==================== design 1
Design 1, clock wires, drivers and flops:
Scale: 4 px per µm.
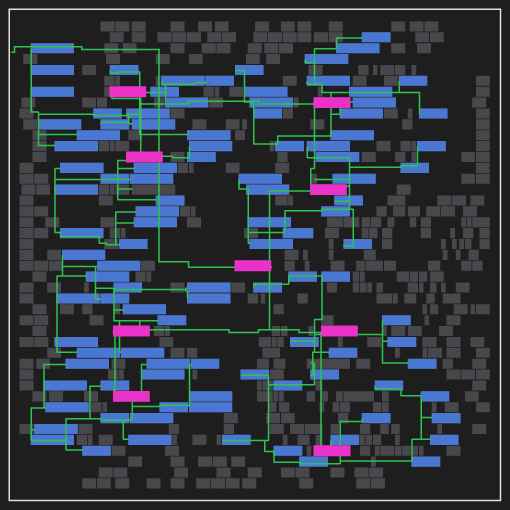

===== config.mk =====
export PLATFORM = sky130hd
export DESIGN_NAME = probe_unit_q
export DESIGN_NICKNAME = d
export VERILOG_FILES = /design/src/rtl/probe_unit_q.sv
export SDC_FILE = /design/constraint.sdc
export NUM_CORES = 1
export LEC_CHECK = 0
export CAP_MARGIN = 10
export CELL_PAD_IN_SITES_DETAIL_PLACEMENT = 0
export CELL_PAD_IN_SITES_GLOBAL_PLACEMENT = 1
export CORE_MARGIN = 2
export CORE_UTILIZATION = 34
export DETAILED_ROUTE_END_ITERATION = 16
export PLACE_DENSITY_LB_ADDON = 0.1
export SKIP_LAST_GASP = 1
export SLEW_MARGIN = 20
export SYNTH_ARGS = -nofsm -noshare
export SYNTH_HDL_FRONTEND = slang
export SYNTH_SLANG_ARGS = --single-unit

===== constraint.sdc =====
create_clock -name clk -period 3.1 [get_ports clk]
set_input_delay 0.775 -clock clk [delete_from_list [all_inputs] [get_ports clk]]
set_output_delay 0.775 -clock clk [all_outputs]
set_load 0.05 [all_outputs]

===== src/rtl/probe_unit_q.sv =====
// Coherence probe handler: queues outer-memory probes and runs each through a
// meta read, an MSHR conflict check, a release or writeback, and a meta update.
module probe_unit_q #(
    parameter  int WAYS     = 4,
    parameter  int IDX_BITS = 6,
    parameter  int BLK_BITS = 26,
    parameter  int QDEPTH   = 2,
    localparam int TAG_BITS = BLK_BITS - IDX_BITS,
    localparam int CW       = $clog2(QDEPTH + 1)
) (
    input  logic                clk,
    input  logic                reset,

    input  logic                req_valid,
    output logic                req_ready,
    input  logic [BLK_BITS-1:0] req_addr_block,
    input  logic [1:0]          req_p_type,

    output logic                meta_read_valid,
    input  logic                meta_read_ready,
    output logic [IDX_BITS-1:0] meta_read_idx,
    output logic [TAG_BITS-1:0] meta_read_tag,

    input  logic [WAYS-1:0]     way_en,
    input  logic [1:0]          block_state,
    input  logic                mshr_rdy,

    output logic                rep_valid,
    input  logic                rep_ready,
    output logic [BLK_BITS-1:0] rep_addr_block,
    output logic [2:0]          rep_r_type,

    output logic                wb_req_valid,
    input  logic                wb_req_ready,
    output logic [BLK_BITS-1:0] wb_req_addr_block,
    output logic [2:0]          wb_req_r_type,
    output logic [WAYS-1:0]     wb_req_way_en,
    input  logic                wb_done,

    output logic                meta_write_valid,
    input  logic                meta_write_ready,
    output logic [IDX_BITS-1:0] meta_write_idx,
    output logic [WAYS-1:0]     meta_write_way_en,
    output logic [TAG_BITS-1:0] meta_write_tag,
    output logic [1:0]          meta_write_coh,

    output logic                busy,
    output logic [CW-1:0]       q_count,
    output logic [7:0]          retry_cnt
);

    localparam int PW = $clog2(QDEPTH);

    typedef enum logic [3:0] {
        S_IDLE       = 4'd0,
        S_META_READ  = 4'd1,
        S_META_RESP  = 4'd2,
        S_MSHR_CHK   = 4'd3,
        S_DECIDE     = 4'd4,
        S_RELEASE    = 4'd5,
        S_WB_REQ     = 4'd6,
        S_WB_WAIT    = 4'd7,
        S_META_WRITE = 4'd8
    } state_t;

    state_t r_state, w_next;

    logic [BLK_BITS-1:0] r_q_addr  [QDEPTH];
    logic [1:0]          r_q_ptype [QDEPTH];
    logic [PW-1:0]       r_wr_ptr, r_rd_ptr;
    logic [CW-1:0]       r_count;

    logic [BLK_BITS-1:0] r_addr;
    logic [1:0]          r_ptype;
    logic [WAYS-1:0]     r_way;
    logic [1:0]          r_old;
    logic [7:0]          r_retry;

    logic       w_push, w_pop, w_hit, w_dirty;
    logic [1:0] w_coh;
    logic [2:0] w_rtype;

    // No bypass: a full queue refuses a push even when the head is popping.
    assign req_ready = (r_count < CW'(QDEPTH));
    assign w_push    = req_valid & req_ready;
    assign w_pop     = (r_state == S_IDLE) && (r_count != '0);

    always_ff @(posedge clk) begin
        if (reset) begin
            r_wr_ptr <= '0;
            r_rd_ptr <= '0;
            r_count  <= '0;
        end else begin
            if (w_push) r_wr_ptr <= r_wr_ptr + PW'(1);
            if (w_pop)  r_rd_ptr <= r_rd_ptr + PW'(1);
            case ({w_push, w_pop})
                2'b10:   r_count <= r_count + CW'(1);
                2'b01:   r_count <= r_count - CW'(1);
                default: r_count <= r_count;
            endcase
        end
    end

    // NOTE: queue storage has no reset; occupancy is tracked by r_count, so
    // stale entries are never observed.
    always_ff @(posedge clk) begin
        if (w_push) begin
            r_q_addr[r_wr_ptr]  <= req_addr_block;
            r_q_ptype[r_wr_ptr] <= req_p_type;
        end
    end

    // NOTE: sequential state uses non-blocking assignments so all registers
    // update from the same pre-edge values.
    always_ff @(posedge clk) begin
        if (reset) begin
            r_addr  <= '0;
            r_ptype <= '0;
            r_way   <= '0;
            r_old   <= '0;
            r_retry <= '0;
        end else begin
            if (w_pop) begin
                r_addr  <= r_q_addr[r_rd_ptr];
                r_ptype <= r_q_ptype[r_rd_ptr];
            end
            if (r_state == S_MSHR_CHK) begin
                r_way <= way_en;
                r_old <= block_state;
                if (!mshr_rdy && r_retry != 8'hFF) r_retry <= r_retry + 8'd1;
            end
        end
    end

    always_ff @(posedge clk) begin
        if (reset) r_state <= S_IDLE;
        else       r_state <= w_next;
    end

    assign w_hit   = |r_way;
    assign w_dirty = (r_old == 2'd3);

    // NOTE: w_next gets a default before the case so no latch is inferred.
    always_comb begin
        w_next = r_state;
        case (r_state)
            S_IDLE:       if (r_count != '0) w_next = S_META_READ;
            S_META_READ:  if (meta_read_ready) w_next = S_META_RESP;
            S_META_RESP:  w_next = S_MSHR_CHK;
            S_MSHR_CHK:   w_next = mshr_rdy ? S_DECIDE : S_META_READ;
            S_DECIDE:     w_next = (w_hit && w_dirty) ? S_WB_REQ : S_RELEASE;
            S_RELEASE:    if (rep_ready) w_next = w_hit ? S_META_WRITE : S_IDLE;
            S_WB_REQ:     if (wb_req_ready) w_next = S_WB_WAIT;
            S_WB_WAIT:    if (wb_done) w_next = S_META_WRITE;
            S_META_WRITE: if (meta_write_ready) w_next = S_IDLE;
            default:      w_next = S_IDLE;
        endcase
    end

    assign w_coh = w_hit ? r_old : 2'd0;

    always_comb begin
        w_rtype = 3'd3;
        case (r_ptype)
            2'd0:    w_rtype = (w_coh == 2'd3) ? 3'd0 : 3'd3;
            2'd1:    w_rtype = (w_coh == 2'd3) ? 3'd1 : 3'd4;
            2'd2:    w_rtype = (w_coh == 2'd3) ? 3'd2 : 3'd5;
            default: w_rtype = 3'd3;
        endcase
    end

    always_comb begin
        meta_read_valid  = (r_state == S_META_READ);
        rep_valid        = (r_state == S_RELEASE);
        wb_req_valid     = (r_state == S_WB_REQ);
        meta_write_valid = (r_state == S_META_WRITE);
        busy             = (r_state != S_IDLE);

        // Reply types read as zero while idle so reset leaves every data output at 0.
        rep_r_type    = rep_valid    ? w_rtype : 3'd0;
        wb_req_r_type = wb_req_valid ? w_rtype : 3'd0;

        case (r_ptype)
            2'd0:    meta_write_coh = 2'd0;
            2'd1:    meta_write_coh = 2'd1;
            default: meta_write_coh = r_old;
        endcase
    end

    assign meta_read_idx     = r_addr[IDX_BITS-1:0];
    assign meta_read_tag     = r_addr[BLK_BITS-1:IDX_BITS];
    assign meta_write_idx    = r_addr[IDX_BITS-1:0];
    assign meta_write_tag    = r_addr[BLK_BITS-1:IDX_BITS];
    assign meta_write_way_en = r_way;
    assign rep_addr_block    = r_addr;
    assign wb_req_addr_block = r_addr;
    assign wb_req_way_en     = r_way;
    assign q_count           = r_count;
    assign retry_cnt         = r_retry;

endmodule

==================== design 2
[src/rtl/nested_cause_stack_pkg.sv]
// Shared definitions for the nested Cause stack: Cause register bit positions
// and the record saved for each exception nesting level.
package nested_cause_stack_pkg;

    localparam int BD_BIT  = 31;
    localparam int IP_LSB  = 8;
    localparam int EXC_LSB = 2;
    localparam int EXC_W   = 5;

    typedef struct packed {
        logic             bd;
        logic [EXC_W-1:0] exc_code;
        logic [1:0]       sw_ip;
    } cause_entry_t;

endpackage

[src/rtl/nested_cause_stack_cause_lifo.sv]
// DEPTH-entry LIFO of saved Cause records; level counts the entries in use.
// Push has priority over pop; a push when full or a pop when empty is ignored.
module cause_lifo
    import nested_cause_stack_pkg::*;
#(
    parameter int DEPTH = 4,
    parameter int LVL_W = $clog2(DEPTH + 1)
) (
    input  logic             clk,
    input  logic             rst,
    input  logic             push_i,
    input  logic             pop_i,
    input  cause_entry_t     push_data_i,
    output cause_entry_t     pop_data_o,
    output logic [LVL_W-1:0] level_o,
    output logic             full_o,
    output logic             empty_o
);

    cause_entry_t     mem_q [DEPTH];
    logic [LVL_W-1:0] level_q;
    logic [LVL_W-1:0] level_d;
    logic             do_push;
    logic             do_pop;

    assign full_o  = (level_q == LVL_W'(DEPTH));
    assign empty_o = (level_q == '0);
    assign level_o = level_q;

    assign do_push = push_i && !full_o;
    assign do_pop  = pop_i && !push_i && !empty_o;

    always_comb begin
        level_d = level_q;
        if (do_push) begin
            level_d = level_q + LVL_W'(1);
        end else if (do_pop) begin
            level_d = level_q - LVL_W'(1);
        end
    end

    // Top-of-stack is the entry just below level; compare-based select avoids index width issues.
    always_comb begin
        pop_data_o = '0;
        for (int i = 0; i < DEPTH; i++) begin
            if (level_q == LVL_W'(i + 1)) begin
                pop_data_o = mem_q[i];
            end
        end
    end

    always_ff @(posedge clk or posedge rst) begin
        if (rst) begin
            level_q <= '0;
            for (int i = 0; i < DEPTH; i++) begin
                mem_q[i] <= '0;
            end
        end else begin
            level_q <= level_d;
            for (int i = 0; i < DEPTH; i++) begin
                if (do_push && (level_q == LVL_W'(i))) begin
                    mem_q[i] <= push_data_i;
                end
            end
        end
    end

endmodule

[src/rtl/nested_cause_stack.sv]
// Cause register with a nesting stack: exceptions save the current cause fields,
// eret restores them; hardware IP bits are sampled every cycle and never stacked.
module nested_cause_stack
    import nested_cause_stack_pkg::*;
#(
    parameter int DEPTH    = 4,
    parameter int IP_WIDTH = 8,
    parameter int LVL_W    = $clog2(DEPTH + 1)
) (
    input  logic                clk,
    input  logic                rst,
    input  logic                exc_valid,
    input  logic                exception_abort,
    input  logic                bd_p,
    input  logic [EXC_W-1:0]    exception_code,
    input  logic                eret,
    input  logic                wr_en,
    input  logic [31:0]         wr_data,
    input  logic [IP_WIDTH-3:0] ip,
    input  logic [IP_WIDTH-1:0] im,
    input  logic                ie,
    output logic [31:0]         read_data,
    output logic                irq,
    output logic [LVL_W-1:0]    level,
    output logic                nest_overflow,
    output logic                nest_underflow
);

    logic                bd_q, bd_d;
    logic [EXC_W-1:0]    exc_q, exc_d;
    logic [1:0]          sw_ip_q, sw_ip_d;
    logic [IP_WIDTH-3:0] hw_ip_q;
    logic                ovf_q, ovf_d;
    logic                unf_q, unf_d;

    logic                exc_eff;
    logic                push;
    logic                pop;
    logic                full;
    logic                empty;
    cause_entry_t        push_data;
    cause_entry_t        pop_data;
    logic [IP_WIDTH-1:0] ip_all;
    logic                unused_wr_bits;

    assign unused_wr_bits = ^{wr_data[31:10], wr_data[7:0]};

    assign exc_eff   = exc_valid && !exception_abort;
    assign push_data = '{bd: bd_q, exc_code: exc_q, sw_ip: sw_ip_q};

    cause_lifo #(
        .DEPTH (DEPTH),
        .LVL_W (LVL_W)
    ) u_lifo (
        .clk         (clk),
        .rst         (rst),
        .push_i      (push),
        .pop_i       (pop),
        .push_data_i (push_data),
        .pop_data_o  (pop_data),
        .level_o     (level),
        .full_o      (full),
        .empty_o     (empty)
    );

    // Exception beats eret beats mtc0; the losers in a cycle are dropped.
    always_comb begin
        bd_d    = bd_q;
        exc_d   = exc_q;
        sw_ip_d = sw_ip_q;
        ovf_d   = ovf_q;
        unf_d   = 1'b0;
        push    = 1'b0;
        pop     = 1'b0;
        if (exc_eff) begin
            push  = !full;
            ovf_d = ovf_q | full;
            bd_d  = bd_p;
            exc_d = exception_code;
        end else if (eret) begin
            if (empty) begin
                unf_d = 1'b1;
            end else begin
                pop     = 1'b1;
                bd_d    = pop_data.bd;
                exc_d   = pop_data.exc_code;
                sw_ip_d = pop_data.sw_ip;
            end
        end else if (wr_en) begin
            sw_ip_d = wr_data[9:8];
        end
    end

    always_ff @(posedge clk or posedge rst) begin
        if (rst) begin
            bd_q    <= 1'b0;
            exc_q   <= '0;
            sw_ip_q <= '0;
            hw_ip_q <= '0;
            ovf_q   <= 1'b0;
            unf_q   <= 1'b0;
        end else begin
            bd_q    <= bd_d;
            exc_q   <= exc_d;
            sw_ip_q <= sw_ip_d;
            hw_ip_q <= ip;
            ovf_q   <= ovf_d;
            unf_q   <= unf_d;
        end
    end

    assign ip_all = {hw_ip_q, sw_ip_q};

    always_comb begin
        read_data                       = '0;
        read_data[BD_BIT]               = bd_q;
        read_data[IP_LSB +: IP_WIDTH]   = ip_all;
        read_data[EXC_LSB +: EXC_W]     = exc_q;
    end

    assign irq            = ie & (|(ip_all & im));
    assign nest_overflow  = ovf_q;
    assign nest_underflow = unf_q;

endmodule
[config.mk]
export PLATFORM = sky130hd
export DESIGN_NAME = nested_cause_stack
export DESIGN_NICKNAME = d
export VERILOG_FILES = /design/src/rtl/nested_cause_stack_pkg.sv /design/src/rtl/nested_cause_stack_cause_lifo.sv /design/src/rtl/nested_cause_stack.sv
export SDC_FILE = /design/constraint.sdc
export NUM_CORES = 1
export LEC_CHECK = 0
export ABC_AREA = 1
export CAP_MARGIN = 20
export CORE_MARGIN = 10
export CORE_UTILIZATION = 44
export CTS_CLUSTER_DIAMETER = 100
export DETAILED_ROUTE_END_ITERATION = 12
export PLACE_DENSITY = 0.85
export SLEW_MARGIN = 20
export SYNTH_ARGS = -nofsm -noshare
export SYNTH_HDL_FRONTEND = slang
export SYNTH_SLANG_ARGS = --single-unit
[constraint.sdc]
create_clock -name clk -period 2.1 [get_ports clk]
set_input_delay 0.42 -clock clk [delete_from_list [all_inputs] [get_ports clk]]
set_output_delay 0.42 -clock clk [all_outputs]
set_load 0.03 [all_outputs]
==================== design 3
--- src/rtl/replay_fifo.sv ---
// ============================================================================
// replay_fifo : multi-lane FIFO with mark/rewind replay of a retained window
// Revision    : 1.0
// ============================================================================
`default_nettype none

module replay_fifo #(
  parameter int DATA_WIDTH = 16,
  parameter int CHANNELS   = 4,
  parameter int ADDR_WIDTH = 4
) (
  input  logic                             clk,
  input  logic                             rst_n,
  input  logic                             clr,
  input  logic                             wr_en,
  input  logic [CHANNELS*DATA_WIDTH-1:0]   wr_data,
  input  logic                             rd_en,
  output logic [CHANNELS*DATA_WIDTH-1:0]   rd_data,
  output logic                             rd_valid,
  input  logic                             mark,
  input  logic                             rewind,
  input  logic                             release_mark,
  output logic [ADDR_WIDTH:0]              count,
  output logic                             full,
  output logic                             empty,
  output logic                             overflow,
  output logic                             underflow
);

  localparam int                c_DEPTH    = 1 << ADDR_WIDTH;
  localparam int                c_WORD_W   = CHANNELS * DATA_WIDTH;
  localparam logic [ADDR_WIDTH:0] c_PTR_ONE  = {{ADDR_WIDTH{1'b0}}, 1'b1};
  localparam logic [ADDR_WIDTH:0] c_FULL_CNT = {1'b1, {ADDR_WIDTH{1'b0}}};

  logic [ADDR_WIDTH:0] r_wr_ptr;
  logic [ADDR_WIDTH:0] r_rd_ptr;
  logic [ADDR_WIDTH:0] r_mark_ptr;
  logic                r_mark_valid;

  logic [ADDR_WIDTH:0] w_base;
  logic                w_rewind_act;
  logic                w_rd_acc;
  logic                w_wr_acc;
  logic [c_WORD_W-1:0] w_rd_word;

  // While a mark is held, the retained window still occupies space.
  assign w_base = r_mark_valid ? r_mark_ptr : r_rd_ptr;
  assign count  = r_wr_ptr - w_base;
  assign full   = (count == c_FULL_CNT);
  assign empty  = (r_rd_ptr == r_wr_ptr);

  assign w_rewind_act = rewind && r_mark_valid;
  assign w_rd_acc     = !clr && rd_en && !empty && !w_rewind_act;
  // A full FIFO may take a write only if the concurrent read frees a slot.
  assign w_wr_acc     = !clr && wr_en && (!full || (w_rd_acc && !r_mark_valid));

  for (genvar g = 0; g < CHANNELS; g++) begin : g_lane
    logic [DATA_WIDTH-1:0] mem [c_DEPTH];

    always_ff @(posedge clk) begin
      if (w_wr_acc) begin
        mem[r_wr_ptr[ADDR_WIDTH-1:0]] <= wr_data[g*DATA_WIDTH +: DATA_WIDTH];
      end
    end

    assign w_rd_word[g*DATA_WIDTH +: DATA_WIDTH] = mem[r_rd_ptr[ADDR_WIDTH-1:0]];
  end

  always_ff @(posedge clk or negedge rst_n) begin
    if (!rst_n) begin
      r_wr_ptr     <= '0;
      r_rd_ptr     <= '0;
      r_mark_ptr   <= '0;
      r_mark_valid <= 1'b0;
      rd_data      <= '0;
      rd_valid     <= 1'b0;
      overflow     <= 1'b0;
      underflow    <= 1'b0;
    end else if (clr) begin
      r_wr_ptr     <= '0;
      r_rd_ptr     <= '0;
      r_mark_ptr   <= '0;
      r_mark_valid <= 1'b0;
      rd_data      <= '0;
      rd_valid     <= 1'b0;
      overflow     <= 1'b0;
      underflow    <= 1'b0;
    end else begin
      if (w_wr_acc) begin
        r_wr_ptr <= r_wr_ptr + c_PTR_ONE;
      end
      if (wr_en && !w_wr_acc) begin
        overflow <= 1'b1;
      end

      rd_valid <= w_rd_acc;
      rd_data  <= w_rd_acc ? w_rd_word : '0;
      if (rd_en && empty && !w_rewind_act) begin
        underflow <= 1'b1;
      end

      // mark samples the read pointer before this cycle's read advances it.
      if (w_rewind_act) begin
        r_rd_ptr <= r_mark_ptr;
      end else begin
        if (w_rd_acc) begin
          r_rd_ptr <= r_rd_ptr + c_PTR_ONE;
        end
        if (mark) begin
          r_mark_ptr   <= r_rd_ptr;
          r_mark_valid <= 1'b1;
        end else if (release_mark) begin
          r_mark_valid <= 1'b0;
        end
      end
    end
  end

endmodule

`default_nettype wire

--- config.mk ---
export PLATFORM = sky130hd
export DESIGN_NAME = replay_fifo
export DESIGN_NICKNAME = d
export VERILOG_FILES = /design/src/rtl/replay_fifo.sv
export SDC_FILE = /design/constraint.sdc
export NUM_CORES = 1
export LEC_CHECK = 0
export ABC_AREA = 0
export CORE_MARGIN = 2
export CORE_UTILIZATION = 30
export CTS_BUF_LIST = sky130_fd_sc_hd__clkbuf_8
export DETAILED_ROUTE_END_ITERATION = 8
export GPL_TIMING_DRIVEN = 0
export PLACE_DENSITY = 0.53
export REMOVE_ABC_BUFFERS = 1
export SLEW_MARGIN = 10
export SYNTH_ARGS = -nofsm -noshare
export SYNTH_HDL_FRONTEND = slang
export SYNTH_SLANG_ARGS = --single-unit
--- constraint.sdc ---
create_clock -name clk -period 17.7 [get_ports clk]
set_input_delay 2.655 -clock clk [delete_from_list [all_inputs] [get_ports clk]]
set_output_delay 2.655 -clock clk [all_outputs]
set_load 0.05 [all_outputs]
Design 3, wiring heat map:
Scale: 1 px per µm. 38 x 38 tiles, from white (low) to dark blue (high), scaled to the fullest tile. Values are wire area over tile area, all layers added.
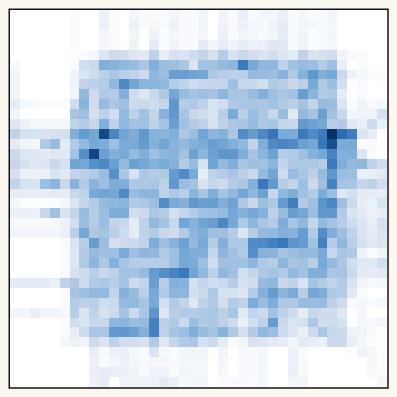
mean over tiles	0.12
nearly empty tiles	17%
fullest tile	0.50

==> impl_results.rst, design 3 <==
Physical design figures
=======================

.. list-table::
   :header-rows: 1

   * - Metric
     - Value
   * - Crit path launch type
     - flip-flop
   * - Area fraction in xor and xnor cells
     - 0.251%
   * - Cells after synthesis
     - 1728
   * - DP Area
     - 0.0475 mm²
   * - Worst path depth
     - 7
   * - Cells along the critical path
     - mux2i_1 -> ha_1 -> nor2b_1 -> o21a_1 -> or3_4 -> a2111oi_4 -> clkdlybuf4s50_1
   * - Number of flops mapped to enable cells by yosys
     - 1024
   * - Total Wirelength
     - 105000 µm
   * - Clock tree from TritonCTS
     - done
   * - Period utilisation layout
     - 41.4%
   * - Class of the tightest hold or removal check
     - reg -> reg
   * - Critical-path cell with the highest stage delay
     - sky130_fd_sc_hd__dfrtp_4
   * - Final HPWL DP
     - 71000 µm
   * - Sequential standard cell area
     - 0.0328 mm²
   * - Measured slew at the worst slew-check pin
     - 995 ps
   * - Number of non-clock buffers in the layout
     - 365
   * - Grt ovf
     - 0
   * - Fraction of final layout cells with drive strength greater than 1
     - 34.5%
   * - Starting density of the core
     - 30.3%
   * - Wire length of the first global-routing pass
     - 152000 µm
   * - Fraction of registers with async set or reset after synthesis
     - 7.50%
   * - Met2 layer usage reported by global route
     - 24.1%
   * - Amount of wire on met3 after detailed routing
     - 6870 µm
   * - Area fraction in mux cells
     - 17.6%
   * - Outcome
     - completed
   * - Sum of negative setup slack
     - 0 ps
   * - Count of buffering cells on the critical path with inverters included
     - 1
   * - Post-synthesis average cell area
     - 24.2 µm²
   * - Count of H-tree levels built during CTS
     - 4
   * - CTS max path bufs
     - 3
   * - Port Buffer Count
     - 145
   * - DRT Pass-1 Iters
     - 7
   * - Area Overhead vs Synth
     - 21.7%
   * - Maxcap violations
     - 0
   * - Number of warning messages in the logs
     - 31
   * - CTS buffer count
     - 180
   * - Hold depth
     - 2
   * - Clock buffer and inverter area fraction after layout
     - 6.68%
design 3: worst paths after layout:
check | end | slack (ps) | start
min in group asynchronous | rd_data[42] | 1720 | rst_n
worst min-delay path | underflow | 510 | underflow
max in group asynchronous | rd_data[38] | 15280 | rst_n
worst max-delay path | full | 10370 | r_rd_ptr[2]
worst min register to register | underflow | 510 | underflow
worst max register to register | g_lane[3].mem[2][6] | 12310 | r_rd_ptr[2]
design 3: flip-flops by register name (all words and copies together) (netlist names):
register and cells:
r_mark_valid 1, underflow 1, r_wr_ptr 5, overflow 1
r_mark_ptr 5, rd_valid 1, r_rd_ptr 5, g_lane.mem 1024
rd_data 64
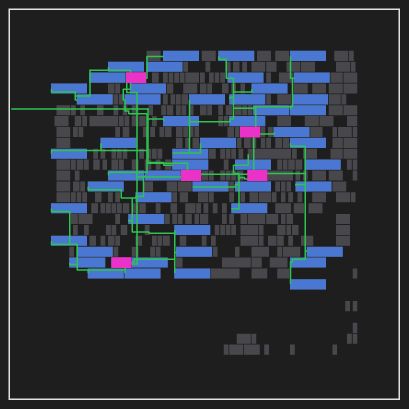
Design 2: clock wires, drivers and flops
Scale: 4 px per µm.
[magenta] cells driving clock nets | count: 5
[blue] flip-flops | count: 51
[green] clock wires | length: 598 µm
routed clock nets	6

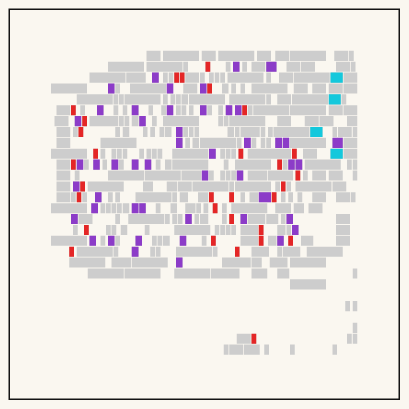
Design 2: gate-type map
Scale: 4 px per µm.
color	family	cells
cyan	AND-OR and OR-AND gates	4
red	inverters	30
purple	inverting AOI/OAI gates	48

==> impl_results.rst, design 2 <==
Physical design figures
=======================

.. list-table::
   :header-rows: 1

   * - Metric
     - Value
   * - Outcome
     - completed
   * - Unrepaired setup endpoints after global routing
     - false
   * - Fraction of registers with async set or reset after synthesis
     - 100%
   * - Antenna-violating nets left
     - 0
   * - Biggest regs
     - u_lifo.mem_q: 32 flops, hw_ip_q: 6 flops, exc_q: 5 flops
   * - Nature of the critical path endpoint
     - output pin
   * - Port Buffer Count
     - 48
   * - Worst path depth
     - 1
   * - Met2 layer usage reported by global route
     - 21.0%
   * - Largest combinational cell category by area
     - simple AND/OR/NAND/NOR gates
   * - Number of warning messages in the logs
     - 60
   * - Flip-flop count of the largest register after layout
     - 32
   * - Yosys warnings
     - 0
   * - Worst-path fanout max
     - 5
   * - Sum of negative setup slack
     - 0 ps
   * - CTS buffer count
     - 5
   * - Chip area
     - 0.00944 mm²
   * - Reg-to-Reg Start
     - u_lifo.level_o[0]
   * - Critical path data arrival time
     - 1470 ps
   * - Most numerous cell in the Yosys netlist
     - sky130_fd_sc_hd__nand2_1
   * - Final number of setup-violating endpoints
     - 0
   * - Clock-pin slew on the worst setup and hold paths
     - 90 ps
-- design 2: through the flow --
step	utilization, %	cells	setup WS, ps	hold WS, ps
CTS	55.1	441	210	432
global placement	53.4	434	284	466
detailed placement	53.4	434	253	473
global route	55.1	441	130	457
finish	55.1	441	214	417
floorplan	-	331	228	451
-- design 2: area by class of cell --
type | count | area, µm² | share of cell area [%]
timing repair buffer | 55 | 543 | 16.8
sequential | 51 | 1280 | 39.6
tap | 75 | 93.8 | 2.91
clock buffer | 6 | 72.6 | 2.25
clock inverter | 1 | 30.0 | 0.931
inverter | 30 | 113 | 3.49
multi-input combinational | 223 | 1100 | 34.0
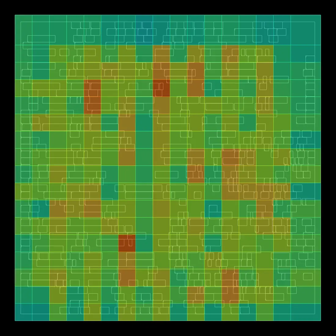
Design 1: routing congestion map
met2 layer usage reported by global route: 20.6%
met1 global-route usage: 17.2%
Most Crowded Layer GR: met2

## Picture notes: 'clock wires, drivers and flops' of design 1
[blue] flip-flops | count: 106
[green] clock wires | length: 1350 µm
[magenta] cells driving clock nets | count: 9
routed clock nets	10

==> impl_results.rst, design 1 <==
Physical design figures
=======================

.. list-table::
   :header-rows: 1

   * - Metric
     - Value
   * - Outcome
     - completed
   * - Fmax
     - 0.342 GHz
   * - Critical path data required time
     - 2320 ps
   * - Area fraction in xor and xnor cells
     - 1.29%
   * - Final number of setup-violating endpoints
     - 0
   * - Count of buffering cells on the critical path with inverters included
     - 2
   * - Die width
     - 122 µm
   * - Fraction of registers with async set or reset after synthesis
     - 0%
   * - Port Buffer Count
     - 178
   * - Number of clock buffers in the layout
     - 10
   * - Overall fraction of global-route tracks in use
     - 13.3%
   * - Post-Synth AOI/OAI Area
     - 7.61%
   * - CTS max path bufs
     - 2
   * - Clock tree from TritonCTS
     - done
   * - Critical-path cell with the highest stage delay
     - sky130_fd_sc_hd__clkdlybuf4s50_1
   * - Most common logic cells in the final layout
     - 169 x sky130_fd_sc_hd__clkdlybuf4s50_1, 56 x sky130_fd_sc_hd__edfxtp_1, 49 x sky130_fd_sc_hd__dfxtp_1
   * - Most frequently placed logic cell in the final layout
     - sky130_fd_sc_hd__clkdlybuf4s50_1
   * - Std cell rows
     - 43
   * - Cells after synthesis
     - 413
   * - Largest register by flop count
     - r_q_addr
   * - Crit path launch type
     - flip-flop
   * - Largest delay share family, worst path
     - buffers and inverters
   * - Maximum single-stage delay on the critical path
     - 800 ps
   * - Cells along the critical path
     - and2b_1 -> nand3b_1 -> inv_1 -> clkdlybuf4s50_1
   * - Worst Setup Slack, final
     - 176 ps
   * - Area fraction in mux cells
     - 8.63%
   * - Uppermost routed layer
     - met4
   * - Worst setup path category
     - reg -> out
   * - Synthesized Nets
     - 458
   * - Hold depth
     - 2
-- design 1: stage by stage --
stage / hold slack (ps) / utilization (%) / instances / area [µm²]
floorplan: 494 / - / 413 / 4770
global placement: 506 / 44.2 / 673 / 6080
detailed placement: 521 / 44.2 / 673 / 6080
CTS: 533 / 46.4 / 688 / 6390
global route: 574 / 46.4 / 688 / 6390
finish: 532 / 46.4 / 688 / 6390
-- design 1: timing repair --
item	in CTS	in global routing
gates resized	0	2
hold buffers	0	0
endpoints found under the setup margin	0	2

==> screenshots <==
I/O nets highlighted.
shot_01.png
Scale: 4 px per µm.
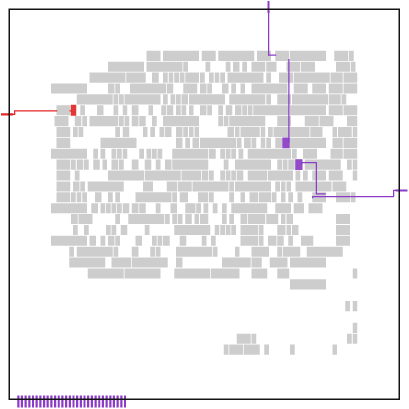
shot_02.png
Scale: 1 px per µm.
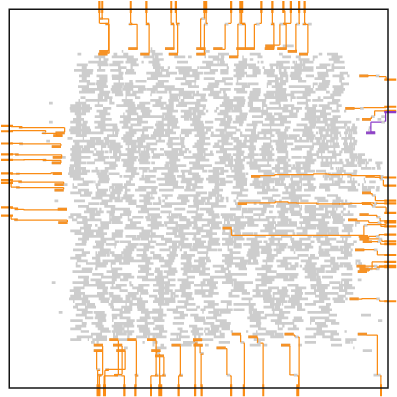
shot_03.png
Scale: 4 px per µm.
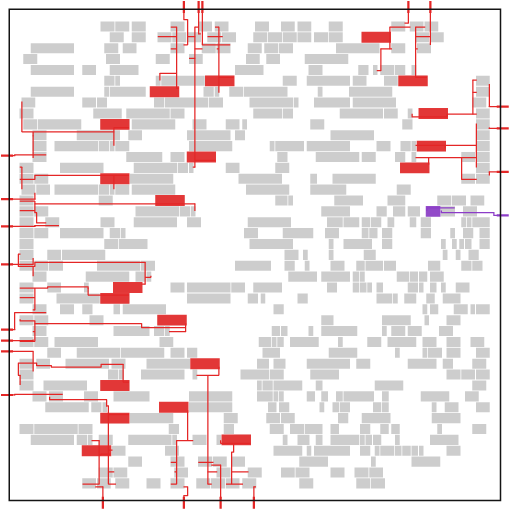
| picture | from |
|---|---|
| shot_03.png | design 1 |
| shot_01.png | design 2 |
| shot_02.png | design 3 |
Of these, most cells: shot_02.png


==================== design 4
Design 4, routing congestion map:
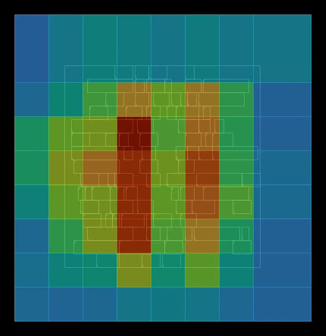

`src/rtl/xor_gate_selftest_ctrl.sv`:
```
// xor_gate_selftest_ctrl
// On-chip self-test sequencer for a 2-input XOR cell. A run applies the
// vectors 00, 01, 10 and 11 to the gate, lets each one settle for
// SETTLE_CYCLES clocks, and compares the gate output against a^b. The
// result is reported as done/pass plus a saturating mismatch count.
//
// Optional build macro: XOR_SELFTEST_FAIL_CAPTURE_EN
//   Adds fail_vec/fail_valid, which record the {a,b} vector of the first
//   mismatch in the current sweep.
//
// Request handshake: start is a request that is taken on a rising clock
// edge only while busy=0 and abort=0; busy=1 on the following cycle is the
// acknowledgement. There is no queuing, so a start seen while busy is
// dropped. abort is a level that wins over start on the same edge.

module xor_gate_selftest_ctrl #(
  parameter int SETTLE_CYCLES = 2,  // legal range 1..15
  parameter int ERR_W         = 3
) (
  input  logic             clk,
  input  logic             rst,
  input  logic             start,
  input  logic             abort,
  input  logic             dut_y,
  output logic             dut_a,
  output logic             dut_b,
  output logic             busy,
  output logic             done,
  output logic             pass,
  output logic [ERR_W-1:0] err_count,
`ifdef XOR_SELFTEST_FAIL_CAPTURE_EN
  output logic [1:0]       fail_vec,
  output logic             fail_valid,
`endif
  output logic [1:0]       state_dbg
);

  typedef enum logic [1:0] {
    ST_IDLE = 2'd0,
    ST_RUN  = 2'd1,
    ST_DONE = 2'd2
  } state_t;

  // The settle counter is sized for the largest legal SETTLE_CYCLES (15).
  localparam int               CNT_W         = 4;
  localparam logic [CNT_W-1:0] SETTLE_RELOAD = CNT_W'(SETTLE_CYCLES - 1);
  localparam logic [ERR_W-1:0] ERR_MAX       = '1;

  state_t           state;
  logic [1:0]       vec;
  logic [CNT_W-1:0] settle_cnt;

  logic             exp_y;
  logic             mismatch;
  logic [ERR_W-1:0] err_next;
  logic [1:0]       vec_next;
  logic             last_vec;
  logic             sample_now;

  // Debug view of the controller state for checkers and bring-up.
  assign state_dbg = state;

  // Compare path: reference value for the current vector and the count
  // that results if this cycle turns out to be a sample cycle.
  always_comb begin
    exp_y      = vec[1] ^ vec[0];
    mismatch   = (dut_y != exp_y);
    sample_now = (state == ST_RUN) && (settle_cnt == '0);
    last_vec   = (vec == 2'd3);
    vec_next   = vec + 2'd1;
    err_next   = err_count;
    if (mismatch && (err_count != ERR_MAX)) begin
      err_next = err_count + ERR_W'(1);
    end
  end

  // Sweep controller: state, gate stimulus, settle timing and results.
  always_ff @(posedge clk or posedge rst) begin
    if (rst) begin
      state      <= ST_IDLE;
      vec        <= 2'd0;
      settle_cnt <= '0;
      dut_a      <= 1'b0;
      dut_b      <= 1'b0;
      busy       <= 1'b0;
      done       <= 1'b0;
      pass       <= 1'b0;
      err_count  <= '0;
`ifdef XOR_SELFTEST_FAIL_CAPTURE_EN
      fail_vec   <= 2'd0;
      fail_valid <= 1'b0;
`endif
    end else begin
      case (state)
        ST_IDLE, ST_DONE: begin
          if (abort) begin
            // Abort while idle or holding results just drops the result
            // flags; the last mismatch count stays readable.
            state <= ST_IDLE;
            done  <= 1'b0;
            pass  <= 1'b0;
`ifdef XOR_SELFTEST_FAIL_CAPTURE_EN
            fail_vec   <= 2'd0;
            fail_valid <= 1'b0;
`endif
          end else if (start) begin
            // Accept the request and apply vector 00 on this same edge.
            state      <= ST_RUN;
            vec        <= 2'd0;
            settle_cnt <= SETTLE_RELOAD;
            dut_a      <= 1'b0;
            dut_b      <= 1'b0;
            busy       <= 1'b1;
            done       <= 1'b0;
            pass       <= 1'b0;
            err_count  <= '0;
`ifdef XOR_SELFTEST_FAIL_CAPTURE_EN
            fail_vec   <= 2'd0;
            fail_valid <= 1'b0;
`endif
          end
        end

        ST_RUN: begin
          if (abort) begin
            // Cancel: park the gate inputs, keep the partial count.
            state      <= ST_IDLE;
            vec        <= 2'd0;
            settle_cnt <= '0;
            dut_a      <= 1'b0;
            dut_b      <= 1'b0;
            busy       <= 1'b0;
            done       <= 1'b0;
            pass       <= 1'b0;
`ifdef XOR_SELFTEST_FAIL_CAPTURE_EN
            fail_vec   <= 2'd0;
            fail_valid <= 1'b0;
`endif
          end else if (!sample_now) begin
            settle_cnt <= settle_cnt - CNT_W'(1);
          end else begin
            // Settle time has elapsed: judge the current vector.
            err_count <= err_next;
`ifdef XOR_SELFTEST_FAIL_CAPTURE_EN
            if (mismatch && !fail_valid) begin
              fail_vec   <= vec;
              fail_valid <= 1'b1;
            end
`endif
            if (!last_vec) begin
              vec        <= vec_next;
              dut_a      <= vec_next[1];
              dut_b      <= vec_next[0];
              settle_cnt <= SETTLE_RELOAD;
            end else begin
              // Final vector judged; pass needs a clean sweep including
              // this last compare.
              state      <= ST_DONE;
              vec        <= 2'd0;
              dut_a      <= 1'b0;
              dut_b      <= 1'b0;
              busy       <= 1'b0;
              done       <= 1'b1;
              pass       <= (err_count == '0) && !mismatch;
            end
          end
        end

        default: begin
          state      <= ST_IDLE;
          vec        <= 2'd0;
          settle_cnt <= '0;
          dut_a      <= 1'b0;
          dut_b      <= 1'b0;
          busy       <= 1'b0;
          done       <= 1'b0;
          pass       <= 1'b0;
        end
      endcase
    end
  end

endmodule

```
`config.mk`:
```
export PLATFORM = sky130hd
export DESIGN_NAME = xor_gate_selftest_ctrl
export DESIGN_NICKNAME = d
export VERILOG_FILES = /design/src/rtl/xor_gate_selftest_ctrl.sv
export SDC_FILE = /design/constraint.sdc
export NUM_CORES = 1
export LEC_CHECK = 0
export CORE_AREA = 10 10 50 52
export DETAILED_ROUTE_END_ITERATION = 8
export DIE_AREA = 0 0 60 62
export PLACE_DENSITY = 0.78
export RECOVER_POWER = 100
export SLEW_MARGIN = 40
export SYNTH_ARGS = -nofsm -noshare
export SYNTH_HDL_FRONTEND = slang
export SYNTH_SLANG_ARGS = --single-unit
```
`constraint.sdc`:
```
create_clock -name clk -period 3.6 [get_ports clk]
set_input_delay 0.36 -clock clk [delete_from_list [all_inputs] [get_ports clk]]
set_output_delay 0.36 -clock clk [all_outputs]
set_load 0.01 [all_outputs]
```
==================== design 5
File: src/rtl/path_request_arbiter_pkg.sv
// path_arb_pkg
// Shared types and default sizes for the path request arbiter slice.
//   arb_state_t : controller states. DRAIN only exists when PATH_ARB_TIMEOUT_EN
//                 is defined, because only a timed-out run can leave the planner busy.
//   NODE_W, PATH_LEN, PATH_W : default node width, path length and packed path width.
package path_arb_pkg;

   localparam int NODE_W   = 5;
   localparam int PATH_LEN = 10;
   localparam int PATH_W   = PATH_LEN * NODE_W;

   typedef enum logic [2:0] {
      IDLE,
      START,
      RUN,
`ifdef PATH_ARB_TIMEOUT_EN
      RESP,
      DRAIN
`else
      RESP
`endif
   } arb_state_t;

endpackage

File: src/rtl/path_request_arbiter_if.sv
// path_request_arbiter_if
// Requester-side bus of the path request arbiter.
//   req_valid  : per-requester request, held until req_ready pulses
//   req_ready  : one-hot accept pulse
//   req_s_node : packed start nodes, slice i = [i*NODE_W +: NODE_W]
//   req_e_node : packed end nodes, same packing
//   rsp_valid  : one-hot one-cycle response pulse to the owner
//   rsp_path   : returned path, meaningful while rsp_valid is non-zero
//   rsp_err    : error flag, meaningful with rsp_valid
// Modports: master = requester side, slave = arbiter side.
interface path_request_arbiter_if #(
   parameter int NREQ   = 4,
   parameter int NODE_W = path_arb_pkg::NODE_W,
   parameter int PATH_W = path_arb_pkg::PATH_W
);

   logic [NREQ-1:0]        req_valid;
   logic [NREQ-1:0]        req_ready;
   logic [NREQ*NODE_W-1:0] req_s_node;
   logic [NREQ*NODE_W-1:0] req_e_node;
   logic [NREQ-1:0]        rsp_valid;
   logic [PATH_W-1:0]      rsp_path;
   logic                   rsp_err;

   modport master (
      output req_valid, req_s_node, req_e_node,
      input  req_ready, rsp_valid, rsp_path, rsp_err
   );

   modport slave (
      input  req_valid, req_s_node, req_e_node,
      output req_ready, rsp_valid, rsp_path, rsp_err
   );

endinterface

File: src/rtl/path_request_arbiter_rr_arbiter.sv
// rr_arbiter
// Combinational round-robin priority encoder. The search starts at ptr and
// wraps, so the first set request bit at or after ptr wins.
//   req   in  NREQ   request vector
//   ptr   in  IDX_W  highest-priority position
//   grant out NREQ   one-hot winner (zero when no request)
//   idx   out IDX_W  winner index
//   any   out 1      at least one request present
module rr_arbiter #(
   parameter int NREQ = 4,
   localparam int IDX_W = $clog2(NREQ)
) (
   input  logic [NREQ-1:0]  req,
   input  logic [IDX_W-1:0] ptr,
   output logic [NREQ-1:0]  grant,
   output logic [IDX_W-1:0] idx,
   output logic             any
);

   logic [IDX_W:0]   pos;
   logic [IDX_W-1:0] cand;

   // Walk the NREQ positions starting at ptr; pos carries one extra bit so the
   // wrap back to zero is a single subtraction even when NREQ is not a power of two.
   always_comb begin
      grant = '0;
      idx   = '0;
      any   = 1'b0;
      pos   = '0;
      cand  = '0;
      for (int i = 0; i < NREQ; i++) begin
         pos = {1'b0, ptr} + (IDX_W+1)'(i);
         if (pos >= (IDX_W+1)'(NREQ)) begin
            pos = pos - (IDX_W+1)'(NREQ);
         end
         cand = pos[IDX_W-1:0];
         if (!any && req[cand]) begin
            any         = 1'b1;
            grant[cand] = 1'b1;
            idx         = cand;
         end
      end
   end

endmodule

File: src/rtl/path_request_arbiter.sv
// path_request_arbiter
// Shares one path_planner between NREQ requesters. Requests are granted
// round-robin, the winner's nodes drive the planner through its level-style
// start/done handshake, and the finished path goes back to the winner with a
// one-cycle rsp_valid pulse. Out-of-range nodes are answered with rsp_err
// without starting the planner.
// Ports:
//   clk, rst_n     clock, asynchronous active-low reset
//   req_bus        requester bus (slave modport of path_request_arbiter_if)
//   pp_start       planner start, held until the planner reports busy
//   pp_s_node/e    planner start/end node
//   pp_done        planner status: 1 = idle/finished, 0 = busy
//   pp_final_path  planner result
// Optional feature: define PATH_ARB_TIMEOUT_EN to bound each planner run to
// TIMEOUT cycles; a timed-out run answers with rsp_err and then waits in
// DRAIN until the planner goes idle.
module path_request_arbiter #(
   parameter int NREQ      = 4,
   parameter int NODE_W    = path_arb_pkg::NODE_W,
   parameter int PATH_LEN  = path_arb_pkg::PATH_LEN,
   parameter int NUM_NODES = 32
`ifdef PATH_ARB_TIMEOUT_EN
   , parameter int TIMEOUT = 4095
`endif
   , localparam int PATH_W = PATH_LEN * NODE_W
) (
   input  logic                  clk,
   input  logic                  rst_n,
   path_request_arbiter_if.slave req_bus,
   output logic                  pp_start,
   output logic [NODE_W-1:0]     pp_s_node,
   output logic [NODE_W-1:0]     pp_e_node,
   input  logic                  pp_done,
   input  logic [PATH_W-1:0]     pp_final_path
);

   import path_arb_pkg::*;

   localparam int IDX_W = $clog2(NREQ);

   arb_state_t        state;
   logic [IDX_W-1:0]  rr_ptr;
   logic [IDX_W-1:0]  owner;
   logic [NREQ-1:0]   owner_oh;
   logic [NREQ-1:0]   req_ready;
   logic [NREQ-1:0]   rsp_valid;
   logic [PATH_W-1:0] rsp_path;
   logic              rsp_err;

   logic [NREQ-1:0]   win_grant;
   logic [IDX_W-1:0]  win_idx;
   logic              win_any;
   logic [NODE_W-1:0] win_s;
   logic [NODE_W-1:0] win_e;
   logic              win_bad;
   logic              timeout_hit;

   rr_arbiter #(.NREQ(NREQ)) u_rr (
      .req   (req_bus.req_valid),
      .ptr   (rr_ptr),
      .grant (win_grant),
      .idx   (win_idx),
      .any   (win_any)
   );

   assign win_s    = req_bus.req_s_node[win_idx*NODE_W +: NODE_W];
   assign win_e    = req_bus.req_e_node[win_idx*NODE_W +: NODE_W];
   assign win_bad  = (int'(win_s) >= NUM_NODES) || (int'(win_e) >= NUM_NODES);
   assign owner_oh = {{(NREQ-1){1'b0}}, 1'b1} << owner;

`ifdef PATH_ARB_TIMEOUT_EN
   localparam int CNT_W = $clog2(TIMEOUT + 1);

   logic [CNT_W-1:0] run_cnt;
   logic             timed_out;

   assign timeout_hit = ((state == START) || (state == RUN)) &&
                        (run_cnt == CNT_W'(TIMEOUT - 1));

   // Run-length counter: cleared on the grant that enters START, then counts
   // every START/RUN cycle. timed_out remembers that RESP must hand over to DRAIN.
   always_ff @(posedge clk or negedge rst_n) begin
      if (!rst_n) begin
         run_cnt   <= '0;
         timed_out <= 1'b0;
      end else if (state == IDLE) begin
         run_cnt   <= '0;
         timed_out <= 1'b0;
      end else if (timeout_hit) begin
         timed_out <= 1'b1;
      end else if ((state == START) || (state == RUN)) begin
         run_cnt <= run_cnt + 1'b1;
      end
   end
`else
   assign timeout_hit = 1'b0;
`endif

   // Main controller. All outputs are registered; req_ready and rsp_valid are
   // single-cycle pulses so they default to zero every cycle. A grant only
   // happens while the planner reports idle, which also covers a planner that
   // is still finishing a run abandoned by reset.
   always_ff @(posedge clk or negedge rst_n) begin
      if (!rst_n) begin
         state     <= IDLE;
         rr_ptr    <= '0;
         owner     <= '0;
         req_ready <= '0;
         rsp_valid <= '0;
         rsp_path  <= '0;
         rsp_err   <= 1'b0;
         pp_start  <= 1'b0;
         pp_s_node <= '0;
         pp_e_node <= '0;
      end else begin
         req_ready <= '0;
         rsp_valid <= '0;
         if (timeout_hit) begin
            pp_start  <= 1'b0;
            rsp_valid <= owner_oh;
            rsp_err   <= 1'b1;
            rsp_path  <= '0;
            state     <= RESP;
         end else begin
            case (state)
               IDLE: begin
                  if (win_any && pp_done) begin
                     req_ready <= win_grant;
                     owner     <= win_idx;
                     pp_s_node <= win_s;
                     pp_e_node <= win_e;
                     rr_ptr    <= (win_idx == IDX_W'(NREQ - 1)) ? '0 : win_idx + 1'b1;
                     if (win_bad) begin
                        rsp_valid <= win_grant;
                        rsp_err   <= 1'b1;
                        rsp_path  <= '0;
                        state     <= RESP;
                     end else begin
                        state <= START;
                     end
                  end
               end
               // pp_start rises one edge after the grant and drops on the edge
               // that first samples the planner busy.
               START: begin
                  if (pp_start && !pp_done) begin
                     pp_start <= 1'b0;
                     state    <= RUN;
                  end else begin
                     pp_start <= 1'b1;
                  end
               end
               RUN: begin
                  if (pp_done) begin
                     rsp_path  <= pp_final_path;
                     rsp_err   <= 1'b0;
                     rsp_valid <= owner_oh;
                     state     <= RESP;
                  end
               end
               RESP: begin
`ifdef PATH_ARB_TIMEOUT_EN
                  state <= timed_out ? DRAIN : IDLE;
`else
                  state <= IDLE;
`endif
               end
`ifdef PATH_ARB_TIMEOUT_EN
               DRAIN: begin
                  pp_start <= 1'b0;
                  if (pp_done) begin
                     state <= IDLE;
                  end
               end
`endif
               default: begin
                  state <= IDLE;
               end
            endcase
         end
      end
   end

   assign req_bus.req_ready = req_ready;
   assign req_bus.rsp_valid = rsp_valid;
   assign req_bus.rsp_path  = rsp_path;
   assign req_bus.rsp_err   = rsp_err;

endmodule

File: src/flat_wrapper.sv
// flat-port wrapper written by rule: the top's interface ports become plain ports
module path_request_arbiter_flat import path_arb_pkg::*;
#(
   parameter int NREQ      = 4,
   parameter int NODE_W    = path_arb_pkg::NODE_W,
   parameter int PATH_LEN  = path_arb_pkg::PATH_LEN,
   parameter int NUM_NODES = 32

   , localparam int PATH_W = PATH_LEN * NODE_W
)
  (clk, rst_n, pp_start, pp_s_node, pp_e_node, pp_done, pp_final_path, req_bus_req_valid, req_bus_req_s_node, req_bus_req_e_node, req_bus_req_ready, req_bus_rsp_valid, req_bus_rsp_path, req_bus_rsp_err);
  path_request_arbiter_if #(.NREQ(NREQ), .NODE_W(NODE_W), .PATH_W(PATH_W)) req_bus_i ();
  input  logic clk;
  input  logic rst_n;
  output logic pp_start;
  output logic [NODE_W-1:0] pp_s_node;
  output logic [NODE_W-1:0] pp_e_node;
  input  logic pp_done;
  input  logic [PATH_W-1:0] pp_final_path;
  input wire logic [$bits(req_bus_i.req_valid)-1:0] req_bus_req_valid;
  input wire logic [$bits(req_bus_i.req_s_node)-1:0] req_bus_req_s_node;
  input wire logic [$bits(req_bus_i.req_e_node)-1:0] req_bus_req_e_node;
  output wire logic [$bits(req_bus_i.req_ready)-1:0] req_bus_req_ready;
  output wire logic [$bits(req_bus_i.rsp_valid)-1:0] req_bus_rsp_valid;
  output wire logic [$bits(req_bus_i.rsp_path)-1:0] req_bus_rsp_path;
  output wire logic [$bits(req_bus_i.rsp_err)-1:0] req_bus_rsp_err;
  assign req_bus_i.req_valid = req_bus_req_valid;
  assign req_bus_i.req_s_node = req_bus_req_s_node;
  assign req_bus_i.req_e_node = req_bus_req_e_node;
  assign req_bus_req_ready = req_bus_i.req_ready;
  assign req_bus_rsp_valid = req_bus_i.rsp_valid;
  assign req_bus_rsp_path = req_bus_i.rsp_path;
  assign req_bus_rsp_err = req_bus_i.rsp_err;
  path_request_arbiter #(.NREQ(NREQ), .NODE_W(NODE_W), .PATH_LEN(PATH_LEN), .NUM_NODES(NUM_NODES)) u_core (.clk(clk), .rst_n(rst_n), .req_bus(req_bus_i), .pp_start(pp_start), .pp_s_node(pp_s_node), .pp_e_node(pp_e_node), .pp_done(pp_done), .pp_final_path(pp_final_path));
endmodule
File: config.mk
export PLATFORM = sky130hd
export DESIGN_NAME = path_request_arbiter_flat
export DESIGN_NICKNAME = d
export VERILOG_FILES = /design/src/rtl/path_request_arbiter_pkg.sv /design/src/rtl/path_request_arbiter_if.sv /design/src/rtl/path_request_arbiter_rr_arbiter.sv /design/src/rtl/path_request_arbiter.sv /design/src/flat_wrapper.sv
export SDC_FILE = /design/constraint.sdc
export NUM_CORES = 1
export LEC_CHECK = 0
export ABC_AREA = 1
export CAP_MARGIN = 20
export CORE_ASPECT_RATIO = 1.1
export CORE_UTILIZATION = 45
export DETAILED_ROUTE_END_ITERATION = 10
export PLACE_DENSITY = 0.93
export REMOVE_ABC_BUFFERS = 1
export SYNTH_ARGS = -nofsm -noshare
export SYNTH_HDL_FRONTEND = slang
export SYNTH_SLANG_ARGS = --single-unit
File: constraint.sdc
create_clock -name clk -period 3.49 [get_ports clk]
set_clock_uncertainty 0.1 [all_clocks]
set_input_delay 0.349 -clock clk [delete_from_list [all_inputs] [get_ports clk]]
set_output_delay 0.349 -clock clk [all_outputs]
set_load 0.05 [all_outputs]
==================== design 6
[config.mk]
export PLATFORM = sky130hd
export DESIGN_NAME = udp_eth_tx
export DESIGN_NICKNAME = d
export VERILOG_FILES = /design/src/rtl/udp_eth_tx.sv
export SDC_FILE = /design/constraint.sdc
export NUM_CORES = 1
export LEC_CHECK = 0
export CAP_MARGIN = 25
export CORE_AREA = 3 3 95 74
export DETAILED_ROUTE_END_ITERATION = 6
export DIE_AREA = 0 0 98 77
export GPL_TIMING_DRIVEN = 0
export PLACE_DENSITY_LB_ADDON = 0.3
export SLEW_MARGIN = 15
export SYNTH_ARGS = -nofsm -noshare
export SYNTH_HDL_FRONTEND = slang
export SYNTH_SLANG_ARGS = --single-unit
[constraint.sdc]
create_clock -name main_clk -period 5.91 [get_ports main_clk]
set_input_delay 0.8865 -clock main_clk [delete_from_list [all_inputs] [get_ports main_clk]]
set_output_delay 0.8865 -clock main_clk [all_outputs]
set_load 0.02 [all_outputs]
[src/rtl/udp_eth_tx.sv]
// udp_eth_tx: byte-wide Ethernet frame transmitter.
// Sends preamble, SFD, destination MAC, source MAC, ethertype, payload,
// zero padding up to MIN_PAYLOAD, an optional FCS, and then an inter-frame gap.
//
// Optional feature macro: UDP_ETH_TX_FCS_EN
// When it is defined, a 4-byte IEEE 802.3 CRC-32 is appended (LSB first).
//
// Ports:
//   main_clk, main_rst     clock, synchronous active-high reset
//   start, payload_len     frame request and payload length (sampled in IDLE)
//   pay_byte/valid/ready   payload input stream
//   eth_byte/valid/ready   frame output stream to the PHY
//   busy                   high in every state except IDLE
//   frame_done             one-cycle pulse on the first IFG cycle
//   len_err                one-cycle pulse after a start with an illegal length
//
// Handshake: a byte moves on a clock edge where valid && ready. A valid
// producer holds its data until that edge. In PAYLOAD the payload stream
// passes straight through to the PHY side.
module udp_eth_tx #(
  parameter logic [47:0] SRC_MAC     = 48'h02_00_00_00_00_01,
  parameter logic [47:0] DST_MAC     = 48'hFF_FF_FF_FF_FF_FF,
  parameter logic [15:0] ETHERTYPE   = 16'h0800,
  parameter logic [10:0] MIN_PAYLOAD = 11'd46,
  parameter logic [10:0] MAX_PAYLOAD = 11'd1500,
  parameter logic [10:0] IFG_BYTES   = 11'd12
) (
  input  logic        main_clk,
  input  logic        main_rst,
  input  logic        start,
  input  logic [10:0] payload_len,
  input  logic [7:0]  pay_byte,
  input  logic        pay_valid,
  output logic        pay_ready,
  output logic [7:0]  eth_byte,
  output logic        eth_valid,
  input  logic        eth_ready,
  output logic        busy,
  output logic        frame_done,
  output logic        len_err
);

  typedef enum logic [3:0] {
    S_IDLE, S_PREAMBLE, S_SFD, S_DST, S_SRC, S_TYPE,
    S_PAYLOAD, S_PAD, S_FCS, S_IFG
  } state_t;

  state_t      state, nxt_state;
  logic [10:0] cnt, nxt_cnt, len_q, pad_len_q;
  logic [7:0]  eth_byte_q, nxt_byte;
  logic        eth_valid_q, frame_done_q, len_err_q;
  logic        xfer, last;
  logic [47:0] mac_sh;
  state_t      tail_state;

  // PAYLOAD is a combinational pass-through; every other state drives registers.
  assign eth_byte   = (state == S_PAYLOAD) ? pay_byte  : eth_byte_q;
  assign eth_valid  = (state == S_PAYLOAD) ? pay_valid : eth_valid_q;
  assign pay_ready  = (state == S_PAYLOAD) && eth_ready;
  assign xfer       = eth_valid && eth_ready;
  assign busy       = (state != S_IDLE);
  assign frame_done = frame_done_q;
  assign len_err    = len_err_q;

`ifdef UDP_ETH_TX_FCS_EN
  assign tail_state = S_FCS;

  logic [31:0] crc_q, crc_nxt, fcs;
  logic        crc_en;

  function automatic logic [31:0] crc_step(input logic [31:0] c_in, input logic [7:0] b);
    logic [31:0] c;
    c = c_in ^ {24'h0, b};
    for (int i = 0; i < 8; i++)
      c = c[0] ? ((c >> 1) ^ 32'hEDB88320) : (c >> 1);
    return c;
  endfunction

  // Coverage runs from DST through PAD; the value is frozen during FCS.
  assign crc_en  = xfer && (state inside {S_DST, S_SRC, S_TYPE, S_PAYLOAD, S_PAD});
  assign crc_nxt = crc_en ? crc_step(crc_q, eth_byte) : crc_q;
  assign fcs     = ~crc_nxt;

  always_ff @(posedge main_clk) begin
    if (main_rst || state == S_IDLE) crc_q <= 32'hFFFF_FFFF;
    else                             crc_q <= crc_nxt;
  end
`else
  assign tail_state = S_IFG;
`endif

  // Is the byte currently on offer the last one of its state?
  always_comb begin
    last = 1'b0;
    case (state)
      S_PREAMBLE: last = (cnt == 11'd6);
      S_SFD:      last = 1'b1;
      S_DST:      last = (cnt == 11'd5);
      S_SRC:      last = (cnt == 11'd5);
      S_TYPE:     last = (cnt == 11'd1);
      S_PAYLOAD:  last = (cnt == len_q - 11'd1);
      S_PAD:      last = (cnt == pad_len_q - 11'd1);
      S_FCS:      last = (cnt == 11'd3);
      default:    last = 1'b0;
    endcase
  end

  // Position after the current byte transfers.
  always_comb begin
    nxt_state = state;
    nxt_cnt   = last ? 11'd0 : cnt + 11'd1;
    if (last) begin
      case (state)
        S_PREAMBLE: nxt_state = S_SFD;
        S_SFD:      nxt_state = S_DST;
        S_DST:      nxt_state = S_SRC;
        S_SRC:      nxt_state = S_TYPE;
        S_TYPE:     nxt_state = S_PAYLOAD;
        S_PAYLOAD:  nxt_state = (len_q < MIN_PAYLOAD) ? S_PAD : tail_state;
        S_PAD:      nxt_state = tail_state;
        S_FCS:      nxt_state = S_IFG;
        default:    nxt_state = state;
      endcase
    end
  end

  // Byte to register for the next position (MACs go out MSB byte first).
  always_comb begin
    nxt_byte = 8'h00;
    mac_sh   = 48'h0;
    case (nxt_state)
      S_PREAMBLE: nxt_byte = 8'h55;
      S_SFD:      nxt_byte = 8'hD5;
      S_DST: begin
        mac_sh   = DST_MAC << {nxt_cnt[2:0], 3'b000};
        nxt_byte = mac_sh[47:40];
      end
      S_SRC: begin
        mac_sh   = SRC_MAC << {nxt_cnt[2:0], 3'b000};
        nxt_byte = mac_sh[47:40];
      end
      S_TYPE:     nxt_byte = nxt_cnt[0] ? ETHERTYPE[7:0] : ETHERTYPE[15:8];
`ifdef UDP_ETH_TX_FCS_EN
      S_FCS: begin
        mac_sh   = {16'h0, fcs >> {nxt_cnt[1:0], 3'b000}};
        nxt_byte = mac_sh[7:0];
      end
`endif
      default:    nxt_byte = 8'h00;
    endcase
  end

  always_ff @(posedge main_clk) begin
    if (main_rst) begin
      state        <= S_IDLE;
      cnt          <= 11'd0;
      len_q        <= 11'd0;
      pad_len_q    <= 11'd0;
      eth_byte_q   <= 8'h00;
      eth_valid_q  <= 1'b0;
      frame_done_q <= 1'b0;
      len_err_q    <= 1'b0;
    end else begin
      frame_done_q <= 1'b0;
      len_err_q    <= 1'b0;
      case (state)
        S_IDLE: begin
          if (start) begin
            if (payload_len != 11'd0 && payload_len <= MAX_PAYLOAD) begin
              state     <= S_PREAMBLE;
              cnt       <= 11'd0;
              len_q     <= payload_len;
              pad_len_q <= MIN_PAYLOAD - payload_len;
            end else begin
              len_err_q <= 1'b1;
            end
          end
        end
        S_IFG: begin
          // Gap runs on clocks alone; eth_ready plays no part.
          if (cnt == IFG_BYTES - 11'd1) begin
            state <= S_IDLE;
            cnt   <= 11'd0;
          end else begin
            cnt <= cnt + 11'd1;
          end
        end
        default: begin
          if (state != S_PAYLOAD && !eth_valid_q) begin
            // First PREAMBLE cycle: load the first registered byte.
            eth_valid_q <= 1'b1;
            eth_byte_q  <= 8'h55;
          end else if (xfer) begin
            state       <= nxt_state;
            cnt         <= nxt_cnt;
            eth_byte_q  <= nxt_byte;
            eth_valid_q <= (nxt_state != S_PAYLOAD) && (nxt_state != S_IFG);
            if (nxt_state == S_IFG) frame_done_q <= 1'b1;
          end
        end
      endcase
    end
  end

endmodule


## Gallery

I/O nets highlighted.
Plate I
Scale: 4 px per µm.
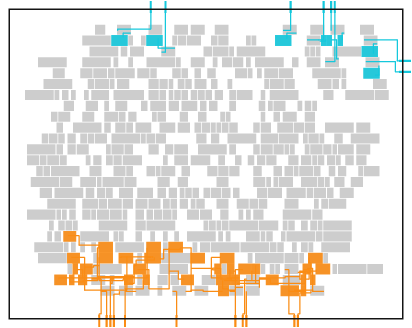
Plate II
Scale: 8 px per µm.
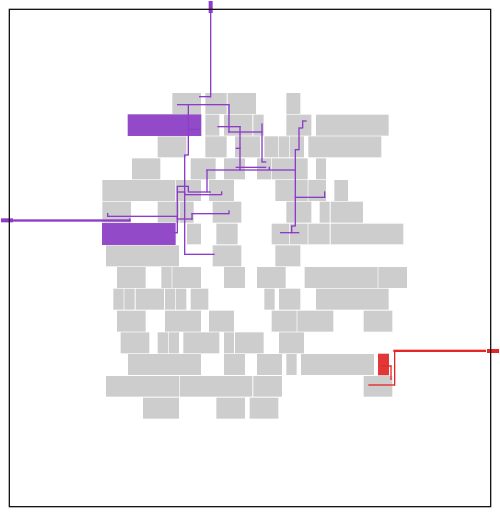
Plate III
Scale: 4 px per µm.
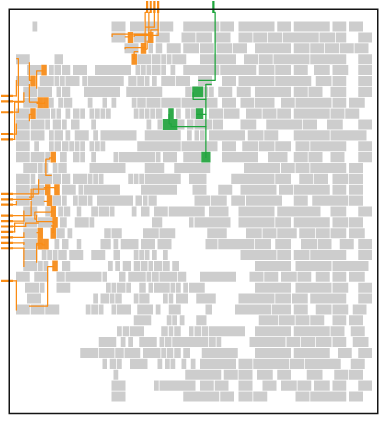
The one with the smallest die is Plate II.
| from | picture |
|---|---|
| design 4 | Plate II |
| design 5 | Plate III |
| design 6 | Plate I |

Key to Plate II:
color	port	bits	direction	end cells	buffers	wire
purple	state_dbg	2	output	2	2	153 µm
red	rst	1	input	1	1	21.6 µm

Design 6, wiring heat map:
Scale: 4 px per µm. 20 x 15 tiles, from white (low) to dark blue (high), scaled to the fullest tile. Values are wire area over tile area, all layers added.
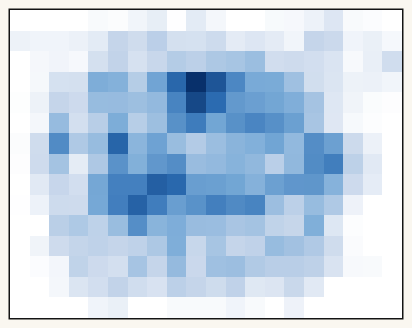
mean over tiles	0.22
nearly empty tiles	18%
fullest tile	0.85
emptiest ninth of the die	bottom right

==> impl_results.rst, design 6 <==
Physical design figures
=======================

.. list-table::
   :header-rows: 1

   * - Metric
     - Value
   * - Outcome
     - completed
   * - Fraction of final layout cells with drive strength greater than 1
     - 10.5%
   * - Total cell area reported by yosys after synthesis
     - 0.00336 mm²
   * - Clock sink count
     - 45
   * - Core region area
     - 0.00622 mm²
   * - Hold violation count in the final report
     - 0
   * - Hold depth
     - 2
   * - Multi-input logic portion of the cell area
     - 57.9%
   * - Worst slew margin relative to its limit
     - 38.1%
   * - Number of clock buffers in the layout
     - 5
   * - CTS max path bufs
     - 2
   * - Met2 layer usage reported by global route
     - 36.6%
   * - Remaining routing DRC violations
     - 0
   * - Yosys cell count
     - 431
   * - Sequential standard cell area
     - 901 µm²
   * - Critical path data required time
     - 6130 ps
   * - Clock-pin slew on the worst setup and hold paths
     - 100 ps
   * - Min cycle time layout
     - 4330 ps
   * - Number of warning messages in the logs
     - 27
   * - Largest combinational cell category by area
     - simple AND/OR/NAND/NOR gates
   * - And+or+nand+nor area frac
     - 30.5%
   * - Insertion Delay late pin
     - 310 ps
   * - Post-synthesis average cell area
     - 7.81 µm²
   * - Taps Inserted
     - 81
   * - Leakage power of the design
     - 0.00147 µW
   * - Synthesized Nets
     - 459
   * - Number of nets in the layout
     - 501
   * - Post-CTS setup buffers
     - 0
   * - Minimum hold slack
     - 466 ps
[design 6: report_power, final]
part | switching (µW) | internal (µW)
clock | 119 | 83.1
sequential | 17.0 | 316
combinational | 110 | 82.9
[design 6: registers in the layout, indices dropped and copies added (netlist names)]
register     count
eth_valid_q      1
frame_done       1
pad_len_q       10
state            4
cnt             11
len_err          1
len_q           11
eth_byte_q       6
[design 6: worst min-delay path: stages (launching register included)]
cell	delay, ps
sky130_fd_sc_hd__dfxtp_1	320
sky130_fd_sc_hd__nand2_1	50
sky130_fd_sc_hd__a21oi_1	60
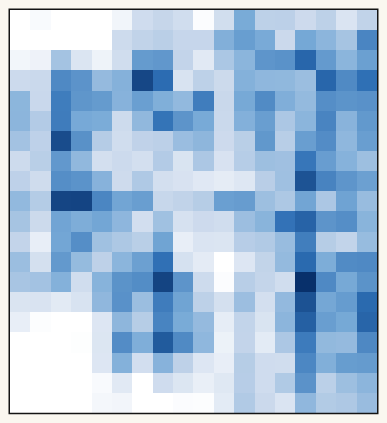
Design 5: wiring heat map
Scale: 4 px per µm. 18 x 20 tiles, from white (low) to dark blue (high), scaled to the fullest tile. Values are wire area over tile area, all layers added.
fullest tile	0.54
nearly empty tiles	10%
tiles over half the peak	29%
mean over tiles	0.20
emptiest ninth of the die	bottom left

==> impl_results.rst, design 5 <==
Physical design figures
=======================

.. list-table::
   :header-rows: 1

   * - Metric
     - Value
   * - CP Capture Point
     - u_core.pp_s_node[3]
   * - Outcome
     - completed
   * - Overall fraction of global-route tracks in use
     - 24.5%
   * - Clock tree from TritonCTS
     - done
   * - Final HPWL DP
     - 8270 µm
   * - Worst-path fanout max
     - 23
   * - Worst slew margin relative to its limit
     - 38.5%
   * - Filler Cell Count
     - 602
   * - Clk pwr
     - 813 µW
   * - Core region area
     - 0.00850 mm²
   * - Insertion Delay late pin
     - 340 ps
   * - Cell-internal power
     - 3320 µW
   * - Crit path launch type
     - flip-flop
   * - Register area share after synthesis
     - 47.1%
   * - Sum of negative setup slack
     - 0 ps
   * - Register-to-register setup slack
     - 450 ps
   * - CTS buffer count
     - 9
   * - Placed cell count
     - 676
   * - CTS max path bufs
     - 2
   * - Clock power frac
     - 12.0%
   * - Multi-input combinational cell count
     - 256
   * - Uppermost routed layer
     - met4
   * - Biggest regs
     - u_core.req_bus.rsp_path: 50 flops, u_core.pp_e_node: 5 flops, u_core.pp_s_node: 5 flops
   * - GRT met3 Usage
     - 7.62%
   * - Antenna-violating nets left
     - 0
   * - Iter 0 DRT Violations
     - 138
design 5: per-stage QoR:
step                      cell area (µm²)  total power (µW)  worst slack, ps
after floorplan                      3860              4560              803
after global placement               5680              5820              637
after detailed placement             5680              5970              490
after CTS                            5930              6800              474
after global routing                 5930              7180              183
final                                5930              6780              452
design 5: cells by family (layout without fill, tap and decap cells):
family          Yosys count  count (layout)  share of synthesized area [%]
other cells               1               1                         0.0941
compound gates           20              20                           2.95
flops                    75              75                           47.1
buf+inv                  85             250                           9.58
fa+ha+maj                11              11                           3.45
mux                      50              50                           14.1
simple gates            174             174                           22.7
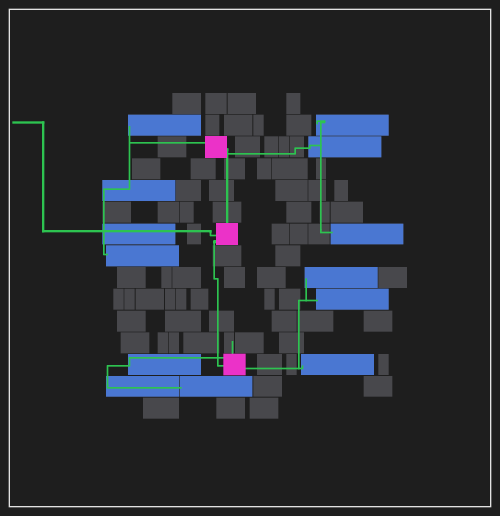
Design 4: clock wires, drivers and flops
Scale: 8 px per µm.
[blue] flip-flops | count: 13
[magenta] cells driving clock nets | count: 3
[green] clock wires | length: 187 µm
routed clock nets	4

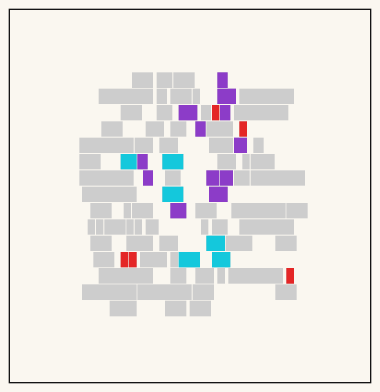
Design 4: gate-type map
Scale: 6 px per µm.
color	family	cells
cyan	AND-OR and OR-AND gates	6
red	inverters	5
purple	inverting AOI/OAI gates	12
multi-input logic portion of the cell area: 42.6%
final cell count without fillers: 105
most frequently placed logic cell in the final layout: sky130_fd_sc_hd__dfrtp_1

Notes on 'routing congestion map' of design 4 above:
Most Crowded Layer GR: met2
met1 global-route usage: 11.3%
wire length per cell after detailed routing: 15.4 µm
GRT met3 Usage: 3.86%

==> impl_results.rst, design 4 <==
Physical design figures
=======================

.. list-table::
   :header-rows: 1

   * - Metric
     - Value
   * - Area fraction in xor and xnor cells
     - 1.11%
   * - Worst-path fanout max
     - 14
   * - Iter 0 DRT Violations
     - 9
   * - Flip-flop and latch share of the layout cell area
     - 35.1%
   * - Crit path launch type
     - flip-flop
   * - Measured slew at the worst slew-check pin
     - 820 ps
   * - Clock tree from TritonCTS
     - done
   * - Fraction of registers with async set or reset after synthesis
     - 100%
   * - Largest combinational cell category by area
     - simple AND/OR/NAND/NOR gates
   * - Antenna-violating nets left
     - 0
   * - Post-CTS setup buffers
     - 0
   * - Wire length of the first global-routing pass
     - 2900 µm
   * - Critical path launch point
     - state_dbg[0]
   * - Outcome
     - completed
   * - Multi-input combinational cell count
     - 52
   * - Final RePlAce weighted congestion
     - 0.769
   * - Area fraction in mux cells
     - 5.25%
   * - Chip area
     - 0.00372 mm²
   * - Number of nets in the layout
     - 99
   * - Ports
     - 15
   * - Portion of synthesized cell area occupied by the leading cell type
     - 41.4%
   * - Hold depth
     - 1
   * - Signal inverters
     - 5
design 4: state kept, by name, indices dropped and copies added (netlist names):
name and flops:
busy 1, dut_a 1, err_count 3, pass 1, settle_cnt 4, state_dbg 2, vec 1
design 4: where the power goes:
group          internal, µW  switching (µW)  leakage (µW)
Combinational          62.4            53.4      0.000238
Clock                  43.0            47.4     0.0000150
Sequential              162            20.1      0.000173
Total                   268             121      0.000426
design 4: critical path, stage by stage (launching register included):
cell and delay, ps:
sky130_fd_sc_hd__dfrtp_1 570, sky130_fd_sc_hd__or3b_1 550, sky130_fd_sc_hd__nor4_1 690, sky130_fd_sc_hd__mux2i_1 270

==================== design 7
[config.mk]
export PLATFORM = sky130hd
export DESIGN_NAME = accuracy_monitor
export DESIGN_NICKNAME = d
export VERILOG_FILES = /design/src/rtl/accuracy_monitor.sv
export SDC_FILE = /design/constraint.sdc
export NUM_CORES = 2
export LEC_CHECK = 0
export CORE_UTILIZATION = 50
export CTS_CLUSTER_SIZE = 24
export DETAILED_ROUTE_END_ITERATION = 6
export PLACE_DENSITY = 0.67
export SETUP_SLACK_MARGIN = 0.15
export SKIP_CTS_REPAIR_TIMING = 1
export SYNTH_ARGS = -nofsm -noshare
export SYNTH_HDL_FRONTEND = slang
export SYNTH_SLANG_ARGS = --single-unit
[constraint.sdc]
create_clock -name clk_i -period 10.6 [get_ports clk_i]
set_input_delay 2.12 -clock clk_i [delete_from_list [all_inputs] [get_ports clk_i]]
set_output_delay 2.12 -clock clk_i [all_outputs]
set_load 0.005 [all_outputs]
[src/rtl/accuracy_monitor.sv]
// Running classification-accuracy statistics for the DNN output layer: sliding window, epoch and total counts.
// Build with ACC_MON_ARGMAX_EN defined to score by argmax of act_in_i instead of a bitwise a_out_i/y_ideal_i compare.
module accuracy_monitor #(
  parameter int unsigned N_OUT     = 16,
  parameter int unsigned N_CLASS   = 10,
  parameter int unsigned WINDOW    = 1000,
  parameter int unsigned EPOCH_LEN = 10000,
  parameter int unsigned TOTAL     = 100000,
  parameter int unsigned CNT_W     = 32,
  parameter int unsigned WIDTH     = 10
) (
  input  logic                         clk_i,
  input  logic                         reset_i,
  input  logic                         case_valid_i,
  input  logic [N_OUT-1:0]             a_out_i,
  input  logic [N_OUT-1:0]             y_ideal_i,
`ifdef ACC_MON_ARGMAX_EN
  input  logic [N_OUT*WIDTH-1:0]       act_in_i,
`endif
  input  logic                         clear_i,
  output logic                         busy_o,
  output logic                         correct_o,
  output logic                         correct_valid_o,
  output logic [$clog2(WINDOW+1)-1:0]  recent_o,
  output logic                         window_full_o,
  output logic [CNT_W-1:0]             total_correct_o,
  output logic [CNT_W-1:0]             num_cases_o,
  output logic [CNT_W-1:0]             epoch_o,
  output logic                         epoch_done_o,
  output logic [CNT_W-1:0]             epoch_correct_o,
  output logic                         done_o,
  output logic                         overrun_o
);

  localparam int unsigned PTR_W  = $clog2(WINDOW);
  localparam int unsigned RCNT_W = $clog2(WINDOW + 1);

  localparam logic [PTR_W-1:0] PTR_LAST = PTR_W'(WINDOW - 1);
  localparam logic [CNT_W-1:0] CNT_MAX  = {CNT_W{1'b1}};
  localparam logic [CNT_W-1:0] CNT_ONE  = CNT_W'(1);
  localparam logic [CNT_W-1:0] WIN_C    = CNT_W'(WINDOW);
  localparam logic [CNT_W-1:0] TOTAL_C  = CNT_W'(TOTAL);
  localparam logic [CNT_W-1:0] EP_LAST  = CNT_W'(EPOCH_LEN - 1);

  // S_CLR: zero window buffer, one entry/cycle | S_RUN: accept cases | S_DONE: TOTAL reached, stats frozen
  typedef enum logic [1:0] {
    S_CLR  = 2'd0,
    S_RUN  = 2'd1,
    S_DONE = 2'd2
  } state_t;

  state_t              state_q;
  logic                busy_q;
  logic [PTR_W-1:0]    ptr_q;
  logic [WINDOW-1:0]   win_q;
  logic [RCNT_W-1:0]   recent_q;
  logic                window_full_q;
  logic                correct_q;
  logic                correct_valid_q;
  logic [CNT_W-1:0]    total_q;
  logic [CNT_W-1:0]    num_cases_q;
  logic [CNT_W-1:0]    epoch_q;
  logic                epoch_done_q;
  logic [CNT_W-1:0]    epoch_correct_q;
  logic [CNT_W-1:0]    ep_cnt_q;
  logic [CNT_W-1:0]    ep_idx_q;
  logic                done_q;
  logic                overrun_q;

  logic                case_c;
  logic                win_old;
  logic [PTR_W-1:0]    ptr_next;
  logic [RCNT_W-1:0]   recent_d;
  logic [CNT_W-1:0]    total_d;
  logic [CNT_W-1:0]    num_cases_d;
  logic [CNT_W-1:0]    ep_cnt_d;
  logic [CNT_W-1:0]    epoch_d;
  logic                unused_bits;

`ifdef ACC_MON_ARGMAX_EN
  localparam int unsigned IDX_W = (N_CLASS > 1) ? $clog2(N_CLASS) : 1;

  logic [WIDTH-1:0]    best_val;
  logic [IDX_W-1:0]    best_idx;
  logic [IDX_W-1:0]    hot_idx;
  logic                hot_found;

  // strict '>' keeps the earliest neuron on ties; descending scan keeps the lowest hot bit
  always_comb begin
    best_val  = act_in_i[WIDTH-1:0];
    best_idx  = '0;
    hot_idx   = '0;
    hot_found = 1'b0;
    for (int i = 1; i < int'(N_CLASS); i++) begin
      if (act_in_i[WIDTH*i +: WIDTH] > best_val) begin
        best_val = act_in_i[WIDTH*i +: WIDTH];
        best_idx = IDX_W'(i);
      end
    end
    for (int i = int'(N_CLASS) - 1; i >= 0; i--) begin
      if (y_ideal_i[i]) begin
        hot_found = 1'b1;
        hot_idx   = IDX_W'(i);
      end
    end
    case_c = hot_found && (best_idx == hot_idx);
  end

  assign unused_bits = ^{a_out_i, act_in_i};
`else
  assign case_c      = (a_out_i[N_CLASS-1:0] == y_ideal_i[N_CLASS-1:0]);
  assign unused_bits = ^{a_out_i, y_ideal_i};
`endif

  always_comb begin
    win_old     = win_q[ptr_q];
    ptr_next    = (ptr_q == PTR_LAST) ? '0 : ptr_q + PTR_W'(1);
    recent_d    = recent_q - RCNT_W'(win_old) + RCNT_W'(case_c);
    num_cases_d = (num_cases_q == CNT_MAX) ? num_cases_q : num_cases_q + CNT_ONE;
    total_d     = (case_c && total_q != CNT_MAX) ? total_q + CNT_ONE : total_q;
    ep_cnt_d    = (case_c && ep_cnt_q != CNT_MAX) ? ep_cnt_q + CNT_ONE : ep_cnt_q;
    epoch_d     = (epoch_q == CNT_MAX) ? epoch_q : epoch_q + CNT_ONE;
  end

  always_ff @(posedge clk_i) begin
    correct_valid_q <= 1'b0;
    epoch_done_q    <= 1'b0;
    if (!reset_i || clear_i) begin
      state_q         <= S_CLR;
      // after reset one arming cycle passes before the sweep; a clear starts sweeping immediately
      busy_q          <= reset_i;
      ptr_q           <= '0;
      recent_q        <= '0;
      window_full_q   <= 1'b0;
      correct_q       <= 1'b0;
      total_q         <= '0;
      num_cases_q     <= '0;
      epoch_q         <= CNT_ONE;
      epoch_correct_q <= '0;
      ep_cnt_q        <= '0;
      ep_idx_q        <= '0;
      done_q          <= 1'b0;
      overrun_q       <= 1'b0;
    end else begin
      unique case (state_q)
        S_CLR: begin
          if (case_valid_i) overrun_q <= 1'b1;
          if (!busy_q) begin
            busy_q <= 1'b1;
          end else begin
            win_q[ptr_q] <= 1'b0;
            ptr_q        <= ptr_next;
            if (ptr_q == PTR_LAST) begin
              busy_q  <= 1'b0;
              state_q <= S_RUN;
            end
          end
        end
        S_RUN: begin
          if (case_valid_i) begin
            win_q[ptr_q]    <= case_c;
            ptr_q           <= ptr_next;
            recent_q        <= recent_d;
            correct_q       <= case_c;
            correct_valid_q <= 1'b1;
            num_cases_q     <= num_cases_d;
            total_q         <= total_d;
            if (num_cases_d >= WIN_C) window_full_q <= 1'b1;
            if (ep_idx_q == EP_LAST) begin
              epoch_correct_q <= ep_cnt_d;
              ep_cnt_q        <= '0;
              ep_idx_q        <= '0;
              epoch_q         <= epoch_d;
              epoch_done_q    <= 1'b1;
            end else begin
              ep_cnt_q <= ep_cnt_d;
              ep_idx_q <= ep_idx_q + CNT_ONE;
            end
            if (num_cases_d >= TOTAL_C) begin
              state_q <= S_DONE;
              done_q  <= 1'b1;
            end
          end
        end
        S_DONE: begin
          if (case_valid_i) overrun_q <= 1'b1;
        end
        default: state_q <= S_CLR;
      endcase
    end
  end

  assign busy_o          = busy_q;
  assign correct_o       = correct_q;
  assign correct_valid_o = correct_valid_q;
  assign recent_o        = recent_q;
  assign window_full_o   = window_full_q;
  assign total_correct_o = total_q;
  assign num_cases_o     = num_cases_q;
  assign epoch_o         = epoch_q;
  assign epoch_done_o    = epoch_done_q;
  assign epoch_correct_o = epoch_correct_q;
  assign done_o          = done_q;
  assign overrun_o       = overrun_q;

endmodule
==================== design 8
File: src/rtl/obj_stream_loader_pkg.sv
// Shared types for the PAL object-stream loader: word type, loader FSM states
// and object-frame bit positions.
package obj_stream_loader_pkg;

  typedef logic [11:0] word_t;

  typedef enum logic [2:0] {
    LD_HIGH,
    LD_LOW,
    LD_WRITE,
    LD_START,
    LD_RUN
  } loader_state_t;

  localparam int FRAME_LEADER_BIT = 7;
  localparam int FRAME_ORIGIN_BIT = 6;

endpackage

File: src/rtl/obj_frame_assembler.sv
// Pairs high/low object frames into 12-bit words; holds the high frame and
// decodes leader/trailer and origin markers for the loader FSM.
module obj_frame_assembler
  import obj_stream_loader_pkg::*;
(
  input  logic       clk,
  input  logic       rst_n,
  input  logic       frame_fire,
  input  logic       expect_low,
  input  logic [7:0] frame_data,
  output logic       hi_load,
  output logic       pair_error,
  output logic       word_valid,
  output logic       word_is_origin,
  output word_t      word
);

  logic [6:0] hi_q;
  logic [6:0] hi_d;
  logic       is_leader;

  always_comb begin
    is_leader      = frame_data[FRAME_LEADER_BIT];
    hi_load        = frame_fire && !expect_low && !is_leader;
    pair_error     = frame_fire && expect_low && is_leader;
    word_valid     = frame_fire && expect_low && !is_leader;
    word_is_origin = hi_q[FRAME_ORIGIN_BIT];
    word           = {hi_q[5:0], frame_data[5:0]};
    hi_d           = hi_load ? frame_data[6:0] : hi_q;
  end

  always_ff @(posedge clk or negedge rst_n) begin
    if (!rst_n) begin
      hi_q <= '0;
    end else begin
      hi_q <= hi_d;
    end
  end

endmodule

File: src/rtl/obj_stream_loader.sv
// Loads a PAL object image from a byte-frame stream into PDP-8 memory using
// the Deposit write handshake, then pulses Load PC and enables run.
module obj_stream_loader
  import obj_stream_loader_pkg::*;
#(
  parameter logic [11:0] START_PC = 12'o0200,
  parameter int          COUNT_W  = 13
) (
  input  logic               clk,
  input  logic               btnCpuReset,
  input  logic               frame_valid,
  input  logic [7:0]         frame_data,
  output logic               frame_ready,
  input  logic               stream_eof,
  output logic [11:0]        mem_address,
  output logic [11:0]        mem_write_data,
  output logic               mem_write_en,
  input  logic               mem_finished,
  output logic               load_pc,
  output logic [11:0]        pc_value,
  output logic               run,
  output logic               load_error,
  output logic [COUNT_W-1:0] word_count
);

  loader_state_t      state_q, state_d, mid_state;
  word_t              addr_q, addr_d;
  word_t              mem_address_q, mem_address_d;
  word_t              mem_write_data_q, mem_write_data_d;
  logic               mem_write_en_q, mem_write_en_d;
  logic               frame_ready_q, frame_ready_d;
  logic               run_q, run_d;
  logic               load_error_q, load_error_d;
  logic               eof_pend_q, eof_pend_d;
  logic [COUNT_W-1:0] word_count_q, word_count_d;

  logic  frame_fire;
  logic  hi_load, pair_error, word_valid, word_is_origin;
  word_t word;

  function automatic logic [COUNT_W-1:0] sat_inc(input logic [COUNT_W-1:0] v);
    return (&v) ? v : v + 1'b1;
  endfunction

  assign frame_fire = frame_valid && frame_ready_q;

  obj_frame_assembler u_asm (
    .clk            (clk),
    .rst_n          (btnCpuReset),
    .frame_fire     (frame_fire),
    .expect_low     (state_q == LD_LOW),
    .frame_data     (frame_data),
    .hi_load        (hi_load),
    .pair_error     (pair_error),
    .word_valid     (word_valid),
    .word_is_origin (word_is_origin),
    .word           (word)
  );

  always_comb begin
    mid_state        = state_q;
    addr_d           = addr_q;
    mem_address_d    = mem_address_q;
    mem_write_data_d = mem_write_data_q;
    mem_write_en_d   = mem_write_en_q;
    run_d            = run_q;
    load_error_d     = load_error_q;
    eof_pend_d       = eof_pend_q;
    word_count_d     = word_count_q;

    case (state_q)
      LD_HIGH: begin
        if (hi_load) mid_state = LD_LOW;
      end
      LD_LOW: begin
        if (pair_error) begin
          load_error_d = 1'b1;
          mid_state    = LD_HIGH;
        end else if (word_valid) begin
          if (word_is_origin) begin
            addr_d    = word;
            mid_state = LD_HIGH;
          end else begin
            mem_write_data_d = word;
            mem_address_d    = addr_q;
            mem_write_en_d   = 1'b1;
            mid_state        = LD_WRITE;
          end
        end
      end
      LD_WRITE: begin
        if (mem_finished) begin
          mem_write_en_d = 1'b0;
          addr_d         = addr_q + 12'd1;
          word_count_d   = sat_inc(word_count_q);
          eof_pend_d     = 1'b0;
          mid_state      = eof_pend_q ? LD_START : LD_HIGH;
        end
      end
      LD_START: begin
        run_d     = 1'b1;
        mid_state = LD_RUN;
      end
      default: ;
    endcase

    // End-of-stream acts on the state reached after any same-cycle frame.
    state_d = mid_state;
    if (stream_eof) begin
      case (mid_state)
        LD_HIGH:  state_d = LD_START;
        LD_LOW: begin
          load_error_d = 1'b1;
          state_d      = LD_START;
        end
        LD_WRITE: eof_pend_d = 1'b1;
        default: ;
      endcase
    end

    frame_ready_d = (state_d == LD_HIGH) || (state_d == LD_LOW);
  end

  always_ff @(posedge clk or negedge btnCpuReset) begin
    if (!btnCpuReset) begin
      state_q          <= LD_HIGH;
      addr_q           <= '0;
      mem_address_q    <= '0;
      mem_write_data_q <= '0;
      mem_write_en_q   <= 1'b0;
      frame_ready_q    <= 1'b0;
      run_q            <= 1'b0;
      load_error_q     <= 1'b0;
      eof_pend_q       <= 1'b0;
      word_count_q     <= '0;
    end else begin
      state_q          <= state_d;
      addr_q           <= addr_d;
      mem_address_q    <= mem_address_d;
      mem_write_data_q <= mem_write_data_d;
      mem_write_en_q   <= mem_write_en_d;
      frame_ready_q    <= frame_ready_d;
      run_q            <= run_d;
      load_error_q     <= load_error_d;
      eof_pend_q       <= eof_pend_d;
      word_count_q     <= word_count_d;
    end
  end

  assign frame_ready    = frame_ready_q;
  assign mem_address    = mem_address_q;
  assign mem_write_data = mem_write_data_q;
  assign mem_write_en   = mem_write_en_q;
  assign load_pc        = (state_q == LD_START);
  assign pc_value       = START_PC;
  assign run            = run_q;
  assign load_error     = load_error_q;
  assign word_count     = word_count_q;

endmodule

File: config.mk
export PLATFORM = sky130hd
export DESIGN_NAME = obj_stream_loader
export DESIGN_NICKNAME = d
export VERILOG_FILES = /design/src/rtl/obj_stream_loader_pkg.sv /design/src/rtl/obj_frame_assembler.sv /design/src/rtl/obj_stream_loader.sv
export SDC_FILE = /design/constraint.sdc
export NUM_CORES = 1
export LEC_CHECK = 0
export ABC_AREA = 0
export ABC_CLOCK_PERIOD_IN_PS = 3260
export CORE_MARGIN = 2
export CORE_UTILIZATION = 29
export DETAILED_ROUTE_END_ITERATION = 10
export MAX_ROUTING_LAYER = met4
export PLACE_DENSITY_LB_ADDON = 0.05
export SLEW_MARGIN = 30
export SYNTH_ARGS = -nofsm -noshare
export SYNTH_HDL_FRONTEND = slang
export SYNTH_HIERARCHICAL = 1
export SYNTH_SLANG_ARGS = --single-unit
File: constraint.sdc
create_clock -name clk -period 3.26 [get_ports clk]
set_clock_uncertainty 0.2 [all_clocks]
set_input_delay 0.652 -clock clk [delete_from_list [all_inputs] [get_ports clk]]
set_output_delay 0.652 -clock clk [all_outputs]
set_load 0.1 [all_outputs]
==================== design 9
## src/rtl/time_digit_chain.sv

```systemverilog
// Mixed-radix BCD up/down digit chain for the stopwatch/timer datapath.
// Optional saturating countdown mode: define TIME_DIGIT_CHAIN_SAT_EN.
module time_digit_chain #(
  parameter int              NDIG        = 6,
  parameter logic [NDIG-1:0] RADIX6_MASK = 6'b101000
) (
  input  logic                clk,
  input  logic                rst,
  input  logic                ce,
  input  logic                ud,
  input  logic                clr,
  input  logic                ld,
  input  logic [4*NDIG-1:0]   din,
  output logic [4*NDIG-1:0]   q,
  output logic                rco,
  output logic                wrap_p
);

  logic [NDIG-1:0][3:0] cnt;
  logic [NDIG-1:0][3:0] nxt_step;
  logic [NDIG-1:0]      term;
  logic [NDIG-1:0]      en;
  logic                 wrap_r;

  function automatic logic [3:0] dmax(input int i);
    return RADIX6_MASK[i] ? 4'd5 : 4'd9;
  endfunction

  function automatic logic [3:0] clamp(input logic [3:0] d, input int i);
    return (d > dmax(i)) ? dmax(i) : d;
  endfunction

  // Terminal detect per digit follows ud combinationally; carry ripples in one cycle
  always_comb begin
    term     = '0;
    en       = '0;
    nxt_step = cnt;
    for (int i = 0; i < NDIG; i++) begin
      term[i] = ud ? (cnt[i] == dmax(i)) : (cnt[i] == 4'd0);
    end
    en[0] = ce;
    for (int i = 1; i < NDIG; i++) begin
      en[i] = en[i-1] & term[i-1];
    end
    for (int i = 0; i < NDIG; i++) begin
      if (en[i]) begin
        if (ud) nxt_step[i] = term[i] ? 4'd0 : cnt[i] + 4'd1;
        else    nxt_step[i] = term[i] ? dmax(i) : cnt[i] - 4'd1;
      end
    end
  end

  assign rco = &term;

`ifdef TIME_DIGIT_CHAIN_SAT_EN
  logic [NDIG-1:0] nxt_term;

  always_comb begin
    nxt_term = '0;
    for (int i = 0; i < NDIG; i++) begin
      nxt_term[i] = ud ? (nxt_step[i] == dmax(i)) : (nxt_step[i] == 4'd0);
    end
  end
`endif

  // State register: rst > clr > ld > ce
  always_ff @(posedge clk or posedge rst) begin
    if (rst) begin
      cnt    <= '0;
      wrap_r <= 1'b0;
    end else if (clr) begin
      cnt    <= '0;
      wrap_r <= 1'b0;
    end else if (ld) begin
      for (int i = 0; i < NDIG; i++) begin
        cnt[i] <= clamp(din[4*i +: 4], i);
      end
      wrap_r <= 1'b0;
    end else begin
`ifdef TIME_DIGIT_CHAIN_SAT_EN
      if (ce && !rco) cnt <= nxt_step;
      wrap_r <= ce & ~rco & (&nxt_term);
`else
      if (ce) cnt <= nxt_step;
      wrap_r <= ce & rco;
`endif
    end
  end

  assign q      = cnt;
  assign wrap_p = wrap_r;

endmodule

```

## config.mk

```make
export PLATFORM = sky130hd
export DESIGN_NAME = time_digit_chain
export DESIGN_NICKNAME = d
export VERILOG_FILES = /design/src/rtl/time_digit_chain.sv
export SDC_FILE = /design/constraint.sdc
export NUM_CORES = 1
export LEC_CHECK = 0
export CAP_MARGIN = 20
export CELL_PAD_IN_SITES_DETAIL_PLACEMENT = 2
export CELL_PAD_IN_SITES_GLOBAL_PLACEMENT = 2
export CORE_AREA = 2 2 92 94
export DETAILED_ROUTE_END_ITERATION = 8
export DIE_AREA = 0 0 94 96
export PLACE_DENSITY = 0.92
export SLEW_MARGIN = 0
export SYNTH_ARGS = -nofsm -noshare
export SYNTH_HDL_FRONTEND = slang
export SYNTH_SLANG_ARGS = --single-unit
```

## constraint.sdc

```tcl
create_clock -name clk -period 3.4 [get_ports clk]
set_clock_uncertainty 0.1 [all_clocks]
set_input_delay 0.51 -clock clk [delete_from_list [all_inputs] [get_ports clk]]
set_output_delay 0.51 -clock clk [all_outputs]
set_load 0.05 [all_outputs]
```

==================== design 10
$ cat src/rtl/extbus_responder.sv
// rtl/extbus_responder.sv - asynchronous host bus to clk25 register-port bridge
//
// Purpose: samples an asynchronous 8-bit host bus (chip select, read/write
// strobes, 5-bit address, data) into the clk25 domain and turns every
// completed access into a single one-cycle strobe toward the register core.
//
// Ports:
//   clk25, rst          sole clock, synchronous active-high reset
//   extbus_cs_n/rd_n/wr_n, extbus_a, extbus_d_in
//                       asynchronous host bus inputs
//   extbus_d_out/d_oe   read data and output enable back to the host
//   reg_addr, reg_wrdata, reg_write
//                       register address, write data and write strobe
//   reg_rddata          combinational core read data for reg_addr
//   reg_read_done       one-cycle strobe after a read access ends
//   bus_err             sticky flag for illegal strobe combinations
module extbus_responder #(
  parameter int SYNC_STAGES = 2,
  parameter int MIN_ACTIVE  = 1
) (
  input  logic       clk25,
  input  logic       rst,
  input  logic       extbus_cs_n,
  input  logic       extbus_rd_n,
  input  logic       extbus_wr_n,
  input  logic [4:0] extbus_a,
  input  logic [7:0] extbus_d_in,
  output logic [7:0] extbus_d_out,
  output logic       extbus_d_oe,
  output logic [4:0] reg_addr,
  output logic [7:0] reg_wrdata,
  output logic       reg_write,
  input  logic [7:0] reg_rddata,
  output logic       reg_read_done,
  output logic       bus_err
);

  localparam int CW = (MIN_ACTIVE < 1) ? 1 : $clog2(MIN_ACTIVE + 1);
  localparam logic [CW-1:0] MIN_CNT    = CW'(MIN_ACTIVE);
  localparam logic [1:0]    FLUSH_DONE = 2'(SYNC_STAGES);

  typedef enum logic [1:0] {IDLE, WR_ACTIVE, RD_ACTIVE, ERR} state_e;

  // Pin synchronizers: all bus pins share the same chain depth so the last
  // stage is a coherent snapshot of one sampling instant.
  logic [SYNC_STAGES-1:0] cs_sync_q, rd_sync_q, wr_sync_q;
  logic [4:0]             a_sync_q [SYNC_STAGES];
  logic [7:0]             d_sync_q [SYNC_STAGES];

  always_ff @(posedge clk25) begin
    if (rst) begin
      cs_sync_q <= '1;
      rd_sync_q <= '1;
      wr_sync_q <= '1;
      for (int i = 0; i < SYNC_STAGES; i++) begin
        a_sync_q[i] <= '0;
        d_sync_q[i] <= '0;
      end
    end else begin
      cs_sync_q   <= {cs_sync_q[SYNC_STAGES-2:0], extbus_cs_n};
      rd_sync_q   <= {rd_sync_q[SYNC_STAGES-2:0], extbus_rd_n};
      wr_sync_q   <= {wr_sync_q[SYNC_STAGES-2:0], extbus_wr_n};
      a_sync_q[0] <= extbus_a;
      d_sync_q[0] <= extbus_d_in;
      for (int i = 1; i < SYNC_STAGES; i++) begin
        a_sync_q[i] <= a_sync_q[i-1];
        d_sync_q[i] <= d_sync_q[i-1];
      end
    end
  end

  logic       cs_s, rd_s, wr_s;
  logic [4:0] a_s;
  logic [7:0] d_s;
  logic       wr_act, rd_act;

  assign cs_s   = cs_sync_q[SYNC_STAGES-1];
  assign rd_s   = rd_sync_q[SYNC_STAGES-1];
  assign wr_s   = wr_sync_q[SYNC_STAGES-1];
  assign a_s    = a_sync_q[SYNC_STAGES-1];
  assign d_s    = d_sync_q[SYNC_STAGES-1];
  // A deselected chip ends any access even if a strobe is still low.
  assign wr_act = !cs_s && !wr_s;
  assign rd_act = !cs_s && !rd_s;

  // Output enable is taken straight from the pins so the host sees data
  // without synchronizer latency.
  assign extbus_d_oe = !extbus_cs_n && !extbus_rd_n && !rst;

  state_e        state_q, state_d;
  logic [CW-1:0] cnt_q, cnt_d, cnt_inc;
  logic [4:0]    addr_hold_q, addr_hold_d;
  logic [7:0]    data_hold_q, data_hold_d;
  logic [4:0]    reg_addr_q, reg_addr_d;
  logic [7:0]    reg_wrdata_q, reg_wrdata_d;
  logic          reg_write_q, reg_write_d;
  logic          read_done_q, read_done_d;
  logic          bus_err_q, bus_err_d;
  logic [7:0]    d_out_q, d_out_d;
  logic          rd_first_q, rd_first_d;
  // After reset the chains first have to refill with real pin samples
  // (flush_q), and then both strobes must be seen inactive (armed_q) before
  // an access may start; a strobe held low across reset is thereby ignored.
  logic [1:0]    flush_q, flush_d;
  logic          armed_q, armed_d;

  assign cnt_inc = (cnt_q >= MIN_CNT) ? cnt_q : cnt_q + CW'(1);

  always_ff @(posedge clk25) begin
    if (rst) begin
      state_q      <= IDLE;
      cnt_q        <= '0;
      addr_hold_q  <= '0;
      data_hold_q  <= '0;
      reg_addr_q   <= '0;
      reg_wrdata_q <= '0;
      reg_write_q  <= 1'b0;
      read_done_q  <= 1'b0;
      bus_err_q    <= 1'b0;
      d_out_q      <= '0;
      rd_first_q   <= 1'b0;
      flush_q      <= '0;
      armed_q      <= 1'b0;
    end else begin
      state_q      <= state_d;
      cnt_q        <= cnt_d;
      addr_hold_q  <= addr_hold_d;
      data_hold_q  <= data_hold_d;
      reg_addr_q   <= reg_addr_d;
      reg_wrdata_q <= reg_wrdata_d;
      reg_write_q  <= reg_write_d;
      read_done_q  <= read_done_d;
      bus_err_q    <= bus_err_d;
      d_out_q      <= d_out_d;
      rd_first_q   <= rd_first_d;
      flush_q      <= flush_d;
      armed_q      <= armed_d;
    end
  end

  always_comb begin
    state_d      = state_q;
    cnt_d        = cnt_q;
    addr_hold_d  = addr_hold_q;
    data_hold_d  = data_hold_q;
    reg_addr_d   = reg_addr_q;
    reg_wrdata_d = reg_wrdata_q;
    reg_write_d  = 1'b0;
    read_done_d  = 1'b0;
    bus_err_d    = bus_err_q;
    d_out_d      = d_out_q;
    rd_first_d   = 1'b0;
    flush_d      = (flush_q == FLUSH_DONE) ? flush_q : flush_q + 2'd1;
    armed_d      = armed_q;

    if (flush_q == FLUSH_DONE && !wr_act && !rd_act) begin
      armed_d = 1'b1;
    end

    case (state_q)
      IDLE: begin
        reg_addr_d = a_s;
        d_out_d    = reg_rddata;
        cnt_d      = '0;
        if (armed_q) begin
          if (wr_act && rd_act) begin
            state_d   = ERR;
            bus_err_d = 1'b1;
          end else if (wr_act) begin
            state_d     = WR_ACTIVE;
            addr_hold_d = a_s;
            data_hold_d = d_s;
            cnt_d       = cnt_inc;
          end else if (rd_act) begin
            state_d    = RD_ACTIVE;
            cnt_d      = cnt_inc;
            rd_first_d = 1'b1;
          end
        end
      end
      WR_ACTIVE: begin
        if (rd_act) begin
          state_d   = ERR;
          bus_err_d = 1'b1;
          cnt_d     = '0;
        end else if (wr_act) begin
          addr_hold_d = a_s;
          data_hold_d = d_s;
          cnt_d       = cnt_inc;
        end else begin
          state_d = IDLE;
          cnt_d   = '0;
          if (cnt_q >= MIN_CNT) begin
            reg_write_d  = 1'b1;
            reg_addr_d   = addr_hold_q;
            reg_wrdata_d = data_hold_q;
          end
        end
      end
      RD_ACTIVE: begin
        // reg_addr loads the read address on the entry edge, so the core's
        // data for it is only valid one cycle later: capture once more here.
        if (rd_first_q) begin
          d_out_d = reg_rddata;
        end
        if (wr_act) begin
          state_d   = ERR;
          bus_err_d = 1'b1;
          cnt_d     = '0;
        end else if (rd_act) begin
          cnt_d = cnt_inc;
        end else begin
          state_d     = IDLE;
          cnt_d       = '0;
          read_done_d = (cnt_q >= MIN_CNT);
        end
      end
      ERR: begin
        bus_err_d = 1'b1;
        cnt_d     = '0;
        if (!wr_act && !rd_act) begin
          state_d = IDLE;
        end
      end
      default: state_d = IDLE;
    endcase
  end

  assign reg_addr      = reg_addr_q;
  assign reg_wrdata    = reg_wrdata_q;
  assign reg_write     = reg_write_q;
  assign reg_read_done = read_done_q;
  assign bus_err       = bus_err_q;
  assign extbus_d_out  = d_out_q;

endmodule
$ cat config.mk
export PLATFORM = sky130hd
export DESIGN_NAME = extbus_responder
export DESIGN_NICKNAME = d
export VERILOG_FILES = /design/src/rtl/extbus_responder.sv
export SDC_FILE = /design/constraint.sdc
export NUM_CORES = 1
export LEC_CHECK = 0
export ABC_AREA = 1
export CORE_MARGIN = 2
export CORE_UTILIZATION = 25
export CTS_BUF_LIST = sky130_fd_sc_hd__clkbuf_4 sky130_fd_sc_hd__clkbuf_8 sky130_fd_sc_hd__clkbuf_16
export CTS_CLUSTER_DIAMETER = 80
export DETAILED_ROUTE_END_ITERATION = 10
export DONT_BUFFER_PORTS = 1
export GPL_TIMING_DRIVEN = 0
export PLACE_DENSITY = 0.48
export SLEW_MARGIN = 20
export SYNTH_ARGS = -nofsm -noshare
export SYNTH_HDL_FRONTEND = slang
export SYNTH_SLANG_ARGS = --single-unit
$ cat constraint.sdc
create_clock -name clk25 -period 1.33 [get_ports clk25]
set_input_delay 0.1995 -clock clk25 [delete_from_list [all_inputs] [get_ports clk25]]
set_output_delay 0.1995 -clock clk25 [all_outputs]
set_load 0.005 [all_outputs]

## Gallery

I/O nets highlighted.
(a)
Scale: 1 px per µm.
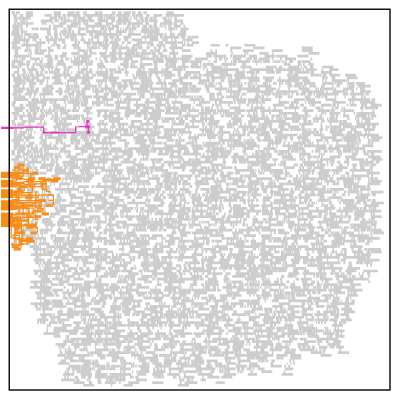
(b)
Scale: 4 px per µm.
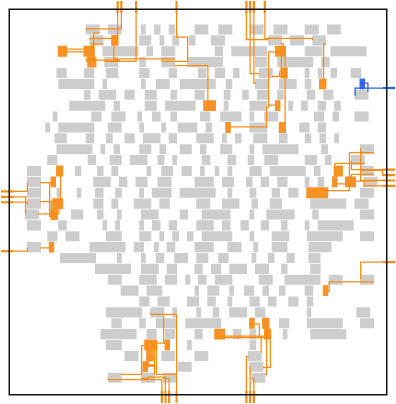
(c)
Scale: 4 px per µm.
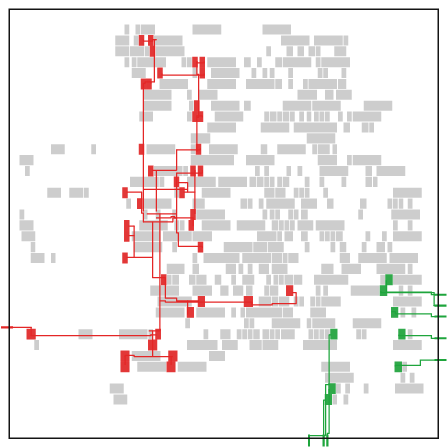
(d)
Scale: 4 px per µm.
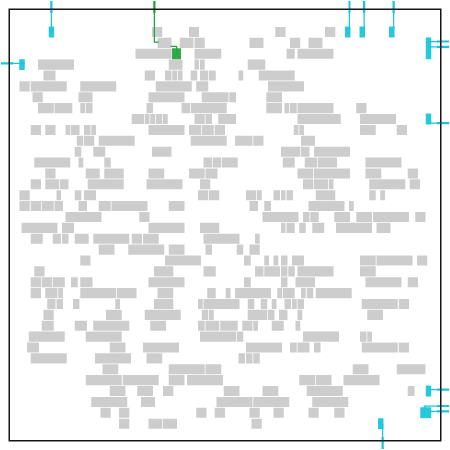
(b): design 9
(a): design 7
(c): design 10
(d): design 8
The one with the smallest die is (b).

Key to (a):
color	port	bits	direction	end cells	buffers	wire
magenta	clear_i	1	input	3	1	98.2 µm
orange	total_correct_o	32	output	32	32	1440 µm

Design 8, routing congestion map:
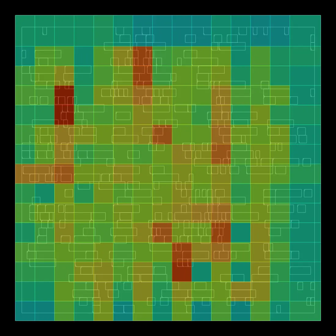
met1 global-route usage: 18.0%
Most Crowded Layer GR: met2
fraction of the core area covered by cells at the end of the flow: 36.7%
GRT met3 Usage: 4.90%

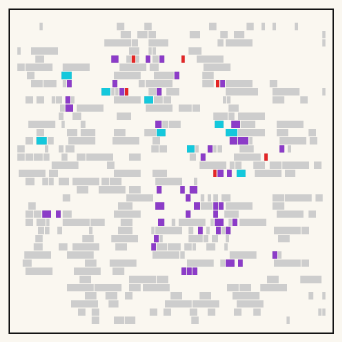
Design 8: gate-type map
Scale: 3 px per µm.
color	family	cells
purple	inverting AOI/OAI gates	46
red	inverters	6
cyan	AND-OR and OR-AND gates	9

==> impl_results.rst, design 8 <==
Physical design figures
=======================

.. list-table::
   :header-rows: 1

   * - Metric
     - Value
   * - Dominant power group
     - registers
   * - Outcome
     - completed
   * - Area share of buffers outside the clock network
     - 12.6%
   * - Final RePlAce weighted congestion
     - 0.723
   * - Final count of pins violating max slew
     - 0
   * - Hold violation count in the final report
     - 0
   * - Clock root cell
     - sky130_fd_sc_hd__clkbuf_8
   * - Clk pwr
     - 690 µW
   * - Signal inverters
     - 6
   * - Maximum ir drop on the vdd rail
     - 0.421 mV
   * - Maximum single-stage delay on the critical path
     - 520 ps
   * - Grt ovf
     - 0
   * - Clock-pin slew on the worst setup and hold paths
     - 70 ps
   * - Port Buffer Count
     - 54
   * - Top area cell types
     - sky130_fd_sc_hd__dfrtp_1 52%, sky130_fd_sc_hd__mux2_2 11%, sky130_fd_sc_hd__buf_4 4.8%, sky130_fd_sc_hd__a21oi_1 2.9%, sky130_fd_sc_hd__xnor2_1 2.8%
   * - Antenna-violating nets left
     - 0
   * - Critical-path cell with the highest stage delay
     - sky130_fd_sc_hd__dfrtp_1
   * - Worst slew margin relative to its limit
     - 53.7%
   * - Wire length on met1
     - 3290 µm
   * - Met2 layer usage reported by global route
     - 20.0%
   * - Commonest cells post-synth
     - 64 x sky130_fd_sc_hd__dfrtp_1, 30 x sky130_fd_sc_hd__mux2_2, 20 x sky130_fd_sc_hd__buf_4, 18 x sky130_fd_sc_hd__a21oi_1, 18 x sky130_fd_sc_hd__nand2_1
   * - Flop pwr share
     - 45.9%
   * - Nature of the critical path endpoint
     - flip-flop
   * - Reg-to-Reg Start
     - state_q[2]
   * - Register-to-register setup slack
     - 640 ps
## design 8: sequential cells by signal, indices dropped and copies added, names as in the netlist
register,flops
mem_write_data,12
word_count,13
load_error,1
eof_pend_q,1
mem_write_en,1
state_q,3
frame_ready,1
mem_address,12
run,1
u_asm/hi_q,7
addr_q,12
## design 8: worst max-delay path by stage
stage,startpoint,endpoint,depth (start not counted)
floorplan,state_q[2],load_pc,2
detailed placement,frame_valid,addr_q[9],8
global route,state_q[0],state_q[0],8
CTS,state_q[2],addr_q[9],7
global placement,frame_valid,addr_q[9],8
finish,state_q[2],addr_q[9],7
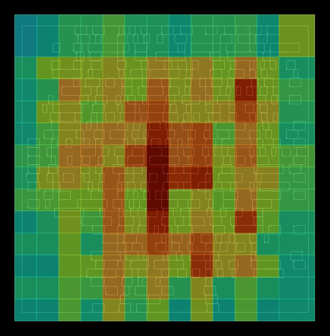
Design 9: routing congestion map
overall fraction of global-route tracks in use: 21.2%
met2 layer usage reported by global route: 38.9%
wire length per cell after detailed routing: 20.4 µm
GRT met3 Usage: 1.96%

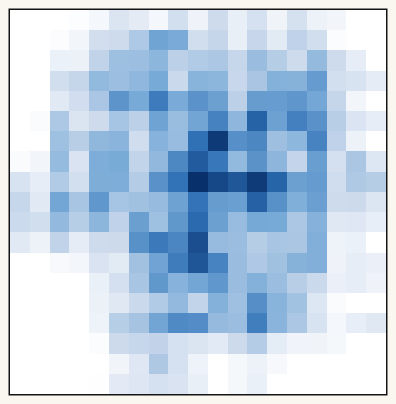
Design 9: wiring heat map
Scale: 4 px per µm. 19 x 19 tiles, from white (low) to dark blue (high), scaled to the fullest tile. Values are wire area over tile area, all layers added.
mean over tiles	0.16
tiles over half the peak	19%
emptiest ninth of the die	bottom left
fullest tile	0.58
densest ninth of the die	middle

==> impl_results.rst, design 9 <==
Physical design figures
=======================

.. list-table::
   :header-rows: 1

   * - Metric
     - Value
   * - Worst slew margin relative to its limit
     - 52.8%
   * - Total Power
     - 1060 µW
   * - Critical path data arrival time
     - 2580 ps
   * - Clock root cell
     - sky130_fd_sc_hd__clkbuf_8
   * - Post-Synth Adder-Cell Area
     - 8.99%
   * - Maximum single-stage delay on the critical path
     - 510 ps
   * - Cells along the critical path
     - inv_1 -> ha_1 -> nor3b_1 -> a31oi_1 -> or4_1 -> nor4_2 -> buf_12
   * - Remaining routing DRC violations
     - 0
   * - Cell-internal power
     - 595 µW
   * - Maximum number of pins on one net before global-route repair
     - 29
   * - Most frequently placed logic cell in the final layout
     - sky130_fd_sc_hd__clkdlybuf4s50_1
   * - Total number of vias
     - 2696
   * - Fraction of final layout cells with drive strength greater than 1
     - 7.91%
   * - Yosys warnings
     - 0
   * - Outcome
     - completed
   * - Dominant power group
     - combinational cells
   * - And+or+nand+nor area frac
     - 24.9%
   * - Final design instance area without fill
     - 0.00321 mm²
   * - Number of flops mapped to enable cells by yosys
     - 0
   * - Hold violation count in the final report
     - 0
   * - Total cell area reported by yosys after synthesis
     - 0.00251 mm²
   * - Largest combinational cell category by area
     - AND-OR/OR-AND gates
   * - Worst-path fanout max
     - 10
   * - Critical-path cell with the highest stage delay
     - sky130_fd_sc_hd__dfrtp_1
   * - Min cycle time layout
     - 3190 ps
   * - Met1 global-route usage
     - 26.3%
   * - Register-to-register setup slack
     - 900 ps
   * - Met2 wire length
     - 4870 µm
   * - Clock sink count
     - 25
   * - Antenna violations before repair
     - 0
   * - DRT Pass-1 Iters
     - 4
   * - Net switching share of the total power
     - 43.7%
   * - Wire length of the first global-routing pass
     - 15000 µm
   * - Leakage power of the design
     - 0.00128 µW
   * - Class of the tightest hold or removal check
     - in -> async
design 9: final cells by class:
cell class,instances,area share (%)
multi-input cells,241,53.3
well taps,105,4.09
clock buffers,4,1.40
flip-flops and latches,25,19.5
repair buffers,60,18.9
inverters,24,2.81
design 9: cells in the mapped netlist, drive strengths merged, types with 10 or more instances:
library cell   n  area, µm²
a21oi         24        120
a31oi         10       68.8
clkbuf        11       41.3
dfrtp         25        626
ha            18        225
inv           23       86.3
nand2         18       70.1
nand3         13       65.1
nor2          18       67.6
nor3          11       55.1
o21ai         16       80.1
o31ai         10       75.1
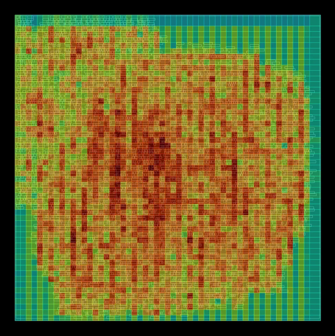
Design 7: routing congestion map
Most Crowded Layer GR: met2
fraction of the core area covered by cells at the end of the flow: 54.9%
met1 global-route usage: 43.1%
GRT met3 Usage: 7.15%

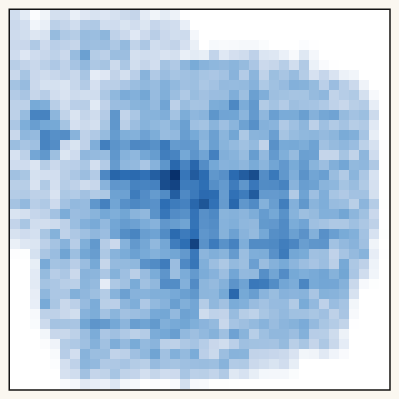
Design 7: wiring heat map
Scale: 1 px per µm. 38 x 38 tiles, from white (low) to dark blue (high), scaled to the fullest tile. Values are wire area over tile area, all layers added.
emptiest ninth of the die	top right
mean over tiles	0.28
tiles over half the peak	20%
nearly empty tiles	15%
densest ninth of the die	middle
fullest tile	0.83

==> impl_results.rst, design 7 <==
Physical design figures
=======================

.. list-table::
   :header-rows: 1

   * - Metric
     - Value
   * - Worst Setup Slack, final
     - 3280 ps
   * - Via-to-Cell Ratio
     - 6.64
   * - Number of nets in the layout
     - 7575
   * - Sequential logic power
     - 5320 µW
   * - Ports
     - 181
   * - Antenna-violating nets left
     - 0
   * - Wire length per cell after detailed routing
     - 24.2 µm
   * - Outcome
     - finished, violations left
   * - Iter 0 DRT Violations
     - 10000
   * - Area of the multi-input gates
     - 0.0335 mm²
   * - Clock skew
     - 39.5 ps
   * - Clock-pin slew on the worst setup and hold paths
     - 60 ps
   * - Multi-input combinational cell count
     - 5825
   * - Worst path depth
     - 20
   * - Nature of the critical path endpoint
     - flip-flop
   * - Maxcap violations
     - 1
   * - Switch Pwr
     - 2360 µW
   * - Cell-internal power
     - 8180 µW
   * - Logic depth of the worst register-to-register path
     - 20
   * - Post-Synth AOI/OAI Area
     - 18.1%
   * - FF+latch count
     - 1221
   * - Wire length on met1
     - 90100 µm
   * - Dominant power group
     - registers
   * - Most common logic cells in the final layout
     - 1120 x sky130_fd_sc_hd__nand2_1, 1092 x sky130_fd_sc_hd__a21oi_1, 1076 x sky130_fd_sc_hd__nand3_1
   * - Die width
     - 379 µm
   * - Violations in the final reports
     - max-capacitance violations
   * - Cell Area, Synth
     - 0.0712 mm²
   * - Maximum single-stage delay on the critical path
     - 1310 ps
   * - Critical path launch point
     - ptr_q[0]
   * - Final cell count without fillers
     - 9513
   * - Most Frequent Cell on Critical Path
     - sky130_fd_sc_hd__a21oi_1
   * - DRT Pass-1 Iters
     - 6
   * - Worst setup path category
     - reg -> reg
## design 7: state kept, by name (all words and copies together), names as in the netlist, 2 cells and up
| register | cells |
|---|---|
| total_correct_o | 32 |
| state_q | 2 |
| ptr_q | 10 |
| epoch_o | 32 |
| ep_idx_q | 32 |
| num_cases_o | 32 |
| ep_cnt_q | 32 |
| recent_o | 10 |
| epoch_correct_o | 32 |
| win_q | 1000 |
## design 7: stage by stage
stage | utilization, % | hold slack, ps
after floorplan | - | 453
after global placement | 51.8 | 451
after detailed placement | 51.8 | 451
after CTS | 54.9 | 463
after global routing | 54.9 | 487
final | 54.9 | 459
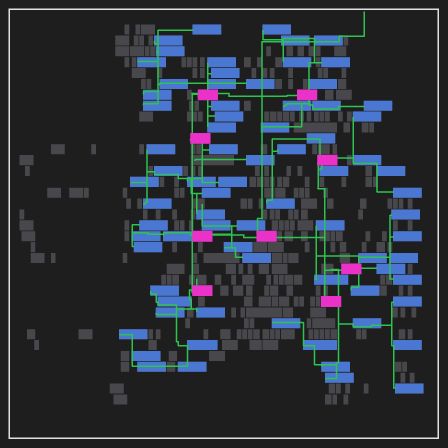
Design 10: clock wires, drivers and flops
Scale: 4 px per µm.
[blue] flip-flops | count: 76
[green] clock wires | length: 859 µm
[magenta] cells driving clock nets | count: 9
routed clock nets	10

==> impl_results.rst, design 10 <==
Physical design figures
=======================

.. list-table::
   :header-rows: 1

   * - Metric
     - Value
   * - Cells along the critical path
     - nor2_4 -> inv_2 -> ha_4 -> nand2_4 -> nor2_4 -> buf_6 -> o21ai_1 -> nor2_1
   * - Cell-internal power
     - 3570 µW
   * - Final design instance area without fill
     - 0.00339 mm²
   * - Wire length of the first global-routing pass
     - 9220 µm
   * - Final RePlAce weighted congestion
     - 0.770
   * - Final HPWL DP
     - 3960 µm
   * - Clock-pin slew on the worst setup and hold paths
     - 80 ps
   * - Signal inverters
     - 43
   * - Largest cell class by area
     - registers
   * - Synthesized Nets
     - 362
   * - Worst setup path category
     - reg -> reg
   * - Leakage power of the design
     - 0.00148 µW
   * - Power per cell area
     - 1370 mW/mm²
   * - CTS-repair resized insts
     - 23
   * - Amount of wire on met3 after detailed routing
     - 348 µm
   * - Clock tree from TritonCTS
     - done
   * - Final number of setup-violating endpoints
     - 2
   * - Fraction of the core area covered by cells at the end of the flow
     - 32.8%
   * - Insertion Delay late pin
     - 340 ps
   * - Number of non-clock buffers in the layout
     - 36
   * - Register bit count reported by yosys
     - 76
   * - Area share of buffers outside the clock network
     - 8.61%
   * - Violations in the final reports
     - negative setup slack
   * - Worst Setup Slack, final
     - -2.36 ps
   * - Taps Inserted
     - 136
   * - Most Frequent Cell on Critical Path
     - sky130_fd_sc_hd__nor2_4
   * - Multi-input logic portion of the cell area
     - 29.4%
   * - Outcome
     - finished, violations left
==> design 10: power by group through the flow <==
stage / clock network, µW / logic, µW / registers (µW)
after global placement: 0 / 269 / 2480
after global routing: 2070 / 373 / 2440
after CTS: 1970 / 320 / 2430
after detailed placement: 0 / 276 / 2480
after floorplan: 0 / 220 / 2470
final: 1910 / 323 / 2420
==> design 10: metrics by stage <==
step | TNS [ps] | setup slack, ps
2_1_floorplan | 0 | 5.09
3_3_place_gp | -4150 | -305
3_5_place_dp | -4940 | -348
4_1_cts | 0 | 1.17
5_1_grt | -1240 | -88.9
6_report | -3.25 | -2.36


==> layout pictures side by side <==
Clock wires, drivers and flops.
picture 1
Scale: 4 px per µm.
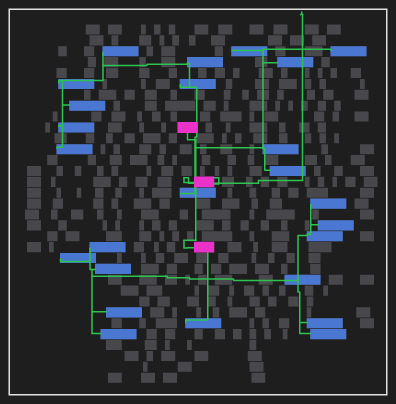
picture 2
Scale: 4 px per µm.
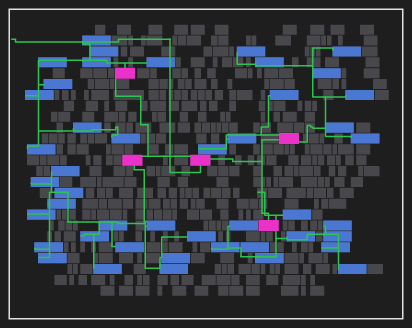
picture 3
Scale: 4 px per µm.
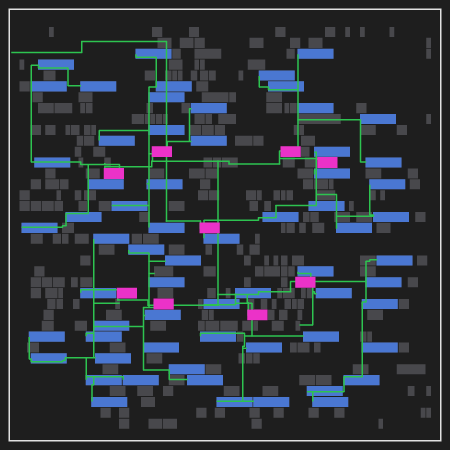
picture 4
Scale: 1 px per µm.
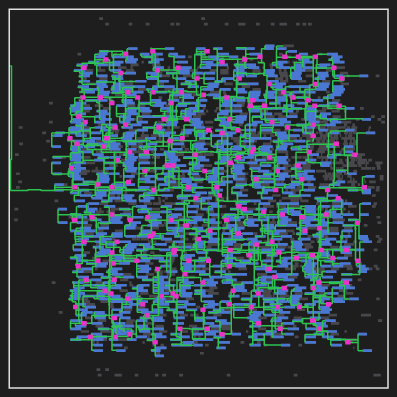
picture 5
Scale: 4 px per µm.
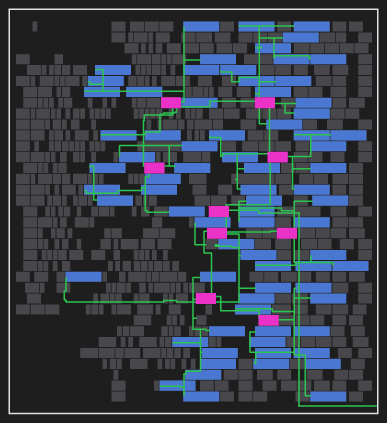
picture 6
Scale: 1 px per µm.
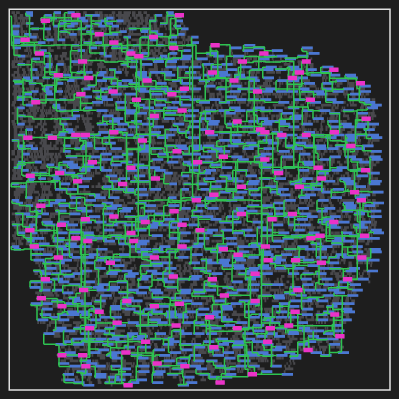
design 6: picture 2
design 3: picture 4
design 8: picture 3
design 5: picture 5
design 7: picture 6
design 9: picture 1
The one with the smallest die is picture 2.


==> notes/layouts.md <==
Pictures saved along the way, in no particular order.

Gate-type map.
image #1
Scale: 3 px per µm.
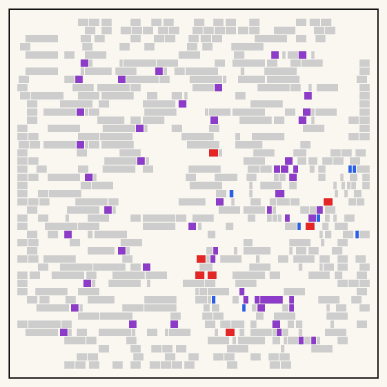
image #2
Scale: 4 px per µm.
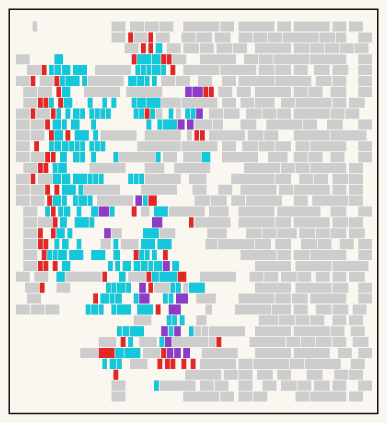
image #3
Scale: 4 px per µm.
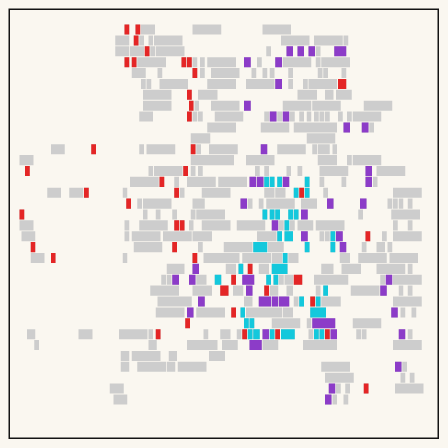
image #4
Scale: 4 px per µm.
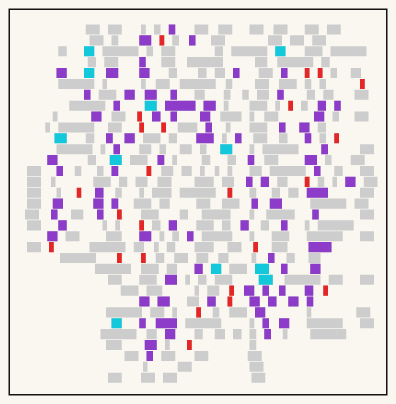
image #5
Scale: 4 px per µm.
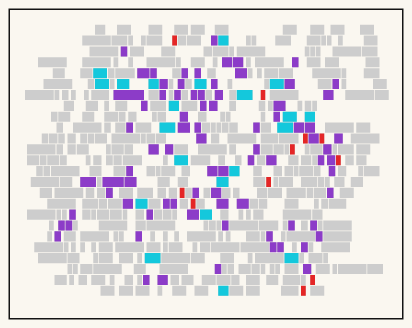
design 6 -> image #5
design 9 -> image #4
design 5 -> image #2
design 10 -> image #3
design 1 -> image #1

Key to image #2:
color	family	cells
purple	inverting AOI/OAI gates	20
red	inverters	66
cyan	NAND gates	164

Power and IR drop assume default switching activity.
